# pwm_bridge_driver_array

**pwm_bridge_driver_array: routing congestion**

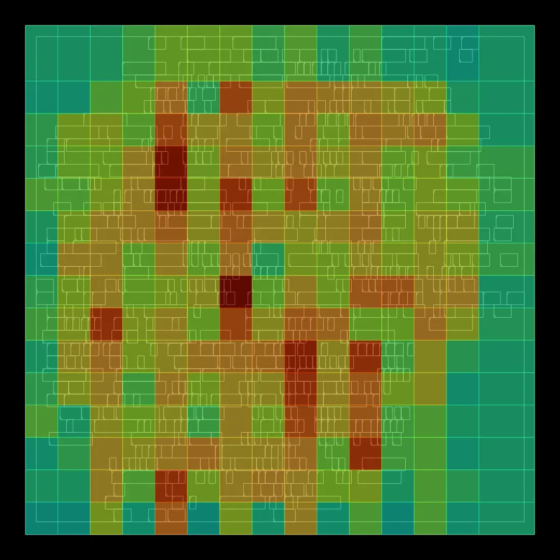

File: src/rtl/pwm_bridge_driver_array.sv
// N-channel half-bridge PWM driver: one shared edge/centre-aligned period counter,
// per-channel shadow duty, break-before-make dead time, per-channel limit and global fault latch.
module pwm_bridge_driver_array #(
  parameter int N_CH  = 3,
  parameter int PWM_W = 8,
  parameter int DT_W  = 4,
  parameter int PRE_W = 3
) (
  input  logic                    CLK,
  input  logic                    RESET_n,
  input  logic [N_CH*PWM_W-1:0]   PWM,
  input  logic [DT_W-1:0]         DEAD_TIME,
  input  logic [PRE_W-1:0]        PRESCALER,
  input  logic                    CENTER_MODE,
  input  logic                    FAULT,
  input  logic [N_CH-1:0]         LIMIT,
  input  logic                    FAULT_CLEAR,
  output logic [N_CH-1:0]         HI_SIDE_FET,
  output logic [N_CH-1:0]         LOW_SIDE_FET,
  output logic                    FAULT_DETECT,
  output logic                    CYCLE,
  output logic [N_CH-1:0]         LIMIT_FLAG
);

  localparam int PRE_CNT_W = (1 << PRE_W) - 1;
  localparam logic [PWM_W-1:0] MAX = '1;

  logic [PRE_CNT_W-1:0]  r_pre;
  logic [PWM_W-1:0]      r_cnt;
  logic                  r_dir_up;
  logic                  r_started;
  logic                  r_center;
  logic [DT_W-1:0]       r_dead;
  logic [N_CH*PWM_W-1:0] r_duty;
  logic                  r_cycle;
  logic [N_CH-1:0]       r_lim_s1;
  logic [N_CH-1:0]       r_lim_s2;
  logic [N_CH-1:0]       r_lim_flag;
  logic                  r_flt_s1;
  logic                  r_flt_s2;
  logic                  r_fault_det;
  logic                  r_hold;
  logic [N_CH-1:0]       r_cmd;
  logic [DT_W-1:0]       r_dt [N_CH];
  logic [N_CH-1:0]       r_hi;
  logic [N_CH-1:0]       r_lo;

  logic [PRE_CNT_W-1:0]  w_pre_mask;
  logic                  w_tick;
  logic [PWM_W-1:0]      w_cnt_next;
  logic                  w_dir_next;
  logic                  w_period_start;
  logic [DT_W-1:0]       w_gap;
  logic                  w_blk;
  logic [N_CH-1:0]       w_cmd;
  logic [N_CH-1:0]       w_on;
  logic [DT_W-1:0]       w_dt_next [N_CH];

  // Low PRESCALER bits of the free-running counter all zero -> tick.
  assign w_pre_mask = ~({PRE_CNT_W{1'b1}} << PRESCALER);
  assign w_tick     = ((r_pre & w_pre_mask) == '0);

  always_comb begin
    w_cnt_next = r_cnt;
    w_dir_next = r_dir_up;
    if (!r_started) begin
      w_cnt_next = '0;
    end else if (!r_center) begin
      w_cnt_next = r_cnt + 1'b1;
    end else if (r_dir_up) begin
      if (r_cnt == MAX) begin
        w_cnt_next = MAX - 1'b1;
        w_dir_next = 1'b0;
      end else begin
        w_cnt_next = r_cnt + 1'b1;
      end
    end else begin
      w_cnt_next = r_cnt - 1'b1;
    end
  end

  assign w_period_start = w_tick && (w_cnt_next == '0);
  assign w_gap          = (r_dead == '0) ? DT_W'(1) : r_dead;
  // Fault kills the gates immediately; the hold keeps them off until a clean period start.
  assign w_blk          = r_flt_s2 | r_hold;

  genvar gi;
  generate
    for (gi = 0; gi < N_CH; gi++) begin : g_ch
      logic [PWM_W-1:0] w_duty;
      logic             w_chg;
      assign w_duty = r_duty[gi*PWM_W +: PWM_W];
      assign w_cmd[gi] = !(r_lim_flag[gi] | r_lim_s2[gi]) &&
                         ((w_duty == MAX) || (r_cnt < w_duty));
      assign w_chg = (w_cmd[gi] != r_cmd[gi]);
      // A command change (re)starts the gap; the side turns on as the count reaches 1.
      assign w_on[gi] = !w_chg && (r_dt[gi] <= DT_W'(1));
      assign w_dt_next[gi] = w_chg ? w_gap :
                             ((r_dt[gi] != '0) ? r_dt[gi] - 1'b1 : r_dt[gi]);
    end
  endgenerate

  always_ff @(posedge CLK or negedge RESET_n) begin
    if (!RESET_n) begin
      r_pre       <= '0;
      r_cnt       <= '0;
      r_dir_up    <= 1'b1;
      r_started   <= 1'b0;
      r_center    <= 1'b0;
      r_dead      <= '0;
      r_duty      <= '0;
      r_cycle     <= 1'b0;
      r_lim_s1    <= '0;
      r_lim_s2    <= '0;
      r_lim_flag  <= '0;
      r_flt_s1    <= 1'b0;
      r_flt_s2    <= 1'b0;
      r_fault_det <= 1'b0;
      r_hold      <= 1'b0;
      r_cmd       <= '0;
      r_hi        <= '0;
      r_lo        <= '0;
      for (int i = 0; i < N_CH; i++) r_dt[i] <= '0;
    end else begin
      r_pre    <= r_pre + 1'b1;
      r_cycle  <= w_period_start;
      r_lim_s1 <= LIMIT;
      r_lim_s2 <= r_lim_s1;
      r_flt_s1 <= FAULT;
      r_flt_s2 <= r_flt_s1;
      if (w_tick) begin
        r_cnt     <= w_cnt_next;
        r_dir_up  <= w_period_start | w_dir_next;
        r_started <= 1'b1;
      end
      if (w_period_start) begin
        r_duty   <= PWM;
        r_dead   <= DEAD_TIME;
        r_center <= CENTER_MODE;
      end
      r_lim_flag <= w_period_start ? '0 : (r_lim_flag | r_lim_s2);
      if (r_flt_s2) begin
        r_fault_det <= 1'b1;
      end else if (FAULT_CLEAR) begin
        r_fault_det <= 1'b0;
      end
      r_hold <= r_flt_s2 | (r_hold & !(w_period_start & !r_fault_det));
      r_cmd  <= w_cmd;
      r_hi   <= {N_CH{!w_blk}} & w_on & r_cmd;
      r_lo   <= {N_CH{!w_blk}} & w_on & ~r_cmd;
      for (int i = 0; i < N_CH; i++) r_dt[i] <= w_dt_next[i];
    end
  end

  assign HI_SIDE_FET  = r_hi;
  assign LOW_SIDE_FET = r_lo;
  assign FAULT_DETECT = r_fault_det;
  assign CYCLE        = r_cycle;
  assign LIMIT_FLAG   = r_lim_flag;

endmodule

File: config.mk
export PLATFORM = sky130hd
export DESIGN_NAME = pwm_bridge_driver_array
export DESIGN_NICKNAME = d
export VERILOG_FILES = /design/src/rtl/pwm_bridge_driver_array.sv
export SDC_FILE = /design/constraint.sdc
export NUM_CORES = 1
export LEC_CHECK = 0
export ABC_AREA = 1
export CAP_MARGIN = 20
export CELL_PAD_IN_SITES_DETAIL_PLACEMENT = 0
export CELL_PAD_IN_SITES_GLOBAL_PLACEMENT = 1
export CORE_MARGIN = 2
export CORE_UTILIZATION = 42
export DETAILED_ROUTE_END_ITERATION = 12
export HOLD_SLACK_MARGIN = 0.08
export PLACE_DENSITY = 0.88
export SLEW_MARGIN = 25
export SYNTH_ARGS = -nofsm -noshare
export SYNTH_HDL_FRONTEND = slang
export SYNTH_SLANG_ARGS = --single-unit
File: constraint.sdc
create_clock -name CLK -period 2.6 [get_ports CLK]
set_clock_uncertainty 0.2 [all_clocks]
set_input_delay 0.26 -clock CLK [delete_from_list [all_inputs] [get_ports CLK]]
set_output_delay 0.26 -clock CLK [all_outputs]
set_load 0.03 [all_outputs]
# imul_unit_flat

===== config.mk =====
export PLATFORM = sky130hd
export DESIGN_NAME = imul_unit_flat
export DESIGN_NICKNAME = d
export VERILOG_FILES = /design/src/rtl/imul_pkg.sv /design/src/rtl/imul_if.sv /design/src/rtl/imul_dpath.sv /design/src/rtl/imul_unit.sv /design/src/flat_wrapper.sv
export SDC_FILE = /design/constraint.sdc
export NUM_CORES = 1
export LEC_CHECK = 0
export ABC_AREA = 1
export CELL_PAD_IN_SITES_DETAIL_PLACEMENT = 0
export CELL_PAD_IN_SITES_GLOBAL_PLACEMENT = 2
export CORE_MARGIN = 1
export CORE_UTILIZATION = 30
export CTS_BUF_LIST = sky130_fd_sc_hd__clkbuf_8
export DETAILED_ROUTE_END_ITERATION = 6
export PLACE_DENSITY_LB_ADDON = 0.1
export RECOVER_POWER = 100
export SYNTH_ARGS = -nofsm -noshare
export SYNTH_HDL_FRONTEND = slang
export SYNTH_HIERARCHICAL = 1
export SYNTH_SLANG_ARGS = --single-unit

===== constraint.sdc =====
create_clock -name clk -period 3.05 [get_ports clk]
set_input_delay 0.4575 -clock clk [delete_from_list [all_inputs] [get_ports clk]]
set_output_delay 0.4575 -clock clk [all_outputs]
set_load 0.03 [all_outputs]

===== src/rtl/imul_pkg.sv =====
// Shared types and constants for the iterative 32-bit multiplier.
package imul_pkg;
   typedef enum logic [1:0] {
      IDLE = 2'd0,
      CALC = 2'd1,
      DONE = 2'd2
   } imul_state_t;

   localparam int IMUL_STEPS = 32;
   localparam int IMUL_CNT_W = 5;
   localparam logic [IMUL_CNT_W-1:0] IMUL_CNT_LAST = IMUL_CNT_W'(IMUL_STEPS - 1);
endpackage


===== src/rtl/imul_if.sv =====
// Request/response val-rdy bundle between operand fetch, the multiplier and writeback.
interface imul_if;
   logic        req_val;
   logic        req_rdy;
   logic [31:0] req_a;
   logic [31:0] req_b;
   logic [4:0]  req_waddr;
   logic        resp_val;
   logic        resp_rdy;
   logic [4:0]  resp_waddr;
   logic [31:0] resp_wdata;

   modport master (
      output req_val, req_a, req_b, req_waddr, resp_rdy,
      input  req_rdy, resp_val, resp_waddr, resp_wdata
   );

   modport slave (
      input  req_val, req_a, req_b, req_waddr, resp_rdy,
      output req_rdy, resp_val, resp_waddr, resp_wdata
   );
endinterface


===== src/rtl/imul_dpath.sv =====
// Shift-add datapath: operand/accumulator/waddr registers and step counter.
// One multiplier bit retired per step; status bits feed the controlling FSM.
module imul_dpath
   import imul_pkg::*;
(
   input  logic        clk,
   input  logic        rst_n,
   input  logic        load,
   input  logic        step,
   input  logic [31:0] ld_a,
   input  logic [31:0] ld_b,
   input  logic [4:0]  ld_waddr,
   output logic [31:0] acc,
   output logic [4:0]  waddr,
   output logic        b_zero,
   output logic        cnt_last
);
   logic [31:0]           a;
   logic [31:0]           b;
   logic [IMUL_CNT_W-1:0] cnt;

   // Looks at b after this step's shift, so the exit decision is made on the same edge.
   assign b_zero   = (b[31:1] == 31'd0);
   assign cnt_last = (cnt == IMUL_CNT_LAST);

   always_ff @(posedge clk) begin
      if (!rst_n) begin
         a     <= '0;
         b     <= '0;
         acc   <= '0;
         cnt   <= '0;
         waddr <= '0;
      end else if (load) begin
         a     <= ld_a;
         b     <= ld_b;
         waddr <= ld_waddr;
         acc   <= '0;
         cnt   <= '0;
      end else if (step) begin
         if (b[0])
            acc <= acc + a;
         a   <= a << 1;
         b   <= b >> 1;
         cnt <= cnt + IMUL_CNT_W'(1);
      end
   end
endmodule


===== src/rtl/imul_unit.sv =====
// Iterative 32x32->32 multiplier, 32 CALC cycles (IMUL_EARLY_TERM_EN: stops once b runs out of ones).
// req_rdy only in IDLE, result held in DONE until resp_rdy; no combinational val/rdy paths.
module imul_unit
   import imul_pkg::*;
(
   input  logic  clk,
   input  logic  rst_n,
   imul_if.slave bus
);
`ifdef IMUL_EARLY_TERM_EN
   localparam bit EARLY_TERM = 1'b1;
`else
   localparam bit EARLY_TERM = 1'b0;
`endif

   imul_state_t state;
   logic        load;
   logic        step;
   logic        b_zero;
   logic        cnt_last;
   logic        calc_exit;

   assign load      = (state == IDLE) && bus.req_val;
   assign step      = (state == CALC);
   assign calc_exit = cnt_last || (EARLY_TERM && b_zero);

   imul_dpath u_dpath (
      .clk      (clk),
      .rst_n    (rst_n),
      .load     (load),
      .step     (step),
      .ld_a     (bus.req_a),
      .ld_b     (bus.req_b),
      .ld_waddr (bus.req_waddr),
      .acc      (bus.resp_wdata),
      .waddr    (bus.resp_waddr),
      .b_zero   (b_zero),
      .cnt_last (cnt_last)
   );

   // req_rdy/resp_val are registered alongside state so they stay pure state decodes.
   always_ff @(posedge clk) begin
      if (!rst_n) begin
         state        <= IDLE;
         bus.req_rdy  <= 1'b1;
         bus.resp_val <= 1'b0;
      end else begin
         case (state)
            IDLE: begin
               if (bus.req_val) begin
                  state       <= CALC;
                  bus.req_rdy <= 1'b0;
               end
            end
            CALC: begin
               if (calc_exit) begin
                  state        <= DONE;
                  bus.resp_val <= 1'b1;
               end
            end
            DONE: begin
               if (bus.resp_rdy) begin
                  state        <= IDLE;
                  bus.resp_val <= 1'b0;
                  bus.req_rdy  <= 1'b1;
               end
            end
            default: begin
               state        <= IDLE;
               bus.resp_val <= 1'b0;
               bus.req_rdy  <= 1'b1;
            end
         endcase
      end
   end
endmodule

===== src/flat_wrapper.sv =====
// flat-port wrapper written by rule: the top's interface ports become plain ports
module imul_unit_flat import imul_pkg::*;
  (clk, rst_n, bus_req_val, bus_req_a, bus_req_b, bus_req_waddr, bus_resp_rdy, bus_req_rdy, bus_resp_val, bus_resp_waddr, bus_resp_wdata);
  imul_if bus_i ();
  input  logic clk;
  input  logic rst_n;
  input wire logic [$bits(bus_i.req_val)-1:0] bus_req_val;
  input wire logic [$bits(bus_i.req_a)-1:0] bus_req_a;
  input wire logic [$bits(bus_i.req_b)-1:0] bus_req_b;
  input wire logic [$bits(bus_i.req_waddr)-1:0] bus_req_waddr;
  input wire logic [$bits(bus_i.resp_rdy)-1:0] bus_resp_rdy;
  output wire logic [$bits(bus_i.req_rdy)-1:0] bus_req_rdy;
  output wire logic [$bits(bus_i.resp_val)-1:0] bus_resp_val;
  output wire logic [$bits(bus_i.resp_waddr)-1:0] bus_resp_waddr;
  output wire logic [$bits(bus_i.resp_wdata)-1:0] bus_resp_wdata;
  assign bus_i.req_val = bus_req_val;
  assign bus_i.req_a = bus_req_a;
  assign bus_i.req_b = bus_req_b;
  assign bus_i.req_waddr = bus_req_waddr;
  assign bus_i.resp_rdy = bus_resp_rdy;
  assign bus_req_rdy = bus_i.req_rdy;
  assign bus_resp_val = bus_i.resp_val;
  assign bus_resp_waddr = bus_i.resp_waddr;
  assign bus_resp_wdata = bus_i.resp_wdata;
  imul_unit u_core (.clk(clk), .rst_n(rst_n), .bus(bus_i));
endmodule

# interrupt_controller

[src/rtl/irq_pkg.sv]
// Shared constants and state encodings for the interrupt controller slice.
// No logic, no latency.
// No flow control; constants only.
package irq_pkg;

    // Source indices; lower index wins priority.
    localparam int IRQ_VBLANK = 0;
    localparam int IRQ_STAT   = 1;
    localparam int IRQ_TIMER  = 2;
    localparam int IRQ_SERIAL = 3;
    localparam int IRQ_JOYPAD = 4;

    // Memory-mapped register addresses decoded by the bus fabric.
    localparam logic [15:0] ADDR_IF = 16'hFF0F;
    localparam logic [15:0] ADDR_IE = 16'hFFFF;

    // Master enable: ARMED models the one-instruction delay after EI.
    typedef enum logic [1:0] {
        IME_OFF   = 2'd0,
        IME_ARMED = 2'd1,
        IME_ON    = 2'd2
    } ime_state_t;

    typedef enum logic {
        DISP_IDLE     = 1'b0,
        DISP_DISPATCH = 1'b1
    } disp_state_t;

endpackage

[src/rtl/irq_priority_encoder.sv]
// Lowest-set-bit encoder: bit 0 is the highest-priority source.
// Purely combinational, zero latency.
// No flow control; o_Valid low means no bit set and o_Index is 0.
module irq_priority_encoder #(
    parameter int NUM_IRQ = 5,
    parameter int IDX_W   = (NUM_IRQ > 1) ? $clog2(NUM_IRQ) : 1
) (
    input  logic [NUM_IRQ-1:0] i_Bits,
    output logic [IDX_W-1:0]   o_Index,
    output logic               o_Valid
);

    // Scan from the top down so the lowest set bit is the last one written.
    always_comb begin
        o_Index = '0;
        o_Valid = 1'b0;
        for (int i = NUM_IRQ - 1; i >= 0; i--) begin
            if (i_Bits[i]) begin
                o_Index = IDX_W'(i);
                o_Valid = 1'b1;
            end
        end
    end

endmodule

[src/rtl/interrupt_controller.sv]
// IF/IE/IME owner: edge-captures peripheral requests, resolves priority, latches the dispatch vector.
// Request edge to IF: 1 enabled clock; IF to o_Pending/o_Service: combinational; ack to o_Vector: 1 clock.
// No backpressure; i_Enable low freezes every register and acks in DISPATCH are dropped.
module interrupt_controller
    import irq_pkg::*;
#(
    parameter int         NUM_IRQ       = 5,
    parameter logic [7:0] VECTOR_BASE   = 8'h40,
    parameter int         VECTOR_STRIDE = 8
) (
    input  logic               i_Clk,
    input  logic               i_nRst,
    input  logic               i_Enable,
    input  logic [NUM_IRQ-1:0] i_Request,
    input  logic               i_Sel_IF,
    input  logic               i_Sel_IE,
    input  logic               i_Write,
    input  logic [7:0]         i_Data,
    output logic [7:0]         o_Data,
    input  logic               i_EI,
    input  logic               i_DI,
    input  logic               i_RETI,
    input  logic               i_Instr_End,
    input  logic               i_Ack,
    input  logic               i_Dispatch_Done,
    output logic [NUM_IRQ-1:0] o_Pending,
    output logic               o_Service,
    output logic [7:0]         o_Vector,
    output logic               o_Busy
);

    localparam int IDX_W = (NUM_IRQ > 1) ? $clog2(NUM_IRQ) : 1;

    logic [NUM_IRQ-1:0] r_req_q;
    logic [NUM_IRQ-1:0] r_if;
    logic [7:0]         r_ie;
    logic [7:0]         r_vector;
    ime_state_t         r_ime_state;
    disp_state_t        r_disp_state;

    logic [NUM_IRQ-1:0] w_pending;
    logic [NUM_IRQ-1:0] w_edge;
    logic [NUM_IRQ-1:0] w_if_next;
    logic [7:0]         w_ie_next;
    logic [7:0]         w_vector_next;
    logic [7:0]         w_vector_calc;
    logic [7:0]         w_if_read;
    logic [IDX_W-1:0]   w_idx;
    logic               w_pend_vld;
    logic               w_ack_fire;
    ime_state_t         w_ime_next;
    disp_state_t        w_disp_next;

    assign w_pending  = r_if & r_ie[NUM_IRQ-1:0];
    assign w_edge     = i_Request & ~r_req_q;
    assign w_ack_fire = i_Ack & (r_disp_state == DISP_IDLE);

    irq_priority_encoder #(
        .NUM_IRQ (NUM_IRQ),
        .IDX_W   (IDX_W)
    ) u_enc (
        .i_Bits  (w_pending),
        .o_Index (w_idx),
        .o_Valid (w_pend_vld)
    );

    assign w_vector_calc = VECTOR_BASE + 8'(VECTOR_STRIDE) * 8'(w_idx);

    // IF/IE next value: ack clear, then bus write, then new edges on top so an edge is never lost.
    always_comb begin
        w_if_next = r_if;
        if (w_ack_fire && w_pend_vld) begin
            w_if_next[w_idx] = 1'b0;
        end
        if (i_Sel_IF && i_Write) begin
            w_if_next = i_Data[NUM_IRQ-1:0];
        end
        w_if_next = w_if_next | w_edge;
        w_ie_next = (i_Sel_IE && i_Write) ? i_Data : r_ie;
    end

    // Request history, IF, IE and the latched vector.
    always_ff @(posedge i_Clk or negedge i_nRst) begin
        if (!i_nRst) begin
            r_req_q  <= '0;
            r_if     <= '0;
            r_ie     <= '0;
            r_vector <= '0;
        end else if (i_Enable) begin
            r_req_q  <= i_Request;
            r_if     <= w_if_next;
            r_ie     <= w_ie_next;
            r_vector <= w_vector_next;
        end
    end

    // IME state register.
    always_ff @(posedge i_Clk or negedge i_nRst) begin
        if (!i_nRst) begin
            r_ime_state <= IME_OFF;
        end else if (i_Enable) begin
            r_ime_state <= w_ime_next;
        end
    end

    // IME next state: DI dominates, dispatch disables, RETI enables, EI arms until the next opcode boundary.
    always_comb begin
        w_ime_next = r_ime_state;
        if (i_DI) begin
            w_ime_next = IME_OFF;
        end else if (w_ack_fire) begin
            w_ime_next = IME_OFF;
        end else if (i_RETI) begin
            w_ime_next = IME_ON;
        end else begin
            case (r_ime_state)
                IME_OFF:   if (i_EI) w_ime_next = IME_ARMED;
                IME_ARMED: if (i_Instr_End) w_ime_next = IME_ON;
                default:   w_ime_next = r_ime_state;
            endcase
        end
    end

    // Dispatch state register.
    always_ff @(posedge i_Clk or negedge i_nRst) begin
        if (!i_nRst) begin
            r_disp_state <= DISP_IDLE;
        end else if (i_Enable) begin
            r_disp_state <= w_disp_next;
        end
    end

    // Dispatch next state and vector capture; a cancelled ack (nothing pending) still dispatches to 0x0000.
    always_comb begin
        w_disp_next   = r_disp_state;
        w_vector_next = r_vector;
        case (r_disp_state)
            DISP_IDLE: begin
                if (i_Ack) begin
                    w_disp_next   = DISP_DISPATCH;
                    w_vector_next = w_pend_vld ? w_vector_calc : 8'h00;
                end
            end
            DISP_DISPATCH: begin
                if (i_Dispatch_Done) begin
                    w_disp_next = DISP_IDLE;
                end
            end
            default: w_disp_next = DISP_IDLE;
        endcase
    end

    // Bus read mux; unused IF bits read as 1.
    always_comb begin
        w_if_read              = 8'hFF;
        w_if_read[NUM_IRQ-1:0] = r_if;
        if (i_Sel_IF) begin
            o_Data = w_if_read;
        end else if (i_Sel_IE) begin
            o_Data = r_ie;
        end else begin
            o_Data = 8'h00;
        end
    end

    assign o_Pending = w_pending;
    assign o_Service = (r_ime_state == IME_ON) & w_pend_vld & (r_disp_state == DISP_IDLE);
    assign o_Vector  = r_vector;
    assign o_Busy    = (r_disp_state == DISP_DISPATCH);

endmodule
[config.mk]
export PLATFORM = sky130hd
export DESIGN_NAME = interrupt_controller
export DESIGN_NICKNAME = d
export VERILOG_FILES = /design/src/rtl/irq_pkg.sv /design/src/rtl/irq_priority_encoder.sv /design/src/rtl/interrupt_controller.sv
export SDC_FILE = /design/constraint.sdc
export NUM_CORES = 1
export LEC_CHECK = 0
export CAP_MARGIN = 20
export CORE_AREA = 4 4 68 70
export CTS_CLUSTER_SIZE = 20
export DETAILED_ROUTE_END_ITERATION = 6
export DIE_AREA = 0 0 72 74
export DONT_BUFFER_PORTS = 1
export SLEW_MARGIN = 40
export SYNTH_ARGS = -nofsm -noshare
export SYNTH_HDL_FRONTEND = slang
export SYNTH_SLANG_ARGS = --single-unit
export TNS_END_PERCENT = 30
[constraint.sdc]
create_clock -name i_Clk -period 2 [get_ports i_Clk]
set_clock_uncertainty 0.05 [all_clocks]
set_input_delay 0.5 -clock i_Clk [delete_from_list [all_inputs] [get_ports i_Clk]]
set_output_delay 0.5 -clock i_Clk [all_outputs]
set_load 0.05 [all_outputs]
**interrupt_controller: cell area per tile**

Scale: 4 px per um. The die is cut into 7 by 7 equal tiles; white is low, dark blue is high, 0 to 100% covered.
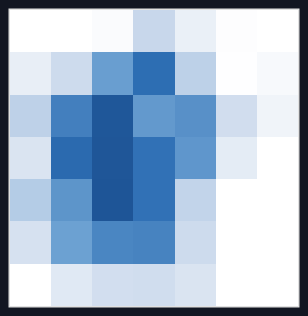
- nearly empty tiles: 27%
- mean over tiles: 30%
- densest ninth of the die: centre
- emptiest ninth of the die: south-east
- tiles over 75% full: 10%

==> flow_summary.json, interrupt_controller <==
{
  "cp_num_buf_inv": 1,
  "cp_max_fo": 2,
  "dp_hpwl_mm": 2.48,
  "tightest_slew_ns": 0.593,
  "grt_util_all_layers_pct": 13.7,
  "num-fill-cells": 407,
  "cts_resized": 3,
  "max_freq_mhz": 507,
  "p_comb_share_pct": 36.8,
  "final_cell_mix": "24 x dfrtp_1, 23 x nand2_1, 19 x buf_4",
  "holdBufCountCts": 2,
  "compound_area_share_pct": 18.0,
  "die_area_um2": 5330,
  "vias_per_cell": 5.34,
  "wl_met3_um": 378,
  "finalMaxSlewViolations": 0,
  "drtIter0Drc": 31,
  "ir_worst_vdd_mv": 0.397,
  "status": "completed",
  "cts_buffers": 3,
  "clkCellAreaFrac_pct": 2.81,
  "drive_above_1_share_pct": 27.5,
  "common_cells": "25 x dfrtp_1, 23 x nand2_1, 12 x mux2_2",
  "power.switching_w": 0.000722,
  "finalHoldViolCount": 0,
  "nonClockInverterCount": 9,
  "clk_latency_ns": 0.28,
  "path_class": "reg -> out",
  "cts.sinks": 25,
  "m1WireLength_mm": 1.33,
  "place_inst": 193,
  "grt_pass1_vias": 1188
}
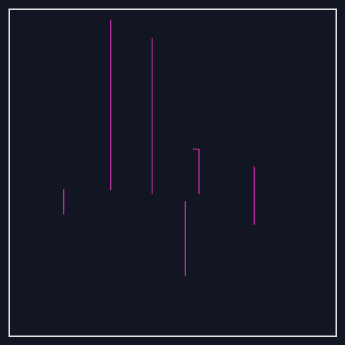
**Above:** pwm_bridge_driver_array (metal 4).
Scale: 3 px per um.
- share of all routed wire: 1.7%
- longest straight run: 56.4 um

## Picture notes: 'routing congestion' of pwm_bridge_driver_array
GR Util All Layers: 20.4%
WL per Instance: 13.6 um

==> flow_summary.json, pwm_bridge_driver_array <==
{
  "status": "completed",
  "powerDensity_nw_per_um2": 973,
  "mux_share_pct": 0,
  "cts_max_path_buffers": 2,
  "post-cts-setup-buffers": 0,
  "rows": 38,
  "syn_area_per_cell_um2": 7.90,
  "pg_seq_w": 0.00188,
  "path_class": "reg -> reg",
  "grt_pass1_vias": 3869,
  "worst_ep_arrival_time_ns": 2.36,
  "timing.final.crit_share_pct": 89.1,
  "path_cells": "ha_1, inv_1, nor2_1, xor2_1, nand2_1, nand2_1, nand2_1, nor2_4, nand3_4, buf_12, o21ai_0, inv_1",
  "cts_tree": "yes",
  "ys_sh_simple_pct": 29.5,
  "final_area_um2": 5470,
  "power.leakage_nw": 2.73,
  "pre_cts_ws_ns": 0.191,
  "adder_share_pct": 8.46,
  "crit_path_top_delay_cell": "dfrtp_1",
  "via_count": 3935,
  "dp_hpwl_mm": 8.09
}
**imul_unit_flat: routing congestion**

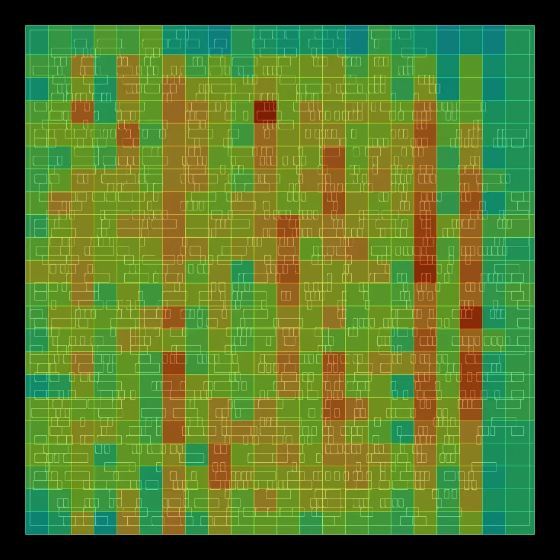
GRT Max-Usage Layer: met2
Finished Core Util: 37.6%
Global Route met1 Usage: 25.1%
GR Util All Layers: 18.4%

**imul_unit_flat: floorplan with the power grid**

Scale: 3 px per um. Pins as bars on the die edge.
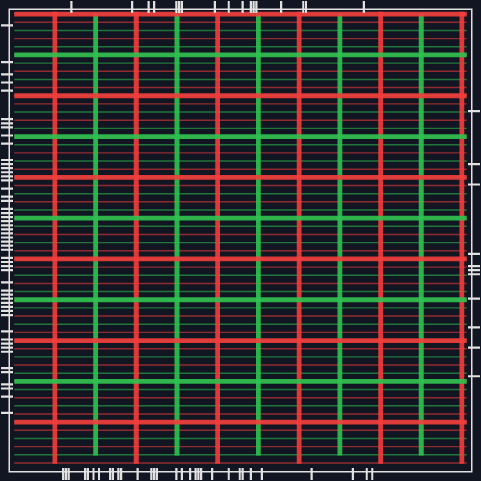
- red: VSS
- green: VDD
- met1 rails: 56
- rows: 55

==> flow_summary.json, imul_unit_flat <==
{
  "status": "complete, but fails checks",
  "violations": "max-capacitance violations, max-slew violations",
  "gp_congestion": 0.796,
  "fin_nets": 1328,
  "power.leakage_nw": 4.45,
  "layout_top_cell": "nand2_1",
  "n_tap_cell": 285,
  "path_cells": "dlygate4sd3_1, clkbuf_1, o21ai_0, nor2_1",
  "power.share.clock_pct": 31.1,
  "seq_cells": 110,
  "routed.top_layer": "met4",
  "drv_cap": 1,
  "grt_pass1_wl_mm": 34.1,
  "coreArea_um2": 22600,
  "path_class": "in -> reg",
  "finalSetupTns_ns": 0,
  "openroad.warnings": 26,
  "comb-cell-share_pct": 43.6,
  "p_comb_share_pct": 18.1,
  "tightest_slew_ns": 1.78,
  "syn_area_um2": 6900,
  "powerDensity_nw_per_um2": 363,
  "finalNonFillerCells": 1512,
  "cts_tree": "yes",
  "die_area_um2": 23600,
  "finalHoldWorstSlack_ns": 0.468,
  "wl_per_cell_um": 14.0,
  "antenna_left": 0,
  "comb_cells": 757,
  "port_buffers": 111,
  "cp.depth": 4,
  "period_needed_ns": 2.39,
  "finalMaxSlewViolations": 42,
  "power.total_w": 0.00308,
  "min_from": "u_core/bus.resp_val$_SDFFE_PN0P_",
  "syn-instance-count": 1124,
  "hold_path.class": "reg -> reg",
  "cts-root-buf": "clkbuf_8",
  "power.switching_w": 0.00101,
  "clkCellAreaFrac_pct": 2.37
}

## Gallery

Clock network drawn from the DEF.
panel A
Scale: 4 px per um.
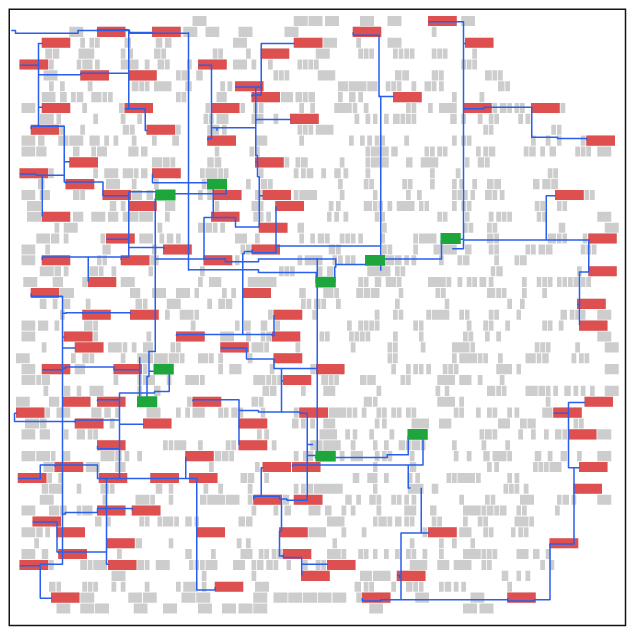
panel B
Scale: 6 px per um.
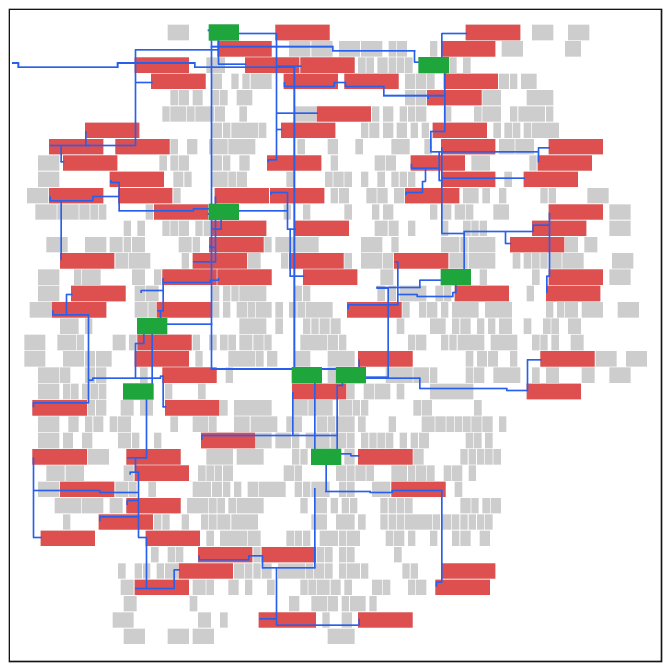
panel C
Scale: 8 px per um.
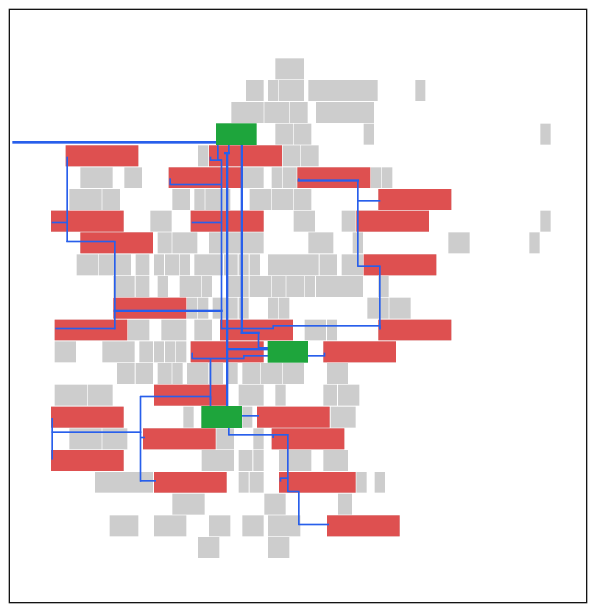
Of these, smallest die: panel C
Of these, most sequential cells: panel A
pwm_bridge_driver_array: panel B
imul_unit_flat: panel A
interrupt_controller: panel C

Key to panel B:
- green: clock drivers (count 9)
- red: flip-flops (count 81)
- blue: clock wires (length 1080 um)
- flops lie: spread over the die


# emisor_configuracion_ventana

**emisor_configuracion_ventana: routing congestion**

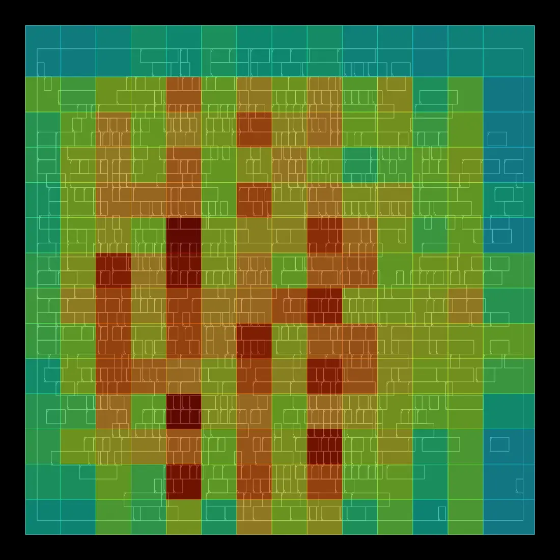

$ cat src/rtl/emisor_configuracion_ventana.sv
// Window-control register-write initiator: latches one request, writes three registers, pulses arranque_ventana.
// Optional macro ESCRITURA_SOLO_CAMBIOS_EN: skip writes whose value matches the last value written.
module emisor_configuracion_ventana #(
  parameter int unsigned BITS_BUS_DATOS_INSTR     = 21,
  parameter int unsigned BITS_BUS_DIRECCION_INSTR = 11,
  parameter int unsigned BITS_BUFFERS_IMAGEN      = 2,
  parameter int unsigned DIRECCION_BASE           = 0,
  parameter int unsigned CICLOS_ESPERA            = 0
) (
  input  logic                                clk,
  input  logic                                reset,
  input  logic                                iniciar,
  input  logic [BITS_BUS_DATOS_INSTR-1:0]     direccion_inicio_imagen,
  input  logic [BITS_BUS_DATOS_INSTR-1:0]     cantidad_lecturas,
  input  logic [BITS_BUFFERS_IMAGEN-1:0]      cantidad_buffers,
  output logic [BITS_BUS_DIRECCION_INSTR-1:0] direccion_registros,
  output logic [BITS_BUS_DATOS_INSTR-1:0]     datos_registros,
  output logic                                habilitacion_registros,
  output logic                                arranque_ventana,
  output logic                                ocupado,
  output logic                                error_config
);

  localparam int unsigned D = BITS_BUS_DATOS_INSTR;
  localparam int unsigned A = BITS_BUS_DIRECCION_INSTR;
  localparam logic [A-1:0] BASE     = A'(DIRECCION_BASE);
  localparam logic [3:0]   N_ESPERA = 4'(CICLOS_ESPERA);

  typedef enum logic [2:0] {
    REPOSO, ESCRIBIR_DIR, ESCRIBIR_LECT, ESCRIBIR_BUF, ESPERA, DISPARO
  } estado_t;

  estado_t        r_estado;
  logic [1:0]     r_indice;
  logic [3:0]     r_cuenta;
  logic [A-1:0]   r_dir;
  logic [D-1:0]   r_dat;
  logic           r_hab, r_arr, r_ocu, r_err;
  logic [D-1:0]   r_lat_dir, r_lat_lect, r_lat_buf;
`ifdef ESCRITURA_SOLO_CAMBIOS_EN
  logic [D-1:0]   r_sombra [3];
  logic           r_sombra_valida;
`endif

  logic [1:0]     w_desde, w_p;
  logic [2:0]     w_cambia;
  logic [D-1:0]   w_v [3];
  logic [D-1:0]   w_dato;
  logic           w_emitir;

  // First position >= desde that still needs a write; 3 means go straight to DISPARO.
  function automatic logic [1:0] f_siguiente(input logic [1:0] desde, input logic [2:0] cambia);
    if (desde == 2'd0 && cambia[0]) return 2'd0;
    if (desde <= 2'd1 && cambia[1]) return 2'd1;
    if (desde <= 2'd2 && cambia[2]) return 2'd2;
    return 2'd3;
  endfunction

  always_comb begin
    if (r_estado == REPOSO) begin
      w_desde = 2'd0;
      w_v[0]  = direccion_inicio_imagen;
      w_v[1]  = cantidad_lecturas;
      w_v[2]  = D'(cantidad_buffers);
    end else begin
      w_desde = r_indice + 2'd1;
      w_v[0]  = r_lat_dir;
      w_v[1]  = r_lat_lect;
      w_v[2]  = r_lat_buf;
    end
`ifdef ESCRITURA_SOLO_CAMBIOS_EN
    for (int unsigned k = 0; k < 3; k++)
      w_cambia[k] = !r_sombra_valida || (w_v[k] != r_sombra[k]);
`else
    w_cambia = '1;
`endif
    w_p = f_siguiente(w_desde, w_cambia);
    case (w_p)
      2'd0:    w_dato = w_v[0];
      2'd1:    w_dato = w_v[1];
      2'd2:    w_dato = w_v[2];
      default: w_dato = '0;
    endcase
    case (r_estado)
      REPOSO:                                    w_emitir = iniciar && (cantidad_lecturas != '0);
      ESCRIBIR_DIR, ESCRIBIR_LECT, ESCRIBIR_BUF: w_emitir = (N_ESPERA == 4'd0);
      ESPERA:                                    w_emitir = (r_cuenta == 4'd0);
      default:                                   w_emitir = 1'b0;
    endcase
  end

  always_ff @(posedge clk) begin
    if (!reset) begin
      r_estado   <= REPOSO;
      r_indice   <= '0;
      r_cuenta   <= '0;
      r_dir      <= '0;
      r_dat      <= '0;
      r_hab      <= 1'b0;
      r_arr      <= 1'b0;
      r_ocu      <= 1'b0;
      r_err      <= 1'b0;
      r_lat_dir  <= '0;
      r_lat_lect <= '0;
      r_lat_buf  <= '0;
`ifdef ESCRITURA_SOLO_CAMBIOS_EN
      for (int unsigned k = 0; k < 3; k++) r_sombra[k] <= '0;
      r_sombra_valida <= 1'b0;
`endif
    end else begin
      r_hab <= 1'b0;
      r_arr <= 1'b0;
      case (r_estado)
        REPOSO: if (iniciar) begin
          if (cantidad_lecturas == '0) begin
            r_err <= 1'b1;
          end else begin
            r_err      <= 1'b0;
            r_ocu      <= 1'b1;
            r_lat_dir  <= direccion_inicio_imagen;
            r_lat_lect <= cantidad_lecturas;
            r_lat_buf  <= D'(cantidad_buffers);
          end
        end
        ESCRIBIR_DIR, ESCRIBIR_LECT, ESCRIBIR_BUF: if (N_ESPERA != 4'd0) begin
          r_estado <= ESPERA;
          r_cuenta <= N_ESPERA - 4'd1;
        end
        ESPERA: if (r_cuenta != 4'd0) r_cuenta <= r_cuenta - 4'd1;
        DISPARO: begin
          r_estado <= REPOSO;
          r_ocu    <= 1'b0;
        end
        default: r_estado <= REPOSO;
      endcase
      // Next write (or the start pulse) is issued from whichever state just finished.
      if (w_emitir) begin
        r_indice <= w_p;
        case (w_p)
          2'd0:    r_estado <= ESCRIBIR_DIR;
          2'd1:    r_estado <= ESCRIBIR_LECT;
          2'd2:    r_estado <= ESCRIBIR_BUF;
          default: begin
            r_estado <= DISPARO;
            r_arr    <= 1'b1;
          end
        endcase
        if (w_p != 2'd3) begin
          r_hab <= 1'b1;
          r_dir <= BASE + A'(w_p);
          r_dat <= w_dato;
        end
`ifdef ESCRITURA_SOLO_CAMBIOS_EN
        case (w_p)
          2'd0:    r_sombra[0] <= w_dato;
          2'd1:    r_sombra[1] <= w_dato;
          2'd2:    r_sombra[2] <= w_dato;
          default: r_sombra_valida <= 1'b1;
        endcase
`endif
      end
    end
  end

  assign direccion_registros    = r_dir;
  assign datos_registros        = r_dat;
  assign habilitacion_registros = r_hab;
  assign arranque_ventana       = r_arr;
  assign ocupado                = r_ocu;
  assign error_config           = r_err;

endmodule

$ cat config.mk
export PLATFORM = sky130hd
export DESIGN_NAME = emisor_configuracion_ventana
export DESIGN_NICKNAME = d
export VERILOG_FILES = /design/src/rtl/emisor_configuracion_ventana.sv
export SDC_FILE = /design/constraint.sdc
export NUM_CORES = 1
export LEC_CHECK = 0
export ABC_AREA = 1
export CORE_MARGIN = 2
export CORE_UTILIZATION = 45
export DETAILED_ROUTE_END_ITERATION = 12
export PLACE_DENSITY = 0.74
export SLEW_MARGIN = 10
export SYNTH_ARGS = -nofsm -noshare
export SYNTH_HDL_FRONTEND = slang
export SYNTH_SLANG_ARGS = --single-unit
$ cat constraint.sdc
create_clock -name clk -period 2.1 [get_ports clk]
set_clock_uncertainty 0.05 [all_clocks]
set_input_delay 0.21 -clock clk [delete_from_list [all_inputs] [get_ports clk]]
set_output_delay 0.21 -clock clk [all_outputs]
set_load 0.03 [all_outputs]
# dfp_arbiter

`src/rtl/dfp_arbiter.sv`:
```
// Round-robin arbiter sharing one cacheline memory port between icache (0) and dcache (1).
// Optional performance counters are built when DFP_ARB_PERF_EN is defined.
module dfp_arbiter #(
    parameter int ADDR_W = 32,
    parameter int LINE_W = 256
) (
    input  logic              clk,
    input  logic              rst,
    input  logic [ADDR_W-1:0] req_addr  [2],
    input  logic [1:0]        req_read,
    input  logic [1:0]        req_write,
    input  logic [LINE_W-1:0] req_wdata [2],
    output logic [LINE_W-1:0] req_rdata [2],
    output logic [1:0]        req_resp,
    output logic [ADDR_W-1:0] mem_addr,
    output logic              mem_read,
    output logic              mem_write,
    output logic [LINE_W-1:0] mem_wdata,
    input  logic [LINE_W-1:0] mem_rdata,
    input  logic              mem_resp
`ifdef DFP_ARB_PERF_EN
    ,
    output logic [31:0]       perf_grant0,
    output logic [31:0]       perf_grant1,
    output logic [31:0]       perf_conflict
`endif
);

    typedef enum logic [1:0] {
        IDLE,
        BUSY,
        DONE
    } state_t;

    state_t     state_q;
    state_t     state_d;
    logic       grant_q;
    logic       grant_d;
    logic [1:0] pending;
    logic       take;
    logic       sel;
    logic       resp_fire;

    assign pending   = req_read | req_write;
    assign resp_fire = (state_q == BUSY) && mem_resp;

    always_comb begin
        state_d = state_q;
        grant_d = grant_q;
        take    = 1'b0;
        sel     = grant_q;
        case (state_q)
            IDLE: begin
                if (pending != 2'b00) begin
                    take    = 1'b1;
                    // Under contention the requester not served last time wins.
                    sel     = (pending == 2'b11) ? ~grant_q : pending[1];
                    grant_d = sel;
                    state_d = BUSY;
                end
            end
            BUSY: begin
                if (mem_resp) begin
                    state_d = DONE;
                end
            end
            DONE: begin
                state_d = IDLE;
            end
            default: begin
                state_d = IDLE;
            end
        endcase
    end

    always_ff @(posedge clk or negedge rst) begin
        if (!rst) begin
            state_q <= IDLE;
            grant_q <= 1'b1;
        end else begin
            state_q <= state_d;
            grant_q <= grant_d;
        end
    end

    // Command register: loaded at grant, held through BUSY, dropped on completion.
    always_ff @(posedge clk or negedge rst) begin
        if (!rst) begin
            mem_addr  <= '0;
            mem_wdata <= '0;
            mem_read  <= 1'b0;
            mem_write <= 1'b0;
        end else if (take) begin
            mem_addr  <= req_addr[sel];
            mem_wdata <= req_wdata[sel];
            mem_write <= req_write[sel];
            mem_read  <= req_read[sel] & ~req_write[sel];
        end else if (resp_fire) begin
            mem_read  <= 1'b0;
            mem_write <= 1'b0;
        end
    end

    always_comb begin
        for (int i = 0; i < 2; i++) begin
            req_resp[i]  = resp_fire && (int'(grant_q) == i);
            req_rdata[i] = req_resp[i] ? mem_rdata : '0;
        end
    end

`ifdef DFP_ARB_PERF_EN
    logic [31:0] grant_cnt0_q;
    logic [31:0] grant_cnt1_q;
    logic [31:0] conflict_cnt_q;
    logic        conflict;

    function automatic logic [31:0] sat_inc(input logic [31:0] v);
        return (&v) ? v : v + 32'd1;
    endfunction

    assign conflict = ((state_q == IDLE) && (pending == 2'b11)) ||
                      ((state_q == BUSY) && pending[~grant_q]);

    always_ff @(posedge clk or negedge rst) begin
        if (!rst) begin
            grant_cnt0_q   <= '0;
            grant_cnt1_q   <= '0;
            conflict_cnt_q <= '0;
        end else begin
            if (take && !sel) grant_cnt0_q <= sat_inc(grant_cnt0_q);
            if (take && sel)  grant_cnt1_q <= sat_inc(grant_cnt1_q);
            if (conflict)     conflict_cnt_q <= sat_inc(conflict_cnt_q);
        end
    end

    assign perf_grant0   = grant_cnt0_q;
    assign perf_grant1   = grant_cnt1_q;
    assign perf_conflict = conflict_cnt_q;
`endif

endmodule
```
`config.mk`:
```
export PLATFORM = sky130hd
export DESIGN_NAME = dfp_arbiter
export DESIGN_NICKNAME = d
export VERILOG_FILES = /design/src/rtl/dfp_arbiter.sv
export SDC_FILE = /design/constraint.sdc
export NUM_CORES = 1
export LEC_CHECK = 0
export ABC_AREA = 1
export CAP_MARGIN = 20
export CORE_AREA = 2 2 632 634
export CTS_BUF_LIST = sky130_fd_sc_hd__clkbuf_16
export DETAILED_ROUTE_END_ITERATION = 7
export DIE_AREA = 0 0 634 636
export HOLD_SLACK_MARGIN = 0.15
export PLACE_DENSITY = 0.3
export SETUP_SLACK_MARGIN = 0.02
export SLEW_MARGIN = 20
export SYNTH_ARGS = -nofsm -noshare
export SYNTH_HDL_FRONTEND = slang
export SYNTH_SLANG_ARGS = --single-unit
```
`constraint.sdc`:
```
create_clock -name clk -period 1.95 [get_ports clk]
set_clock_uncertainty 0.05 [all_clocks]
set_input_delay 0.195 -clock clk [delete_from_list [all_inputs] [get_ports clk]]
set_output_delay 0.195 -clock clk [all_outputs]
set_load 0.01 [all_outputs]
```
**dfp_arbiter: clock network drawn from the DEF**

Scale: 1 px per um.
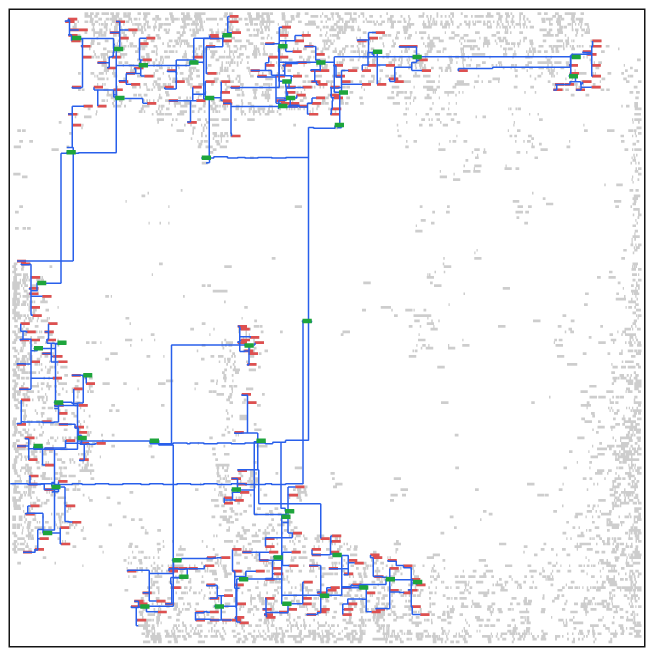
- blue: clock wires (length 8520 um)
- green: clock drivers (count 48)
- red: flip-flops (count 293)
- routed clock nets: 49

==> flow_summary.json, dfp_arbiter <==
{
  "status": "complete, but fails checks",
  "violations": "negative setup slack",
  "cts.sinks": 293,
  "syn-instance-count": 3361,
  "fin_ws_ns": -0.900,
  "place_inst": 10346,
  "xor_area_share_pct": 0,
  "final_core_util_pct": 13.1,
  "finalSetupViolations": 823,
  "grt_pass1_vias": 31851,
  "adder_share_pct": 0,
  "p_comb_w": 0.0439,
  "timing.final.crit_share_pct": 146,
  "common_cells": "874 x nand3_1, 840 x inv_1, 587 x nand2_1",
  "fin_nets": 6318,
  "h-tree-depth": 2,
  "mux_share_pct": 0,
  "tightest_slew_ns": 0.770,
  "cts_resized": 345,
  "seq_cells": 293,
  "grt_max_degree": 73,
  "clk_pin_slew_ns": 0.08,
  "dp_hpwl_mm": 260,
  "pg_seq_w": 0.0115
}
**emisor_configuracion_ventana: metal 4**

Scale: 4 px per um.
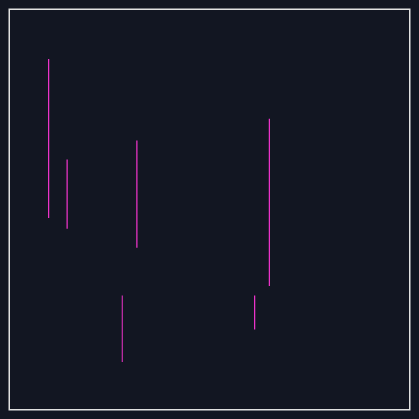
- longest straight run: 41.5 um
- wire length on this layer: 149 um
- nets with wire on the layer: 5

**emisor_configuracion_ventana: floorplan with the power grid**

Scale: 4 px per um. Pins as bars on the die edge.
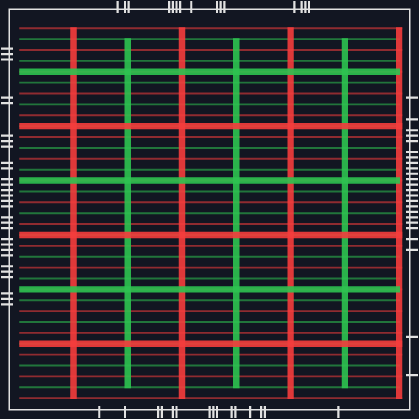
- green: VDD
- red: VSS
- met1 rails: 35
- met4 straps: 7
- met5 straps: 6

Notes on 'routing congestion' of emisor_configuracion_ventana above:
GRT Max-Usage Layer: met2
M2 GR Usage: 33.1%
Global Route met1 Usage: 31.3%
GR Util All Layers: 21.8%
GR Util met3: 4.01%

==> flow_summary.json, emisor_configuracion_ventana <==
{
  "crit_path_top_delay_cell": "dfxtp_2",
  "p_comb_share_pct": 58.8,
  "pg_seq_w": 0.00224,
  "crit_path_end": "datos_registros[5]$_SDFFE_PN0P_",
  "vias_per_cell": 5.09,
  "status": "completed",
  "largestClassByArea": "multi-input combinational cells",
  "max_freq_mhz": 495,
  "power.share.clock_pct": 13.8,
  "yosys_area_um2": 4130,
  "power.total_w": 0.00817,
  "pre_cts_ws_ns": 0.0500,
  "finalHoldViolCount": 0,
  "fin_ws_ns": 0.0798,
  "regArea_um2": 1600,
  "final_cell_mix": "108 x nand2_1, 84 x nor2_1, 79 x dfxtp_1",
  "start_kind": "register",
  "cts_tree": "yes",
  "startpoint": "r_indice[0]$_SDFFE_PN0P_",
  "cts-root-buf": "clkbuf_8",
  "cp.required_ns": 2.29,
  "synth-edff-count": 0,
  "wl_per_cell_um": 13.3,
  "globalRoute.totalOverflow": 0,
  "finalSetupViolations": 0,
  "openroad.warnings": 31
}

# uart_cpld_responder_flat

**uart_cpld_responder_flat: clock network drawn from the DEF**

Scale: 4 px per um.
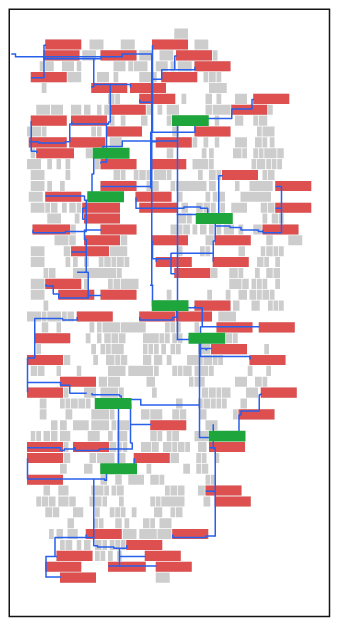

**src/rtl/uart_cpld_responder_if.sv**
```systemverilog
// rtl/uart_cpld_responder_if.sv - CPU parallel UART port bundle
//
// Purpose: groups the CPU-side parallel UART signals (strobes, bus byte,
// status flags) so the responder and its host connect through one port.
// Signals:
//   rdn, wrn    active-low read/write strobes from the CPU
//   data_in     bus byte presented with wrn low
//   data_out    receive buffer byte
//   data_oe     bus drive enable (high while rdn low)
//   dataready   receive buffer holds an unread byte
//   tbre        transmit holding register empty
//   tsre        transmit shifter empty (line idle)
// Modports: master = CPU side, slave = responder side.

interface uart_cpld_responder_if;
    logic       rdn;
    logic       wrn;
    logic [7:0] data_in;
    logic [7:0] data_out;
    logic       data_oe;
    logic       dataready;
    logic       tbre;
    logic       tsre;

    modport master (
        output rdn, wrn, data_in,
        input  data_out, data_oe, dataready, tbre, tsre
    );

    modport slave (
        input  rdn, wrn, data_in,
        output data_out, data_oe, dataready, tbre, tsre
    );
endinterface

```
**src/rtl/uart_cpld_responder.sv**
```systemverilog
// rtl/uart_cpld_responder.sv - parallel-port UART responder with 8N1 TX/RX
//
// Purpose: turns CPU byte writes into 8N1 frames on txd and deserialises
// rxd into a one-byte receive buffer readable over the parallel port.
// Ports:
//   clk         system clock, all state on posedge
//   rst         asynchronous active-high reset
//   bus         parallel UART port (slave side)
//   txd         serial out, idle high
//   rxd         serial in, asynchronous to clk
//   rx_overrun  1-cycle pulse when an unread byte is overwritten
//   frame_err   1-cycle pulse when a stop bit samples low (byte dropped)

module uart_cpld_responder #(
    parameter int CLK_FREQ = 50000000,
    parameter int BAUD     = 9600
) (
    input  logic                        clk,
    input  logic                        rst,
    uart_cpld_responder_if.slave        bus,
    output logic                        txd,
    input  logic                        rxd,
    output logic                        rx_overrun,
    output logic                        frame_err
);
    localparam int DIV = CLK_FREQ / BAUD;
    localparam int CW  = $clog2(DIV);
    localparam logic [CW-1:0] C_BIT_END  = CW'(DIV - 1);
    localparam logic [CW-1:0] C_HALF_END = CW'(DIV / 2 - 1);

    typedef enum logic [1:0] {
        ST_IDLE,
        ST_START,
        ST_DATA,
        ST_STOP
    } state_t;

    // ------------------------------------------------------------------
    // Strobe edge detection: an access fires when the previous sample was
    // high and the current input is low, so a held strobe fires once.
    // ------------------------------------------------------------------
    logic r_rdn_q;
    logic r_wrn_q;
    logic w_rd_fire;
    logic w_wr_fire;

    assign w_rd_fire = r_rdn_q & ~bus.rdn;
    assign w_wr_fire = r_wrn_q & ~bus.wrn;

    always_ff @(posedge clk or posedge rst) begin
        if (rst) begin
            r_rdn_q <= 1'b1;
            r_wrn_q <= 1'b1;
        end else begin
            r_rdn_q <= bus.rdn;
            r_wrn_q <= bus.wrn;
        end
    end

    // ------------------------------------------------------------------
    // Transmitter
    // ------------------------------------------------------------------
    state_t        r_tx_state;
    state_t        w_tx_state_n;
    logic [CW-1:0] r_tx_cnt;
    logic [CW-1:0] w_tx_cnt_n;
    logic [2:0]    r_tx_bit;
    logic [2:0]    w_tx_bit_n;
    logic [7:0]    r_tx_shift;
    logic [7:0]    w_tx_shift_n;
    logic [7:0]    r_hold;
    logic          r_tbre;
    logic          r_tsre;
    logic          r_txd;
    logic          w_tx_load;
    logic          w_tx_done;
    logic          w_txd_n;
    logic          w_hold_wr;

    // Writes are only taken while the holding register is free.
    assign w_hold_wr = w_wr_fire & r_tbre;

    always_comb begin
        w_tx_state_n = r_tx_state;
        w_tx_cnt_n   = r_tx_cnt;
        w_tx_bit_n   = r_tx_bit;
        w_tx_shift_n = r_tx_shift;
        w_tx_load    = 1'b0;
        w_tx_done    = 1'b0;
        w_txd_n      = 1'b1;

        case (r_tx_state)
            ST_IDLE: begin
                if (!r_tbre) begin
                    w_tx_load    = 1'b1;
                    w_tx_shift_n = r_hold;
                    w_tx_cnt_n   = '0;
                    w_tx_state_n = ST_START;
                end
            end
            ST_START: begin
                if (r_tx_cnt == C_BIT_END) begin
                    w_tx_cnt_n   = '0;
                    w_tx_bit_n   = 3'd0;
                    w_tx_state_n = ST_DATA;
                end else begin
                    w_tx_cnt_n = r_tx_cnt + 1'b1;
                end
            end
            ST_DATA: begin
                if (r_tx_cnt == C_BIT_END) begin
                    w_tx_cnt_n   = '0;
                    w_tx_shift_n = {1'b0, r_tx_shift[7:1]};
                    if (r_tx_bit == 3'd7) begin
                        w_tx_state_n = ST_STOP;
                    end else begin
                        w_tx_bit_n = r_tx_bit + 1'b1;
                    end
                end else begin
                    w_tx_cnt_n = r_tx_cnt + 1'b1;
                end
            end
            ST_STOP: begin
                if (r_tx_cnt == C_BIT_END) begin
                    w_tx_cnt_n = '0;
                    // A byte already waiting goes straight out with no idle gap.
                    if (!r_tbre) begin
                        w_tx_load    = 1'b1;
                        w_tx_shift_n = r_hold;
                        w_tx_state_n = ST_START;
                    end else begin
                        w_tx_done    = 1'b1;
                        w_tx_state_n = ST_IDLE;
                    end
                end else begin
                    w_tx_cnt_n = r_tx_cnt + 1'b1;
                end
            end
            default: begin
                w_tx_state_n = ST_IDLE;
            end
        endcase

        // txd is registered from the next state so it never glitches.
        case (w_tx_state_n)
            ST_START: w_txd_n = 1'b0;
            ST_DATA:  w_txd_n = w_tx_shift_n[0];
            default:  w_txd_n = 1'b1;
        endcase
    end

    always_ff @(posedge clk or posedge rst) begin
        if (rst) begin
            r_tx_state <= ST_IDLE;
            r_tx_cnt   <= '0;
            r_tx_bit   <= 3'd0;
            r_tx_shift <= 8'h00;
            r_hold     <= 8'h00;
            r_tbre     <= 1'b1;
            r_tsre     <= 1'b1;
            r_txd      <= 1'b1;
        end else begin
            r_tx_state <= w_tx_state_n;
            r_tx_cnt   <= w_tx_cnt_n;
            r_tx_bit   <= w_tx_bit_n;
            r_tx_shift <= w_tx_shift_n;
            r_txd      <= w_txd_n;
            if (w_hold_wr) begin
                r_hold <= bus.data_in;
            end
            // Load only happens with tbre low and a write only with tbre
            // high, so these two never collide.
            if (w_tx_load) begin
                r_tbre <= 1'b1;
            end else if (w_hold_wr) begin
                r_tbre <= 1'b0;
            end
            if (w_tx_load) begin
                r_tsre <= 1'b0;
            end else if (w_tx_done) begin
                r_tsre <= 1'b1;
            end
        end
    end

    // ------------------------------------------------------------------
    // Receiver
    // ------------------------------------------------------------------
    logic          r_rx_s1;
    logic          r_rx_s2;
    state_t        r_rx_state;
    state_t        w_rx_state_n;
    logic [CW-1:0] r_rx_cnt;
    logic [CW-1:0] w_rx_cnt_n;
    logic [2:0]    r_rx_bit;
    logic [2:0]    w_rx_bit_n;
    logic [7:0]    r_rx_shift;
    logic [7:0]    w_rx_shift_n;
    logic          w_rx_commit;
    logic          w_rx_ferr;
    logic [7:0]    r_data_out;
    logic          r_dataready;
    logic          r_rx_overrun;
    logic          r_frame_err;

    always_comb begin
        w_rx_state_n = r_rx_state;
        w_rx_cnt_n   = r_rx_cnt;
        w_rx_bit_n   = r_rx_bit;
        w_rx_shift_n = r_rx_shift;
        w_rx_commit  = 1'b0;
        w_rx_ferr    = 1'b0;

        case (r_rx_state)
            ST_IDLE: begin
                if (!r_rx_s2) begin
                    w_rx_cnt_n   = '0;
                    w_rx_state_n = ST_START;
                end
            end
            ST_START: begin
                // Re-check at mid start bit; short low pulses are ignored.
                if (r_rx_cnt == C_HALF_END) begin
                    w_rx_cnt_n = '0;
                    w_rx_bit_n = 3'd0;
                    w_rx_state_n = r_rx_s2 ? ST_IDLE : ST_DATA;
                end else begin
                    w_rx_cnt_n = r_rx_cnt + 1'b1;
                end
            end
            ST_DATA: begin
                if (r_rx_cnt == C_BIT_END) begin
                    w_rx_cnt_n   = '0;
                    w_rx_shift_n = {r_rx_s2, r_rx_shift[7:1]};
                    if (r_rx_bit == 3'd7) begin
                        w_rx_state_n = ST_STOP;
                    end else begin
                        w_rx_bit_n = r_rx_bit + 1'b1;
                    end
                end else begin
                    w_rx_cnt_n = r_rx_cnt + 1'b1;
                end
            end
            ST_STOP: begin
                if (r_rx_cnt == C_BIT_END) begin
                    w_rx_cnt_n   = '0;
                    w_rx_state_n = ST_IDLE;
                    w_rx_commit  = r_rx_s2;
                    w_rx_ferr    = ~r_rx_s2;
                end else begin
                    w_rx_cnt_n = r_rx_cnt + 1'b1;
                end
            end
            default: begin
                w_rx_state_n = ST_IDLE;
            end
        endcase
    end

    always_ff @(posedge clk or posedge rst) begin
        if (rst) begin
            r_rx_s1      <= 1'b1;
            r_rx_s2      <= 1'b1;
            r_rx_state   <= ST_IDLE;
            r_rx_cnt     <= '0;
            r_rx_bit     <= 3'd0;
            r_rx_shift   <= 8'h00;
            r_data_out   <= 8'h00;
            r_dataready  <= 1'b0;
            r_rx_overrun <= 1'b0;
            r_frame_err  <= 1'b0;
        end else begin
            r_rx_s1      <= rxd;
            r_rx_s2      <= r_rx_s1;
            r_rx_state   <= w_rx_state_n;
            r_rx_cnt     <= w_rx_cnt_n;
            r_rx_bit     <= w_rx_bit_n;
            r_rx_shift   <= w_rx_shift_n;
            r_frame_err  <= w_rx_ferr;
            // A read in the completing cycle consumes the old byte, so the
            // new one is not counted as an overrun.
            r_rx_overrun <= w_rx_commit & r_dataready & ~w_rd_fire;
            if (w_rx_commit) begin
                r_data_out  <= r_rx_shift;
                r_dataready <= 1'b1;
            end else if (w_rd_fire) begin
                r_dataready <= 1'b0;
            end
        end
    end

    // ------------------------------------------------------------------
    // Outputs
    // ------------------------------------------------------------------
    assign bus.data_out  = r_data_out;
    assign bus.data_oe   = ~bus.rdn;
    assign bus.dataready = r_dataready;
    assign bus.tbre      = r_tbre;
    assign bus.tsre      = r_tsre;
    assign txd           = r_txd;
    assign rx_overrun    = r_rx_overrun;
    assign frame_err     = r_frame_err;
endmodule
```
**src/flat_wrapper.sv**
```systemverilog
// flat-port wrapper written by rule: the top's interface ports become plain ports
module uart_cpld_responder_flat 
#(
    parameter int CLK_FREQ = 50000000,
    parameter int BAUD     = 9600
)
  (clk, rst, txd, rxd, rx_overrun, frame_err, bus_rdn, bus_wrn, bus_data_in, bus_data_out, bus_data_oe, bus_dataready, bus_tbre, bus_tsre);
  uart_cpld_responder_if bus_i ();
  input  logic clk;
  input  logic rst;
  output logic txd;
  input  logic rxd;
  output logic rx_overrun;
  output logic frame_err;
  input wire logic [$bits(bus_i.rdn)-1:0] bus_rdn;
  input wire logic [$bits(bus_i.wrn)-1:0] bus_wrn;
  input wire logic [$bits(bus_i.data_in)-1:0] bus_data_in;
  output wire logic [$bits(bus_i.data_out)-1:0] bus_data_out;
  output wire logic [$bits(bus_i.data_oe)-1:0] bus_data_oe;
  output wire logic [$bits(bus_i.dataready)-1:0] bus_dataready;
  output wire logic [$bits(bus_i.tbre)-1:0] bus_tbre;
  output wire logic [$bits(bus_i.tsre)-1:0] bus_tsre;
  assign bus_i.rdn = bus_rdn;
  assign bus_i.wrn = bus_wrn;
  assign bus_i.data_in = bus_data_in;
  assign bus_data_out = bus_i.data_out;
  assign bus_data_oe = bus_i.data_oe;
  assign bus_dataready = bus_i.dataready;
  assign bus_tbre = bus_i.tbre;
  assign bus_tsre = bus_i.tsre;
  uart_cpld_responder #(.CLK_FREQ(CLK_FREQ), .BAUD(BAUD)) u_core (.clk(clk), .rst(rst), .bus(bus_i), .txd(txd), .rxd(rxd), .rx_overrun(rx_overrun), .frame_err(frame_err));
endmodule
```
**config.mk**
```make
export PLATFORM = sky130hd
export DESIGN_NAME = uart_cpld_responder_flat
export DESIGN_NICKNAME = d
export VERILOG_FILES = /design/src/rtl/uart_cpld_responder_if.sv /design/src/rtl/uart_cpld_responder.sv /design/src/flat_wrapper.sv
export SDC_FILE = /design/constraint.sdc
export NUM_CORES = 1
export LEC_CHECK = 0
export ABC_AREA = 1
export CORE_ASPECT_RATIO = 2
export CORE_MARGIN = 4
export CORE_UTILIZATION = 40
export DETAILED_ROUTE_END_ITERATION = 12
export GPL_ROUTABILITY_DRIVEN = 0
export PLACE_DENSITY_LB_ADDON = 0.15
export SLEW_MARGIN = 40
export SYNTH_ARGS = -nofsm -noshare
export SYNTH_HDL_FRONTEND = slang
export SYNTH_SLANG_ARGS = --single-unit
```
**constraint.sdc**
```tcl
create_clock -name clk -period 3 [get_ports clk]
set_input_delay 0.3 -clock clk [delete_from_list [all_inputs] [get_ports clk]]
set_output_delay 0.3 -clock clk [all_outputs]
set_load 0.05 [all_outputs]
```
# mxn_arb_reg

===== src/rtl/mxn_arb_reg_pkg.sv =====
// mxn_defs: shared definitions for the mxn_arb_reg channel selector and
// the arbiters built on rr_pick_n (mode encoding and channel-count limits).
package mxn_defs;

   typedef enum logic {
      MODE_SEL = 1'b0,
      MODE_RR  = 1'b1
   } mode_e;

   localparam int CH_MIN = 2;
   localparam int CH_MAX = 16;

endpackage


===== src/rtl/rr_pick_n.sv =====
// rr_pick_n: purely combinational round-robin picker. Returns the first
// asserted request found searching upward from ptr, wrapping CH-1 -> 0.
module rr_pick_n
   import mxn_defs::*;
#(
   parameter  int CH    = 4,
   localparam int SEL_W = $clog2(CH)
) (
   input  logic [CH-1:0]    req,
   input  logic [SEL_W-1:0] ptr,
   output logic             gnt_valid,
   output logic [SEL_W-1:0] gnt
);

   // ptr + k modulo CH; ptr is always kept below CH by the owner
   function automatic logic [SEL_W-1:0] wrap_add(logic [SEL_W-1:0] p, int k);
      int j;
      j = int'(p) + k;
      if (j >= CH) j = j - CH;
      return SEL_W'(j);
   endfunction

   // scan from farthest to nearest so the nearest requester wins
   always_comb begin
      gnt_valid = 1'b0;
      gnt       = '0;
      for (int k = CH - 1; k >= 0; k--) begin
         if (req[wrap_add(ptr, k)]) begin
            gnt_valid = 1'b1;
            gnt       = wrap_add(ptr, k);
         end
      end
   end

endmodule


===== src/rtl/mxn_arb_reg.sv =====
// mxn_arb_reg: CH-to-1 channel selector with a registered output stage and
// valid/ready on every channel. mode selects external select (s) or
// round-robin arbitration. Optional macro MXN_ARB_PARITY_EN adds a
// registered even-parity output out_par.
module mxn_arb_reg
   import mxn_defs::*;
#(
   parameter  int WIDTH = 32,
   parameter  int CH    = 4,
   localparam int SEL_W = $clog2(CH)
) (
   input  logic                clk,
   input  logic                reset_n,
   input  logic [CH*WIDTH-1:0] in_data,
   input  logic [CH-1:0]       in_valid,
   output logic [CH-1:0]       in_ready,
   input  logic                mode,
   input  logic [SEL_W-1:0]    s,
   output logic [WIDTH-1:0]    out_data,
   output logic                out_valid,
   input  logic                out_ready,
   output logic [SEL_W-1:0]    out_ch
`ifdef MXN_ARB_PARITY_EN
   ,output logic               out_par
`endif
);

   logic             load;
   logic             rr_gnt_valid;
   logic [SEL_W-1:0] rr_gnt;
   logic             grant_valid;
   logic [SEL_W-1:0] grant;
   logic             xfer;
   logic [SEL_W-1:0] rr_ptr;
   logic [WIDTH-1:0] sel_data;

   // output register can take a word when empty or being drained this cycle
   assign load = !out_valid | out_ready;

   rr_pick_n #(.CH(CH)) u_pick (
      .req       (in_valid),
      .ptr       (rr_ptr),
      .gnt_valid (rr_gnt_valid),
      .gnt       (rr_gnt)
   );

   // grant selection; an out-of-range s (non power-of-two CH) grants nothing
   always_comb begin
      grant_valid = 1'b0;
      grant       = '0;
      if (mode == MODE_RR) begin
         grant_valid = rr_gnt_valid;
         grant       = rr_gnt;
      end else if ((int'(s) < CH) && in_valid[s]) begin
         grant_valid = 1'b1;
         grant       = s;
      end
   end

   // a grant implies in_valid on that channel, so load & grant is a transfer;
   // nothing is accepted while reset is held
   assign xfer     = reset_n & load & grant_valid;
   assign sel_data = in_data[int'(grant)*WIDTH +: WIDTH];

   // one-hot ready toward the granted channel only
   always_comb begin
      in_ready = '0;
      if (xfer) in_ready[grant] = 1'b1;
   end

   // output stage: capture on transfer, drop valid on drain with no grant
   always_ff @(posedge clk or negedge reset_n) begin
      if (!reset_n) begin
         out_valid <= 1'b0;
         out_data  <= '0;
         out_ch    <= '0;
      end else if (xfer) begin
         out_valid <= 1'b1;
         out_data  <= sel_data;
         out_ch    <= grant;
      end else if (out_ready) begin
         out_valid <= 1'b0;
      end
   end

   // round-robin pointer advances past the winner, only on RR transfers
   always_ff @(posedge clk or negedge reset_n) begin
      if (!reset_n) begin
         rr_ptr <= '0;
      end else if (xfer && (mode == MODE_RR)) begin
         rr_ptr <= (int'(grant) == CH - 1) ? '0 : SEL_W'(grant + 1'b1);
      end
   end

`ifdef MXN_ARB_PARITY_EN
   // even parity of the captured word, loaded alongside out_data
   always_ff @(posedge clk or negedge reset_n) begin
      if (!reset_n) begin
         out_par <= 1'b0;
      end else if (xfer) begin
         out_par <= ^sel_data;
      end
   end
`endif

endmodule


===== config.mk =====
export PLATFORM = sky130hd
export DESIGN_NAME = mxn_arb_reg
export DESIGN_NICKNAME = d
export VERILOG_FILES = /design/src/rtl/mxn_arb_reg_pkg.sv /design/src/rtl/rr_pick_n.sv /design/src/rtl/mxn_arb_reg.sv
export SDC_FILE = /design/constraint.sdc
export NUM_CORES = 1
export LEC_CHECK = 0
export ABC_AREA = 0
export CORE_MARGIN = 2
export CORE_UTILIZATION = 32
export DETAILED_ROUTE_END_ITERATION = 16
export HOLD_SLACK_MARGIN = 0.03
export PLACE_DENSITY = 0.87
export SETUP_SLACK_MARGIN = 0.02
export SLEW_MARGIN = 40
export SYNTH_ARGS = -nofsm -noshare
export SYNTH_HDL_FRONTEND = slang
export SYNTH_HIERARCHICAL = 1
export SYNTH_SLANG_ARGS = --single-unit

===== constraint.sdc =====
create_clock -name clk -period 1.7 [get_ports clk]
set_input_delay 0.255 -clock clk [delete_from_list [all_inputs] [get_ports clk]]
set_output_delay 0.255 -clock clk [all_outputs]
set_load 0.1 [all_outputs]

# phase_pc_unit_flat

$ cat src/rtl/phase_pc_unit_if.sv
// Bus between the phase/PC unit and its surroundings: run control from the
// sequencer, PC writes from the PC-select stage, and the phase/PC status
// returned by the unit.
interface phase_pc_unit_if;
    logic        exec;
    logic        step;
    logic        halt_req;
    logic        load_en;
    logic [11:0] load_addr;
    logic [11:0] next_pc;
    logic        pc_enable;
    logic [4:0]  phase;
    logic [11:0] pc;
    logic [11:0] from_adder;
    logic        running;
    logic        instr_done;
    logic [15:0] instr_count;

    // Driver side: control and PC-select stage.
    modport master (
        output exec, step, halt_req, load_en, load_addr, next_pc, pc_enable,
        input  phase, pc, from_adder, running, instr_done, instr_count
    );

    // The phase/PC unit itself.
    modport slave (
        input  exec, step, halt_req, load_en, load_addr, next_pc, pc_enable,
        output phase, pc, from_adder, running, instr_done, instr_count
    );
endinterface

$ cat src/rtl/phase_pc_unit.sv
// Five-phase instruction sequencer with program counter.
// IDLE waits for load/exec/step; RUN repeats P0..P4 until a halt is pending
// at the end of P4; STEP executes a single P0..P4 pass. The PC is written
// from the PC-select stage only at the end of P3.
module phase_pc_unit #(
    parameter logic [11:0] PC_RESET = 12'h000
) (
    input  logic            clk,
    input  logic            rst,
    phase_pc_unit_if.slave  bus
);

    typedef enum logic [1:0] {
        IDLE = 2'd0,
        RUN  = 2'd1,
        STEP = 2'd2
    } state_t;

    localparam logic [4:0] PH_NONE = 5'b00000;
    localparam logic [4:0] PH_P0   = 5'b00001;
    localparam logic [4:0] PH_P1   = 5'b00010;
    localparam logic [4:0] PH_P2   = 5'b00100;
    localparam logic [4:0] PH_P3   = 5'b01000;
    localparam logic [4:0] PH_P4   = 5'b10000;

    state_t      state_r;
    state_t      state_s;
    logic [4:0]  phase_r;
    logic [4:0]  phase_s;
    logic [11:0] pc_r;
    logic [11:0] pc_s;
    logic        halt_pending_r;
    logic        halt_pending_s;
    logic        halt_now_s;
    logic        instr_done_r;
    logic        instr_done_s;
    logic [15:0] instr_count_r;
    logic [15:0] instr_count_s;
    logic        running_r;
    logic        running_s;

    // Next-state and next-datapath values for the sequencer.
    always_comb begin
        state_s        = state_r;
        phase_s        = phase_r;
        pc_s           = pc_r;
        halt_pending_s = halt_pending_r;
        halt_now_s     = 1'b0;
        instr_done_s   = 1'b0;
        instr_count_s  = instr_count_r;
        running_s      = 1'b0;

        case (state_r)
            IDLE: begin
                phase_s        = PH_NONE;
                halt_pending_s = 1'b0;
                // Load wins over exec, exec wins over step.
                if (bus.load_en) begin
                    pc_s = bus.load_addr;
                end else if (bus.exec) begin
                    state_s = RUN;
                    phase_s = PH_P0;
                end else if (bus.step) begin
                    state_s = STEP;
                    phase_s = PH_P0;
                end else begin
                    state_s = IDLE;
                end
            end

            RUN, STEP: begin
                // A halt raised in P4 must count at that same P4 edge.
                halt_now_s     = halt_pending_r | bus.halt_req;
                halt_pending_s = halt_now_s;
                case (phase_r)
                    PH_P0: phase_s = PH_P1;
                    PH_P1: phase_s = PH_P2;
                    PH_P2: phase_s = PH_P3;
                    PH_P3: begin
                        phase_s = PH_P4;
                        if (bus.pc_enable) begin
                            pc_s = bus.next_pc;
                        end else begin
                            pc_s = pc_r;
                        end
                    end
                    PH_P4: begin
                        instr_done_s  = 1'b1;
                        instr_count_s = instr_count_r + 16'd1;
                        if ((state_r == RUN) && !halt_now_s) begin
                            phase_s = PH_P0;
                        end else begin
                            state_s        = IDLE;
                            phase_s        = PH_NONE;
                            halt_pending_s = 1'b0;
                        end
                    end
                    default: begin
                        // Corrupted phase: drop back to a safe idle state.
                        state_s        = IDLE;
                        phase_s        = PH_NONE;
                        halt_pending_s = 1'b0;
                    end
                endcase
            end

            default: begin
                state_s        = IDLE;
                phase_s        = PH_NONE;
                halt_pending_s = 1'b0;
            end
        endcase

        if (state_s != IDLE) begin
            running_s = 1'b1;
        end else begin
            running_s = 1'b0;
        end
    end

    // FSM state register.
    always_ff @(posedge clk or posedge rst) begin
        if (rst) begin
            state_r <= IDLE;
        end else begin
            state_r <= state_s;
        end
    end

    // Phase, PC, halt flag and instruction bookkeeping registers.
    always_ff @(posedge clk or posedge rst) begin
        if (rst) begin
            phase_r        <= PH_NONE;
            pc_r           <= PC_RESET;
            halt_pending_r <= 1'b0;
            instr_done_r   <= 1'b0;
            instr_count_r  <= 16'h0000;
            running_r      <= 1'b0;
        end else begin
            phase_r        <= phase_s;
            pc_r           <= pc_s;
            halt_pending_r <= halt_pending_s;
            instr_done_r   <= instr_done_s;
            instr_count_r  <= instr_count_s;
            running_r      <= running_s;
        end
    end

    assign bus.phase       = phase_r;
    assign bus.pc          = pc_r;
    assign bus.from_adder  = pc_r + 12'd1;
    assign bus.running     = running_r;
    assign bus.instr_done  = instr_done_r;
    assign bus.instr_count = instr_count_r;

endmodule

$ cat src/flat_wrapper.sv
// flat-port wrapper written by rule: the top's interface ports become plain ports
module phase_pc_unit_flat 
#(
    parameter logic [11:0] PC_RESET = 12'h000
)
  (clk, rst, bus_exec, bus_step, bus_halt_req, bus_load_en, bus_load_addr, bus_next_pc, bus_pc_enable, bus_phase, bus_pc, bus_from_adder, bus_running, bus_instr_done, bus_instr_count);
  phase_pc_unit_if bus_i ();
  input  logic clk;
  input  logic rst;
  input wire logic [$bits(bus_i.exec)-1:0] bus_exec;
  input wire logic [$bits(bus_i.step)-1:0] bus_step;
  input wire logic [$bits(bus_i.halt_req)-1:0] bus_halt_req;
  input wire logic [$bits(bus_i.load_en)-1:0] bus_load_en;
  input wire logic [$bits(bus_i.load_addr)-1:0] bus_load_addr;
  input wire logic [$bits(bus_i.next_pc)-1:0] bus_next_pc;
  input wire logic [$bits(bus_i.pc_enable)-1:0] bus_pc_enable;
  output wire logic [$bits(bus_i.phase)-1:0] bus_phase;
  output wire logic [$bits(bus_i.pc)-1:0] bus_pc;
  output wire logic [$bits(bus_i.from_adder)-1:0] bus_from_adder;
  output wire logic [$bits(bus_i.running)-1:0] bus_running;
  output wire logic [$bits(bus_i.instr_done)-1:0] bus_instr_done;
  output wire logic [$bits(bus_i.instr_count)-1:0] bus_instr_count;
  assign bus_i.exec = bus_exec;
  assign bus_i.step = bus_step;
  assign bus_i.halt_req = bus_halt_req;
  assign bus_i.load_en = bus_load_en;
  assign bus_i.load_addr = bus_load_addr;
  assign bus_i.next_pc = bus_next_pc;
  assign bus_i.pc_enable = bus_pc_enable;
  assign bus_phase = bus_i.phase;
  assign bus_pc = bus_i.pc;
  assign bus_from_adder = bus_i.from_adder;
  assign bus_running = bus_i.running;
  assign bus_instr_done = bus_i.instr_done;
  assign bus_instr_count = bus_i.instr_count;
  phase_pc_unit #(.PC_RESET(PC_RESET)) u_core (.clk(clk), .rst(rst), .bus(bus_i));
endmodule
$ cat config.mk
export PLATFORM = sky130hd
export DESIGN_NAME = phase_pc_unit_flat
export DESIGN_NICKNAME = d
export VERILOG_FILES = /design/src/rtl/phase_pc_unit_if.sv /design/src/rtl/phase_pc_unit.sv /design/src/flat_wrapper.sv
export SDC_FILE = /design/constraint.sdc
export NUM_CORES = 1
export LEC_CHECK = 0
export CAP_MARGIN = 20
export CORE_MARGIN = 2
export CORE_UTILIZATION = 40
export CTS_CLUSTER_DIAMETER = 200
export DETAILED_ROUTE_END_ITERATION = 10
export GPL_TIMING_DRIVEN = 1
export HOLD_SLACK_MARGIN = 0.1
export PLACE_DENSITY_LB_ADDON = 0.1
export SETUP_SLACK_MARGIN = 0.05
export SYNTH_ARGS = -nofsm -noshare
export SYNTH_HDL_FRONTEND = slang
export SYNTH_SLANG_ARGS = --single-unit
export TNS_END_PERCENT = 1
$ cat constraint.sdc
create_clock -name clk -period 4.06 [get_ports clk]
set_input_delay 0.609 -clock clk [delete_from_list [all_inputs] [get_ports clk]]
set_output_delay 0.609 -clock clk [all_outputs]
set_load 0.01 [all_outputs]
# alu_cmd_sequencer

## src/rtl/alu_cmd_sequencer.sv

```systemverilog
// Issue stage for the 8-bit ALU: command FIFO, registered ALU drive,
// result capture and valid/ready presentation downstream.
module alu_cmd_sequencer #(
  parameter int WIDTH = 8,
  parameter int DEPTH = 4
) (
  input  logic                       clk,
  input  logic                       rst,
  input  logic                       cmd_valid,
  output logic                       cmd_ready,
  input  logic [WIDTH-1:0]           cmd_x,
  input  logic [WIDTH-1:0]           cmd_y,
  input  logic [2:0]                 cmd_op,
  output logic [WIDTH-1:0]           alu_x,
  output logic [WIDTH-1:0]           alu_y,
  output logic                       alu_s2,
  output logic                       alu_s1,
  output logic                       alu_s0,
  input  logic [WIDTH-1:0]           alu_z,
  output logic                       res_valid,
  input  logic                       res_ready,
  output logic [WIDTH-1:0]           res_data,
  output logic [2:0]                 res_op,
  output logic                       res_err,
  output logic [$clog2(DEPTH):0]     count
);

  localparam int AW = $clog2(DEPTH);
  localparam int CW = AW + 1;

  typedef enum logic [1:0] {
    IDLE,
    DRIVE,
    RESULT
  } state_t;

  state_t state_q, state_d;

  logic [WIDTH-1:0] mem_x  [DEPTH];
  logic [WIDTH-1:0] mem_y  [DEPTH];
  logic [2:0]       mem_op [DEPTH];

  logic [AW-1:0] wr_ptr, rd_ptr;
  logic [CW-1:0] count_q;

  logic push, pop, capture, release_res;
  logic unsup;

  assign cmd_ready = (count_q != CW'(DEPTH));
  assign push      = cmd_valid && cmd_ready;
  assign count     = count_q;
  assign unsup     = alu_s2 & alu_s1;

  // Command storage; flushing is done through the pointers, so no reset.
  always_ff @(posedge clk) begin
    if (push) begin
      mem_x[wr_ptr]  <= cmd_x;
      mem_y[wr_ptr]  <= cmd_y;
      mem_op[wr_ptr] <= cmd_op;
    end
  end

  // FIFO pointers and occupancy; pointers wrap naturally (DEPTH is 2^n).
  always_ff @(posedge clk or posedge rst) begin
    if (rst) begin
      wr_ptr  <= '0;
      rd_ptr  <= '0;
      count_q <= '0;
    end else begin
      if (push) wr_ptr <= wr_ptr + AW'(1);
      if (pop)  rd_ptr <= rd_ptr + AW'(1);
      unique case ({push, pop})
        2'b10:   count_q <= count_q + CW'(1);
        2'b01:   count_q <= count_q - CW'(1);
        default: count_q <= count_q;
      endcase
    end
  end

  // State register.
  always_ff @(posedge clk or posedge rst) begin
    if (rst) state_q <= IDLE;
    else     state_q <= state_d;
  end

  // Next state and pop/capture/release strobes; occupancy is the
  // registered count, so a command written this edge waits one cycle.
  always_comb begin
    state_d     = state_q;
    pop         = 1'b0;
    capture     = 1'b0;
    release_res = 1'b0;
    unique case (state_q)
      IDLE: begin
        if (count_q != '0) begin
          pop     = 1'b1;
          state_d = DRIVE;
        end
      end
      DRIVE: begin
        capture = 1'b1;
        state_d = RESULT;
      end
      RESULT: begin
        if (res_ready) begin
          release_res = 1'b1;
          if (count_q != '0) begin
            pop     = 1'b1;
            state_d = DRIVE;
          end else begin
            state_d = IDLE;
          end
        end
      end
      default: state_d = IDLE;
    endcase
  end

  // ALU operand registers; they only change on a pop and hold otherwise.
  always_ff @(posedge clk or posedge rst) begin
    if (rst) begin
      alu_x  <= '0;
      alu_y  <= '0;
      alu_s2 <= 1'b0;
      alu_s1 <= 1'b0;
      alu_s0 <= 1'b0;
    end else if (pop) begin
      alu_x  <= mem_x[rd_ptr];
      alu_y  <= mem_y[rd_ptr];
      alu_s2 <= mem_op[rd_ptr][2];
      alu_s1 <= mem_op[rd_ptr][1];
      alu_s0 <= mem_op[rd_ptr][0];
    end
  end

  // Result capture; unsupported opcodes report zero data with res_err.
  always_ff @(posedge clk or posedge rst) begin
    if (rst) begin
      res_valid <= 1'b0;
      res_data  <= '0;
      res_op    <= '0;
      res_err   <= 1'b0;
    end else if (capture) begin
      res_valid <= 1'b1;
      res_data  <= unsup ? '0 : alu_z;
      res_op    <= {alu_s2, alu_s1, alu_s0};
      res_err   <= unsup;
    end else if (release_res) begin
      res_valid <= 1'b0;
    end
  end

endmodule

```

## config.mk

```make
export PLATFORM = sky130hd
export DESIGN_NAME = alu_cmd_sequencer
export DESIGN_NICKNAME = d
export VERILOG_FILES = /design/src/rtl/alu_cmd_sequencer.sv
export SDC_FILE = /design/constraint.sdc
export NUM_CORES = 1
export LEC_CHECK = 0
export ABC_AREA = 1
export CORE_MARGIN = 4
export CORE_UTILIZATION = 45
export CTS_CLUSTER_DIAMETER = 50
export DETAILED_ROUTE_END_ITERATION = 10
export PLACE_DENSITY = 0.67
export SLEW_MARGIN = 0
export SYNTH_ARGS = -nofsm -noshare
export SYNTH_HDL_FRONTEND = slang
export SYNTH_SLANG_ARGS = --single-unit
```

## constraint.sdc

```tcl
create_clock -name clk -period 3.8 [get_ports clk]
set_input_delay 0.76 -clock clk [delete_from_list [all_inputs] [get_ports clk]]
set_output_delay 0.76 -clock clk [all_outputs]
set_load 0.02 [all_outputs]
```

**mxn_arb_reg: metal 4**

Scale: 4 px per um.
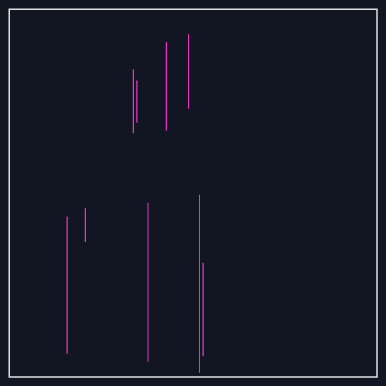
- wire length on this layer: 215 um
- main direction: vertical
- nets with wire on the layer: 9
- share of all routed wire: 2.1%

==> flow_summary.json, mxn_arb_reg <==
{
  "wl_met3_um": 778,
  "grtUsageMet1_pct": 24.5,
  "cp.depth": 8,
  "coreArea_um2": 7330,
  "grt_pass1_wl_mm": 14.9,
  "seq_share_pct": 16.6,
  "groute.layer.met2.usage_pct": 41.5,
  "via_count": 2928,
  "regArea_um2": 931,
  "m1WireLength_mm": 3.73,
  "logic_family": "multiplexers",
  "h-tree-depth": 2,
  "fin_nets": 594,
  "path_class": "reg -> out",
  "finalHoldViolCount": 0,
  "routed.top_layer": "met4",
  "status": "complete, but fails checks",
  "cts-root-buf": "clkbuf_8",
  "grt_antenna_before_repair": 0,
  "xor_area_share_pct": 0.357,
  "fp.dieW_um": 91.5,
  "worst_ep_arrival_time_ns": 1.92,
  "finalSetupTns_ns": -11.54,
  "pg_seq_w": 0.00155,
  "syn_area_um2": 2450,
  "place_area_um2": 5050,
  "synth-edff-count": 0,
  "antenna_left": 0,
  "syn-instance-count": 233,
  "powerDensity_nw_per_um2": 1370,
  "fin_ws_ns": -0.471,
  "startpoint": "rr_ptr[1]$_DFFE_PN0P_",
  "ys_sh_simple_pct": 5.87,
  "finalSetupViolations": 39,
  "finalHoldWorstSlack_ns": 0.136,
  "tightest_slew_ns": 0.509,
  "violations": "negative setup slack",
  "firstDrtPassIters": 4,
  "common_cells": "66 x mux2i_1, 37 x dfrtp_1, 32 x o221ai_1",
  "adder_share_pct": 0,
  "final_core_util_pct": 76.4,
  "cts_tree": "yes",
  "final_area_um2": 5600,
  "comb-cell-share_pct": 29.0,
  "ys_cells": 233
}
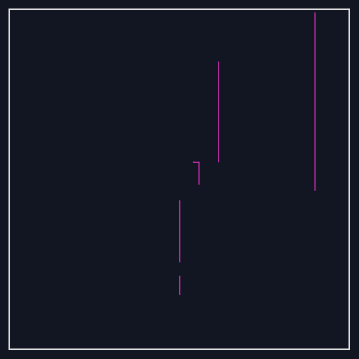
**Above:** alu_cmd_sequencer (metal 4).
Scale: 3 px per um.
- share of all routed wire: 1.2%
- wire length on this layer: 128 um
- main direction: vertical
- longest straight run: 59.2 um
- nets with wire on the layer: 3

==> flow_summary.json, alu_cmd_sequencer <==
{
  "buffer_area_share_pct": 11.4,
  "dieHeight_um": 113,
  "met2_length_mm": 5.28,
  "rr_endpoint": "count[2]$_DFFE_PP0P_",
  "r2r_start": "count[0]$_DFFE_PP0P_",
  "top_cell_area_share_pct": 46.1,
  "syn-instance-count": 497,
  "vias_per_cell": 4.77,
  "status": "completed",
  "final_area_um2": 6270,
  "m1WireLength_mm": 4.34,
  "crit_path_end": "cmd_ready",
  "cts_tree": "yes",
  "gp_congestion": 0.760,
  "power.total_w": 0.00543,
  "syn_area_per_cell_um2": 9.95,
  "firstDrtPassIters": 7,
  "post-cts-setup-buffers": 0,
  "ys_cells": 497,
  "crit_path_top_delay_cell": "clkdlybuf4s50_1",
  "reg2reg_depth": 10,
  "max_slew_margin_pct": 37.4,
  "compound_area_share_pct": 0.936
}
**uart_cpld_responder_flat: routing congestion**

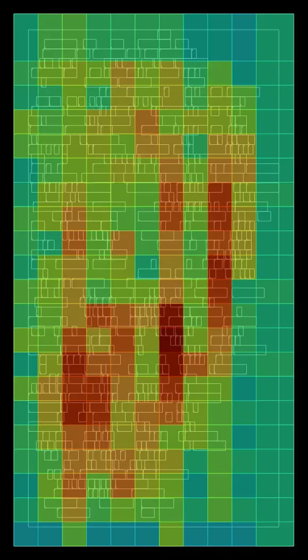
Finished Core Util: 48.0%
GR Util All Layers: 16.8%

Notes on 'clock network drawn from the DEF' of uart_cpld_responder_flat above:
- blue: clock wires (length 1050 um)
- red: flip-flops (count 78)
- green: clock drivers (count 9)
- flops lie: spread over the die
- routed clock nets: 10

==> flow_summary.json, uart_cpld_responder_flat <==
{
  "cp-end-kind": "primary output",
  "dp_hpwl_mm": 7.00,
  "openroad.warnings": 30,
  "globalRoute.totalOverflow": 0,
  "worst_ep_arrival_time_ns": 1.92,
  "holdBufCountCts": 0,
  "intPower_w": 0.00208,
  "finalHoldWorstSlack_ns": 0.324,
  "rr_endpoint": "u_core.r_tx_bit[0]$_DFFE_PP0P_",
  "xor_area_share_pct": 1.92,
  "syn_area_per_cell_um2": 8.43,
  "largestClassByArea": "registers",
  "final_area_um2": 4840,
  "port_buffers": 27,
  "tightest_slew_ns": 0.501,
  "cp_slowest_stage_delay_ns": 0.87,
  "finalNonFillerCells": 662,
  "drive_above_1_share_pct": 15.2,
  "status": "completed",
  "path_cells": "clkdlybuf4s50_1",
  "period_needed_ns": 2.22,
  "n_antenna_cell": 0,
  "fp.dieW_um": 79.7,
  "r2r_start": "u_core.r_tx_state[0]$_DFF_PP0_",
  "num-fill-cells": 984,
  "adder_share_pct": 3.35,
  "nonClockInverterCount": 66,
  "fin_ws_ns": 0.780,
  "drt_wl_total_mm": 9.20,
  "reg_top3": "u_core.r_rx_cnt (13), u_core.r_tx_cnt (13)",
  "m1WireLength_mm": 3.42,
  "p_comb_share_pct": 23.1,
  "seq_cells": 78,
  "cp_max_fo": 14,
  "cts_resized": 0,
  "cp_num_buf_inv": 1,
  "cts-root-buf": "clkbuf_16",
  "compound_area_share_pct": 12.4,
  "finalHoldViolCount": 0,
  "finalMaxSlewViolations": 0,
  "reg2reg_depth": 8,
  "coreArea_um2": 10100
}
**phase_pc_unit_flat: clock network drawn from the DEF**

Scale: 8 px per um.
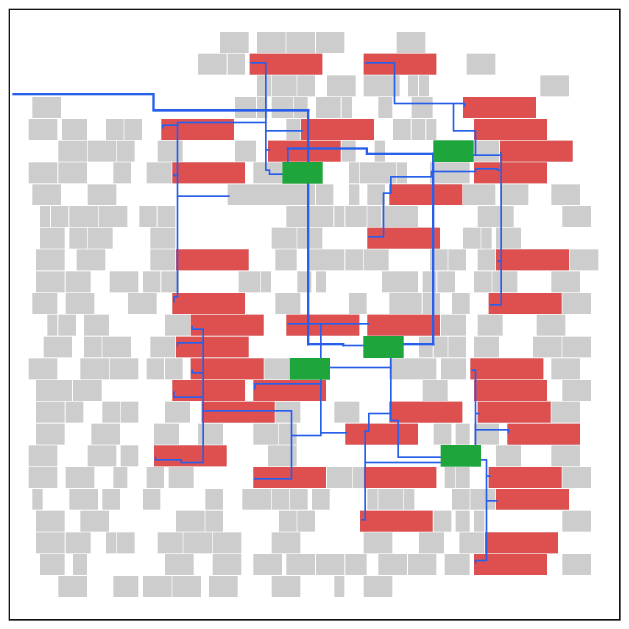
- blue: clock wires (length 472 um)
- green: clock drivers (count 5)
- red: flip-flops (count 38)
- routed clock nets: 6

==> flow_summary.json, phase_pc_unit_flat <==
{
  "cts-root-buf": "clkbuf_8",
  "drtIter0Drc": 50,
  "drive_above_1_share_pct": 5.76,
  "cts_max_path_buffers": 2,
  "dp_hpwl_mm": 3.67,
  "met2_length_mm": 2.22,
  "status": "completed",
  "reg2reg_depth": 6,
  "largestClassByArea": "multi-input combinational cells",
  "syn_area_um2": 2080,
  "finalSetupTns_ns": 0,
  "place_inst": 341,
  "grt_max_degree": 39,
  "power.switching_w": 0.000552,
  "max_slew_margin_pct": 43.0,
  "worst_ep_arrival_time_ns": 2.12,
  "crit_path_top_delay_cell": "clkdlybuf4s50_1",
  "post-cts-setup-buffers": 0,
  "pre_cts_ws_ns": 1.56,
  "dieHeight_um": 76.1,
  "rsz0062_at_grt": "false",
  "finalSetupViolations": 0,
  "area_delta_synth_final_pct": 45.2,
  "clk_latency_ns": 0.29,
  "antenna_left": 0,
  "compound_area_share_pct": 12.9,
  "final_core_util_pct": 59.5,
  "ys_warn_count": 0,
  "grt_pass1_vias": 1782,
  "place_area_um2": 2910,
  "openroad.warnings": 28,
  "rr_endpoint": "u_core.state_r[0]$_DFF_PP0_",
  "xor_area_share_pct": 10.9
}

# router_reg

**router_reg: floorplan with the power grid**

Scale: 4 px per um. Pins as bars on the die edge.
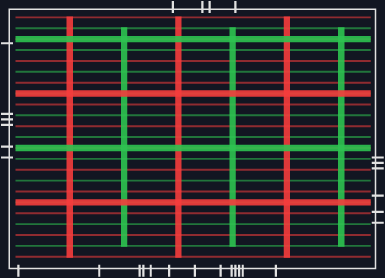

### config.mk
export PLATFORM = sky130hd
export DESIGN_NAME = router_reg
export DESIGN_NICKNAME = d
export VERILOG_FILES = /design/src/rtl/router_reg.sv
export SDC_FILE = /design/constraint.sdc
export NUM_CORES = 1
export LEC_CHECK = 0
export CORE_ASPECT_RATIO = 0.7
export CORE_UTILIZATION = 40
export CTS_CLUSTER_DIAMETER = 80
export DETAILED_ROUTE_END_ITERATION = 16
export HOLD_SLACK_MARGIN = 0.02
export PLACE_DENSITY = 0.57
export SLEW_MARGIN = 10
export SYNTH_ARGS = -nofsm -noshare
export SYNTH_HDL_FRONTEND = slang
export SYNTH_SLANG_ARGS = --single-unit
export TNS_END_PERCENT = 30
### constraint.sdc
create_clock -name clock -period 2.08 [get_ports clock]
set_input_delay 0.312 -clock clock [delete_from_list [all_inputs] [get_ports clock]]
set_output_delay 0.312 -clock clock [all_outputs]
set_load 0.05 [all_outputs]
### src/rtl/router_reg.sv
// Datapath register stage of the 1x3 packet router: header latch, byte forwarding,
// single-entry full-hold buffer, running parity and parity error flag.
module router_reg #(
   parameter int WIDTH = 8
) (
   input  logic             clock,
   input  logic             reset,
   input  logic             pkt_valid,
   input  logic [WIDTH-1:0] data_in,
   input  logic             fifo_full,
   input  logic             detect_add,
   input  logic             lfd_state,
   input  logic             ld_state,
   input  logic             laf_state,
   input  logic             full_state,
   input  logic             rst_int_reg,
   output logic [WIDTH-1:0] dout,
   output logic             parity_done,
   output logic             low_pkt_valid,
   output logic             err
);

   logic [WIDTH-1:0] hdr_r, hold_r, int_par_r, pkt_par_r, dout_r;
   logic             hold_pl_r, chk_r, parity_done_r, low_pkt_valid_r, err_r;

   logic [WIDTH-1:0] hdr_s, hold_s, int_par_s, pkt_par_s, dout_s;
   logic             hold_pl_s, chk_s, parity_done_s, low_pkt_valid_s, err_s;
   logic             full_unused_s;

   function automatic logic [WIDTH-1:0] par_acc(input logic [WIDTH-1:0] acc,
                                                input logic [WIDTH-1:0] b);
      return acc ^ b;
   endfunction

   assign dout          = dout_r;
   assign parity_done   = parity_done_r;
   assign low_pkt_valid = low_pkt_valid_r;
   assign err           = err_r;

   // Next-state computation for every datapath register.
   always_comb begin
      hdr_s           = hdr_r;
      hold_s          = hold_r;
      hold_pl_s       = hold_pl_r;
      int_par_s       = int_par_r;
      pkt_par_s       = pkt_par_r;
      dout_s          = dout_r;
      chk_s           = chk_r;
      parity_done_s   = parity_done_r;
      low_pkt_valid_s = low_pkt_valid_r;
      err_s           = err_r;
      // full_state only marks a wait; nothing moves while it is asserted.
      full_unused_s   = full_state;

      // Address 3 is not a valid destination, so its header is never latched.
      if (detect_add && pkt_valid && (data_in[1:0] != 2'b11)) begin
         hdr_s = data_in;
      end else begin
         hdr_s = hdr_r;
      end

      if (lfd_state) begin
         dout_s = hdr_r;
      end else if (ld_state && !fifo_full) begin
         dout_s = data_in;
      end else if (ld_state && fifo_full) begin
         hold_s    = data_in;
         hold_pl_s = pkt_valid;
      end else if (laf_state) begin
         dout_s = hold_r;
      end else begin
         dout_s = dout_r;
      end

      // A held payload byte is folded in when it is released, not when captured.
      if (detect_add) begin
         int_par_s = {WIDTH{1'b0}};
      end else if (lfd_state) begin
         int_par_s = par_acc(int_par_r, hdr_r);
      end else if (ld_state && pkt_valid && !fifo_full) begin
         int_par_s = par_acc(int_par_r, data_in);
      end else if (laf_state && hold_pl_r) begin
         int_par_s = par_acc(int_par_r, hold_r);
      end else begin
         int_par_s = int_par_r;
      end

      if (detect_add) begin
         parity_done_s = 1'b0;
      end else if (ld_state && !pkt_valid && !fifo_full) begin
         pkt_par_s     = data_in;
         parity_done_s = 1'b1;
      end else if (laf_state && !hold_pl_r && !parity_done_r) begin
         pkt_par_s     = hold_r;
         parity_done_s = 1'b1;
      end else begin
         parity_done_s = parity_done_r;
      end

      if (rst_int_reg || detect_add) begin
         low_pkt_valid_s = 1'b0;
      end else if (ld_state && !pkt_valid) begin
         low_pkt_valid_s = 1'b1;
      end else begin
         low_pkt_valid_s = low_pkt_valid_r;
      end

      // err survives detect_add so the previous packet's result stays visible.
      if (detect_add) begin
         chk_s = 1'b0;
      end else if (parity_done_r && !chk_r) begin
         err_s = (int_par_r != pkt_par_r);
         chk_s = 1'b1;
      end else begin
         chk_s = chk_r;
      end
   end

   // Register bank with synchronous reset.
   always_ff @(posedge clock) begin
      if (reset) begin
         hdr_r           <= {WIDTH{1'b0}};
         hold_r          <= {WIDTH{1'b0}};
         hold_pl_r       <= 1'b0;
         int_par_r       <= {WIDTH{1'b0}};
         pkt_par_r       <= {WIDTH{1'b0}};
         dout_r          <= {WIDTH{1'b0}};
         chk_r           <= 1'b0;
         parity_done_r   <= 1'b0;
         low_pkt_valid_r <= 1'b0;
         err_r           <= 1'b0;
      end else begin
         hdr_r           <= hdr_s;
         hold_r          <= hold_s;
         hold_pl_r       <= hold_pl_s;
         int_par_r       <= int_par_s;
         pkt_par_r       <= pkt_par_s;
         dout_r          <= dout_s;
         chk_r           <= chk_s;
         parity_done_r   <= parity_done_s;
         low_pkt_valid_r <= low_pkt_valid_s;
         err_r           <= err_s;
      end
   end

endmodule

# fetch_stage

==> src/rtl/cpu_pkg.sv <==
// Shared CPU definitions: fetch FSM states, instruction-format helpers and
// default geometry for the fetch stage.
package cpu_pkg;

    localparam int DEF_ADDR_W    = 20;
    localparam int DEF_INSTR_W   = 16;
    localparam int DEF_RESET_VEC = 0;
    localparam int IMM_FLAG_BIT  = 15;

    typedef enum logic [1:0] {
        BOOT_HI   = 2'd0,
        BOOT_LO   = 2'd1,
        FETCH     = 2'd2,
        FETCH_IMM = 2'd3
    } fetch_state_t;

    // A set flag bit marks the first word of a two-word (immediate) instruction.
    function automatic logic is_two_word(input logic [DEF_INSTR_W-1:0] word);
        return word[IMM_FLAG_BIT];
    endfunction

endpackage

==> src/rtl/pc_reg.sv <==
// Program counter: load beats increment beats hold; arithmetic wraps at 2^ADDR_W.
module pc_reg #(
    parameter int ADDR_W = 20
) (
    input  logic              clk,
    input  logic              reset,
    input  logic              load,
    input  logic [ADDR_W-1:0] load_val,
    input  logic              inc,
    output logic [ADDR_W-1:0] pc,
    output logic [ADDR_W-1:0] pc_next
);

    assign pc_next = pc + ADDR_W'(1);

    // PC update: load target, step by one word, or hold.
    always_ff @(posedge clk or negedge reset) begin
        if (!reset)
            pc <= '0;
        else if (load)
            pc <= load_val;
        else if (inc)
            pc <= pc_next;
    end

endmodule

==> src/rtl/fetch_stage.sv <==
// Instruction fetch: boots the PC from a two-word vector, fetches 16-bit words
// and packs two-word instructions into one 32-bit packet for IF/ID.
module fetch_stage
    import cpu_pkg::*;
#(
    parameter int                ADDR_W    = DEF_ADDR_W,
    parameter int                INSTR_W   = DEF_INSTR_W,
    parameter logic [ADDR_W-1:0] RESET_VEC = ADDR_W'(DEF_RESET_VEC)
) (
    input  logic                 clk,
    input  logic                 reset,
    output logic [ADDR_W-1:0]    imem_addr,
    input  logic [INSTR_W-1:0]   imem_data,
    input  logic                 stall,
    input  logic                 redirect_en,
    input  logic [ADDR_W-1:0]    redirect_pc,
    output logic [2*INSTR_W-1:0] if_instr,
    output logic [ADDR_W-1:0]    if_pc,
    output logic [ADDR_W-1:0]    if_pc_next,
    output logic                 if_valid
);

    fetch_state_t         state;
    logic [INSTR_W-1:0]   hi_q;
    logic [INSTR_W-1:0]   word0_q;
    logic [ADDR_W-1:0]    pc;
    logic [ADDR_W-1:0]    pc_next;
    logic [ADDR_W-1:0]    pc_load_val;
    logic                 pc_load;
    logic                 pc_inc;
    logic [2*INSTR_W-1:0] boot_word;

    assign boot_word = {hi_q, imem_data};

    pc_reg #(.ADDR_W(ADDR_W)) u_pc (
        .clk      (clk),
        .reset    (reset),
        .load     (pc_load),
        .load_val (pc_load_val),
        .inc      (pc_inc),
        .pc       (pc),
        .pc_next  (pc_next)
    );

    // Memory address and PC control; boot states ignore stall and redirect.
    always_comb begin
        imem_addr   = pc;
        pc_load     = 1'b0;
        pc_load_val = redirect_pc;
        pc_inc      = 1'b0;
        case (state)
            BOOT_HI: imem_addr = RESET_VEC;
            BOOT_LO: begin
                imem_addr   = RESET_VEC + ADDR_W'(1);
                pc_load     = 1'b1;
                pc_load_val = boot_word[ADDR_W-1:0];
            end
            default: begin
                if (redirect_en)
                    pc_load = 1'b1;
                else if (!stall)
                    pc_inc = 1'b1;
            end
        endcase
    end

    // Fetch FSM and IF/ID output registers.
    always_ff @(posedge clk or negedge reset) begin
        if (!reset) begin
            state      <= BOOT_HI;
            hi_q       <= '0;
            word0_q    <= '0;
            if_instr   <= '0;
            if_pc      <= '0;
            if_pc_next <= '0;
            if_valid   <= 1'b0;
        end else begin
            case (state)
                BOOT_HI: begin
                    hi_q  <= imem_data;
                    state <= BOOT_LO;
                end
                BOOT_LO: state <= FETCH;
                FETCH: begin
                    if (redirect_en) begin
                        if_valid <= 1'b0;
                    end else if (!stall) begin
                        if (is_two_word(imem_data)) begin
                            word0_q  <= imem_data;
                            if_valid <= 1'b0;
                            state    <= FETCH_IMM;
                        end else begin
                            if_instr   <= {imem_data, INSTR_W'(0)};
                            if_pc      <= pc;
                            if_pc_next <= pc_next;
                            if_valid   <= 1'b1;
                        end
                    end
                end
                FETCH_IMM: begin
                    // A redirect drops the half-fetched instruction in word0_q.
                    if (redirect_en) begin
                        if_valid <= 1'b0;
                        state    <= FETCH;
                    end else if (!stall) begin
                        if_instr   <= {word0_q, imem_data};
                        if_pc      <= pc - ADDR_W'(1);
                        if_pc_next <= pc_next;
                        if_valid   <= 1'b1;
                        state      <= FETCH;
                    end
                end
                default: state <= BOOT_HI;
            endcase
        end
    end

endmodule

==> config.mk <==
export PLATFORM = sky130hd
export DESIGN_NAME = fetch_stage
export DESIGN_NICKNAME = d
export VERILOG_FILES = /design/src/rtl/cpu_pkg.sv /design/src/rtl/pc_reg.sv /design/src/rtl/fetch_stage.sv
export SDC_FILE = /design/constraint.sdc
export NUM_CORES = 1
export LEC_CHECK = 0
export CORE_UTILIZATION = 51
export DETAILED_ROUTE_END_ITERATION = 10
export PLACE_DENSITY = 0.81
export SKIP_LAST_GASP = 1
export SLEW_MARGIN = 0
export SYNTH_ARGS = -nofsm -noshare
export SYNTH_HDL_FRONTEND = slang
export SYNTH_SLANG_ARGS = --single-unit
==> constraint.sdc <==
create_clock -name clk -period 2.5 [get_ports clk]
set_clock_uncertainty 0.05 [all_clocks]
set_input_delay 0.25 -clock clk [delete_from_list [all_inputs] [get_ports clk]]
set_output_delay 0.25 -clock clk [all_outputs]
set_load 0.05 [all_outputs]
# rect_draw_arbiter

File: config.mk
export PLATFORM = sky130hd
export DESIGN_NAME = rect_draw_arbiter
export DESIGN_NICKNAME = d
export VERILOG_FILES = /design/src/rtl/rect_draw_arbiter.sv
export SDC_FILE = /design/constraint.sdc
export NUM_CORES = 1
export LEC_CHECK = 0
export ABC_AREA = 1
export ABC_CLOCK_PERIOD_IN_PS = 3750
export CORE_AREA = 3 3 87 89
export CTS_CLUSTER_SIZE = 25
export DETAILED_ROUTE_END_ITERATION = 7
export DIE_AREA = 0 0 90 92
export DONT_BUFFER_PORTS = 1
export GPL_TIMING_DRIVEN = 0
export MAX_ROUTING_LAYER = met4
export PLACE_DENSITY_LB_ADDON = 0.05
export SYNTH_ARGS = -nofsm -noshare
export SYNTH_HDL_FRONTEND = slang
export SYNTH_SLANG_ARGS = --single-unit
File: constraint.sdc
create_clock -name clk -period 3.75 [get_ports clk]
set_input_delay 1.125 -clock clk [delete_from_list [all_inputs] [get_ports clk]]
set_output_delay 1.125 -clock clk [all_outputs]
set_load 0.1 [all_outputs]
File: src/rtl/rect_draw_arbiter.sv
// rect_draw_arbiter: round-robin front end for a shared rectangle-fill engine.
// Picks one requester at a time, latches its rectangle and colour, runs the
// engine's enable/finished handshake, and streams engine pixels to the VGA plot port.
module rect_draw_arbiter #(
    parameter int NUM_REQ  = 4,
    parameter int COORD_W  = 8,
    parameter int COLOUR_W = 3
) (
    input  logic                          clk,
    input  logic                          resetn,
    input  logic [NUM_REQ-1:0]            req,
    input  logic [NUM_REQ*COORD_W-1:0]    req_x,
    input  logic [NUM_REQ*COORD_W-1:0]    req_y,
    input  logic [NUM_REQ*COORD_W-1:0]    req_w,
    input  logic [NUM_REQ*COORD_W-1:0]    req_h,
    input  logic [NUM_REQ*COLOUR_W-1:0]   req_colour,
    output logic [NUM_REQ-1:0]            grant,
    output logic [NUM_REQ-1:0]            done,
    output logic                          busy,
    output logic [COORD_W-1:0]            rect_x,
    output logic [COORD_W-1:0]            rect_y,
    output logic [COORD_W-1:0]            rect_w,
    output logic [COORD_W-1:0]            rect_h,
    output logic                          rect_enable,
    input  logic                          rect_finished,
    input  logic [COORD_W-1:0]            rect_x_out,
    input  logic [COORD_W-1:0]            rect_y_out,
    output logic [COORD_W-1:0]            vga_x,
    output logic [COORD_W-1:0]            vga_y,
    output logic [COLOUR_W-1:0]           vga_colour,
    output logic                          vga_plot
);

    localparam int IDX_W = (NUM_REQ > 2) ? $clog2(NUM_REQ) : 1;

    typedef enum logic [1:0] {
        IDLE    = 2'd0,
        DRAW    = 2'd1,
        RELEASE = 2'd2
    } state_t;

    state_t                state;
    state_t                state_next;
    logic [IDX_W-1:0]      ptr;
    logic [IDX_W-1:0]      ptr_next;
    logic [IDX_W-1:0]      cur_idx;
    logic [IDX_W-1:0]      pick_idx;
    logic                  pick_valid;
    logic [IDX_W:0]        cand;
    logic [COORD_W-1:0]    sel_x;
    logic [COORD_W-1:0]    sel_y;
    logic [COORD_W-1:0]    sel_w;
    logic [COORD_W-1:0]    sel_h;
    logic [COLOUR_W-1:0]   sel_colour;
    logic [COLOUR_W-1:0]   colour_q;
    logic                  zero_size;

    // Pixel coordinates come straight from the engine; colour is the latched one.
    assign vga_x      = rect_x_out;
    assign vga_y      = rect_y_out;
    assign vga_colour = colour_q;

    // After a job the pointer moves just past the requester that was served.
    assign ptr_next = (cur_idx == IDX_W'(NUM_REQ - 1)) ? '0 : cur_idx + IDX_W'(1);

    // Round-robin search: first active request at or after ptr, wrapping mod NUM_REQ.
    always_comb begin
        pick_valid = 1'b0;
        pick_idx   = '0;
        cand       = '0;
        for (int k = 0; k < NUM_REQ; k++) begin
            cand = {1'b0, ptr} + (IDX_W + 1)'(k);
            if (cand >= (IDX_W + 1)'(NUM_REQ)) begin
                cand = cand - (IDX_W + 1)'(NUM_REQ);
            end
            if (!pick_valid && req[cand[IDX_W-1:0]]) begin
                pick_valid = 1'b1;
                pick_idx   = cand[IDX_W-1:0];
            end
        end
    end

    // Select the winning requester's slice of the packed rectangle/colour buses.
    always_comb begin
        sel_x      = '0;
        sel_y      = '0;
        sel_w      = '0;
        sel_h      = '0;
        sel_colour = '0;
        for (int i = 0; i < NUM_REQ; i++) begin
            if (pick_idx == IDX_W'(i)) begin
                sel_x      = req_x[i*COORD_W +: COORD_W];
                sel_y      = req_y[i*COORD_W +: COORD_W];
                sel_w      = req_w[i*COORD_W +: COORD_W];
                sel_h      = req_h[i*COORD_W +: COORD_W];
                sel_colour = req_colour[i*COLOUR_W +: COLOUR_W];
            end
        end
    end

    // State register.
    always_ff @(posedge clk or negedge resetn) begin
        if (!resetn) begin
            state <= IDLE;
        end else begin
            state <= state_next;
        end
    end

    // Latch the winner's job on acceptance, pulse grant, and advance ptr on release.
    always_ff @(posedge clk or negedge resetn) begin
        if (!resetn) begin
            ptr       <= '0;
            cur_idx   <= '0;
            rect_x    <= '0;
            rect_y    <= '0;
            rect_w    <= '0;
            rect_h    <= '0;
            colour_q  <= '0;
            zero_size <= 1'b0;
            grant     <= '0;
        end else begin
            grant <= '0;
            if (state == IDLE && pick_valid) begin
                cur_idx   <= pick_idx;
                rect_x    <= sel_x;
                rect_y    <= sel_y;
                rect_w    <= sel_w;
                rect_h    <= sel_h;
                colour_q  <= sel_colour;
                zero_size <= (sel_w == '0) || (sel_h == '0);
                grant     <= NUM_REQ'(1) << pick_idx;
            end
            if (state == RELEASE) begin
                ptr <= ptr_next;
            end
        end
    end

    // Next state and handshake outputs; a zero-size job spends one DRAW cycle with the engine held off.
    always_comb begin
        state_next  = state;
        busy        = 1'b0;
        rect_enable = 1'b0;
        vga_plot    = 1'b0;
        done        = '0;
        case (state)
            IDLE: begin
                if (pick_valid) begin
                    state_next = DRAW;
                end
            end
            DRAW: begin
                busy        = 1'b1;
                rect_enable = !zero_size;
                vga_plot    = !zero_size && !rect_finished;
                if (zero_size || rect_finished) begin
                    state_next = RELEASE;
                end
            end
            RELEASE: begin
                busy       = 1'b1;
                done       = NUM_REQ'(1) << cur_idx;
                state_next = IDLE;
            end
            default: begin
                state_next = IDLE;
            end
        endcase
    end

endmodule
**fetch_stage: metal 4**

Scale: 3 px per um.
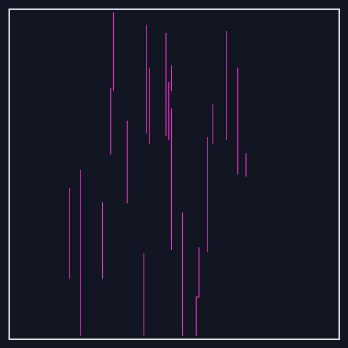
- main direction: vertical
- wire length on this layer: 582 um
- longest straight run: 55.1 um

==> flow_summary.json, fetch_stage <==
{
  "holdPathEnd": "if_instr[8]$_DFFE_PN0P_",
  "die_area_um2": 12000,
  "path_delay_family": "simple AND/OR/NAND/NOR gates",
  "post-cts-setup-buffers": 0,
  "finalNonFillerCells": 927,
  "finalMaxSlewViolations": 0,
  "grt_max_degree": 116,
  "globalRoute.totalOverflow": 0,
  "r2r_start": "u_pc.pc[1]$_DFFE_PN0P_",
  "xor_area_share_pct": 3.12,
  "timing.final.crit_share_pct": 95.3,
  "yosys-top-cells-area": "dfrtp_1 49%, nand2_1 7.9%, mux2_2 3.8%",
  "ys_cells": 651,
  "buffer_area_share_pct": 19.3,
  "area_delta_synth_final_pct": 35.1,
  "port_buffers": 132,
  "fp_util_pct": 53.4,
  "m1WireLength_mm": 6.92,
  "dieHeight_um": 109,
  "status": "completed",
  "grt_use_met3_pct": 5.63,
  "nonClockInverterCount": 8,
  "hold_path.class": "reg -> reg",
  "nonClockBufferCount": 162,
  "openroad.warnings": 29,
  "wl_met3_mm": 1.35,
  "top_usage_layer": "met2",
  "holdBufCountCts": 1,
  "min_from": "if_instr[8]$_DFFE_PN0P_",
  "compound_area_share_pct": 14.4,
  "grt_util_all_layers_pct": 30.1,
  "grt_pass1_wl_mm": 27.0,
  "comb_cells": 471
}
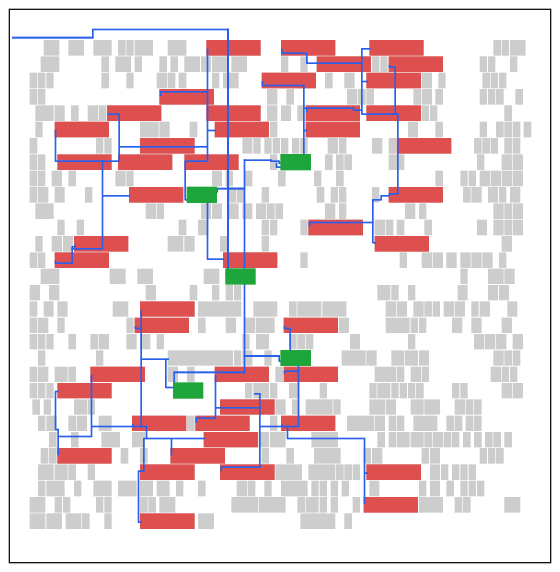
**Above:** rect_draw_arbiter (clock network drawn from the DEF).
Scale: 6 px per um.
- blue: clock wires (length 596 um)
- green: clock drivers (count 5)
- red: flip-flops (count 46)
- routed clock nets: 6

==> flow_summary.json, rect_draw_arbiter <==
{
  "status": "completed",
  "final_area_um2": 3550,
  "dp_hpwl_mm": 8.47,
  "cts_tree": "yes",
  "mux_share_pct": 0,
  "synth_flops": 46,
  "n_tap_cell": 96,
  "groute.layer.met2.usage_pct": 43.4,
  "drt_wl_total_mm": 10.5,
  "yosysSeqAreaShare_pct": 34.8,
  "tightest_slew_ns": 1.06,
  "top_cell_area_share_pct": 34.8,
  "io_pins": 225,
  "comb-cell-share_pct": 48.9,
  "cts.sinks": 46,
  "finalNonFillerCells": 593,
  "yosys-top-cells-area": "dfrtp_1 35%, nand2_1 18%, nand3_1 9.1%",
  "cp_num_buf_inv": 0,
  "cts-root-buf": "clkbuf_8",
  "finalSetupTns_ns": 0,
  "n_antenna_cell": 0,
  "ys_sh_simple_pct": 37.6,
  "synth-edff-count": 0,
  "place_inst": 585,
  "ff_type": "dfrtp_1",
  "dieHeight_um": 92,
  "fin_nets": 667,
  "syn_area_um2": 3300
}
**router_reg: metal layers overlaid**

Scale: 6 px per um. Two of the layers only.
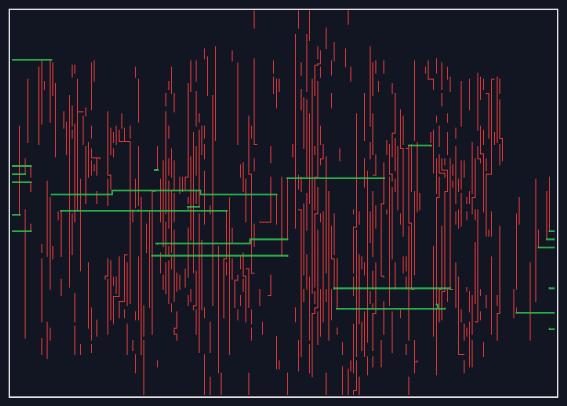
- green: metal 3 (wire length 202 um)
- red: metal 2 (wire length 2750 um)

About 'floorplan with the power grid' of router_reg:
- green: VDD
- red: VSS
- met4 straps: 6
- rows: 22
- met1 rails: 23

==> flow_summary.json, router_reg <==
{
  "status": "completed",
  "finalSetupViolations": 0,
  "logic_family": "simple AND/OR/NAND/NOR gates",
  "finalHoldViolCount": 0,
  "m1WireLength_mm": 3.08,
  "adder_share_pct": 0,
  "drt_wl_total_mm": 6.07,
  "async_reset_ff_share_pct": 0,
  "rows": 22,
  "cp_max_fo": 6,
  "pre_cts_ws_ns": 0.00725,
  "syn_area_per_cell_um2": 9.55,
  "clkCellAreaFrac_pct": 4.13,
  "fin_nets": 307,
  "drv_cap": 0,
  "dp_hpwl_mm": 4.47,
  "num-fill-cells": 517,
  "reg2reg_depth": 5,
  "cp_num_buf_inv": 1,
  "grt_max_degree": 27,
  "yosysTopAreaCell": "dfxtp_1",
  "n_antenna_cell": 0,
  "place_area_um2": 2790,
  "ys_warn_count": 0,
  "die_area_um2": 5870
}

==> screenshots <==
Routing congestion.
image #1
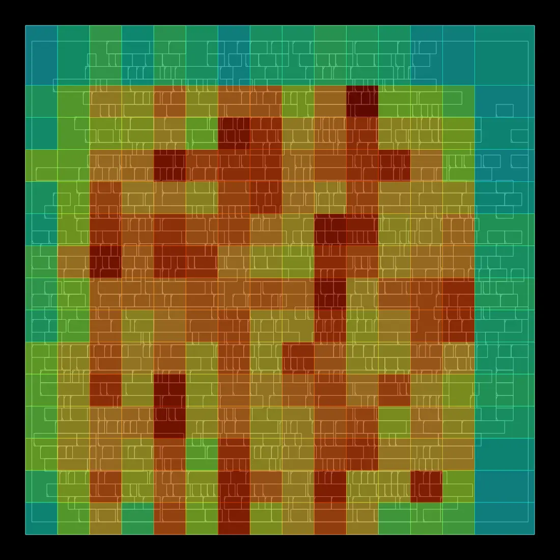
image #2
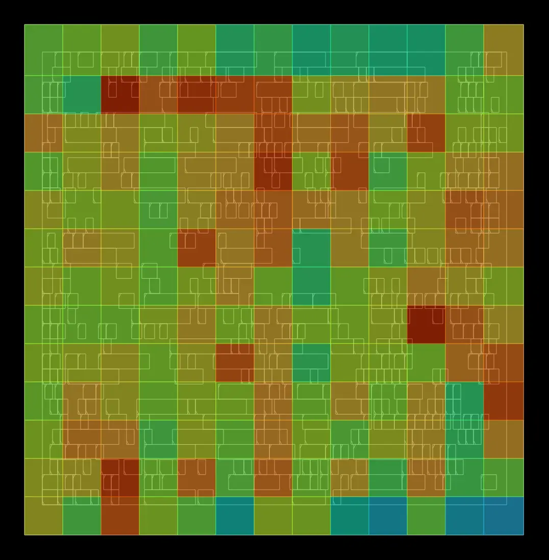
image #3
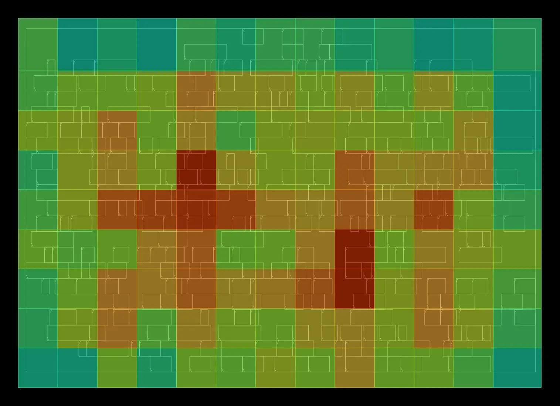
router_reg is image #3.
rect_draw_arbiter is image #2.
fetch_stage is image #1.
- highest track usage: image #1
- highest utilization: image #1



==> gallery <==
Cell area per tile.
shot_01.png
Scale: 3 px per um. The die is cut into 9 by 6 equal tiles; white is low, dark blue is high, 0 to 100% covered.
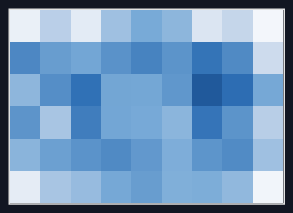
shot_02.png
Scale: 2 px per um. The die is cut into 8 by 15 equal tiles; white is low, dark blue is high, 0 to 100% covered.
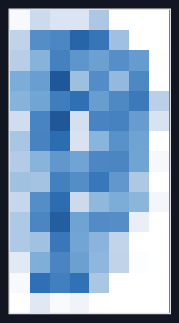
shot_03.png
Scale: 2 px per um. The die is cut into 15 by 15 equal tiles; white is low, dark blue is high, 0 to 100% covered.
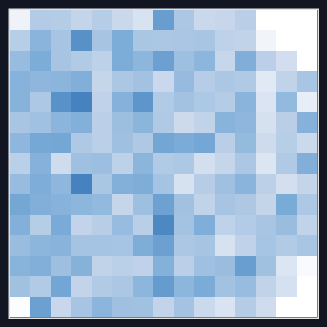
shot_04.png
Scale: 4 px per um. The die is cut into 8 by 8 equal tiles; white is low, dark blue is high, 0 to 100% covered.
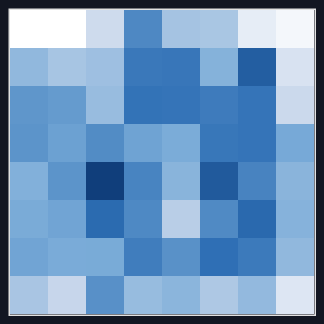
shot_05.png
Scale: 2 px per um. The die is cut into 11 by 11 equal tiles; white is low, dark blue is high, 0 to 100% covered.
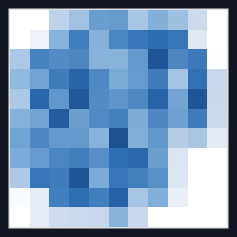
shot_06.png
Scale: 2 px per um. The die is cut into 11 by 11 equal tiles; white is low, dark blue is high, 0 to 100% covered.
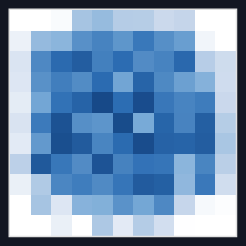
| picture | from |
|---|---|
| shot_03.png | imul_unit_flat |
| shot_06.png | alu_cmd_sequencer |
| shot_02.png | uart_cpld_responder_flat |
| shot_04.png | phase_pc_unit_flat |
| shot_05.png | pwm_bridge_driver_array |
| shot_01.png | router_reg |

Key to shot_03.png:
- nearly empty tiles: 4.4%
- fullest tile: 67%
- emptiest ninth of the die: north-east


==> notes/layouts.md <==
Pictures saved along the way, in no particular order.

Cell area per tile.
(a)
Scale: 2 px per um. The die is cut into 11 by 11 equal tiles; white is low, dark blue is high, 0 to 100% covered.
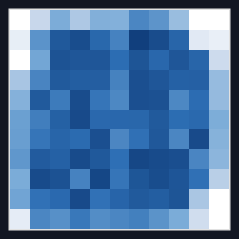
(b)
The die is cut into 32 by 32 equal tiles; white is low, dark blue is high, 0 to 100% covered.
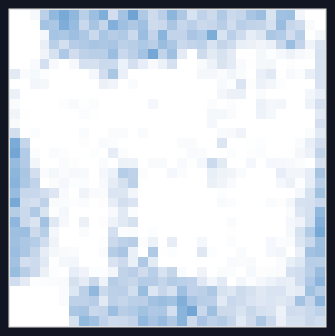
(c)
Scale: 3 px per um. The die is cut into 9 by 9 equal tiles; white is low, dark blue is high, 0 to 100% covered.
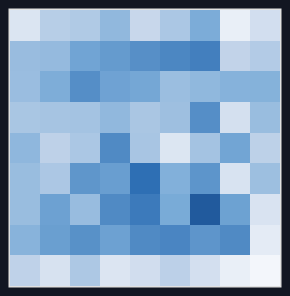
(d)
Scale: 3 px per um. The die is cut into 10 by 10 equal tiles; white is low, dark blue is high, 0 to 100% covered.
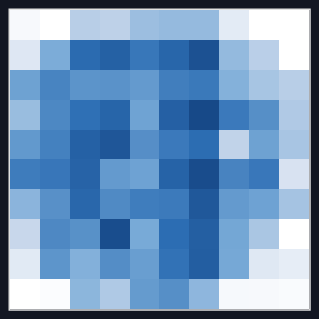
(e)
Scale: 3 px per um. The die is cut into 9 by 9 equal tiles; white is low, dark blue is high, 0 to 100% covered.
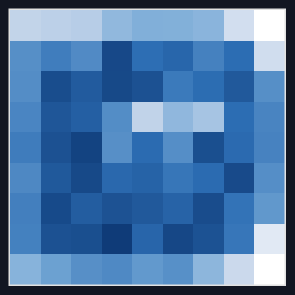
- (e) = mxn_arb_reg
- (c) = rect_draw_arbiter
- (b) = dfp_arbiter
- (a) = fetch_stage
- (d) = emisor_configuracion_ventana
Of these, lowest utilization: (b)
Of these, largest die: (b)

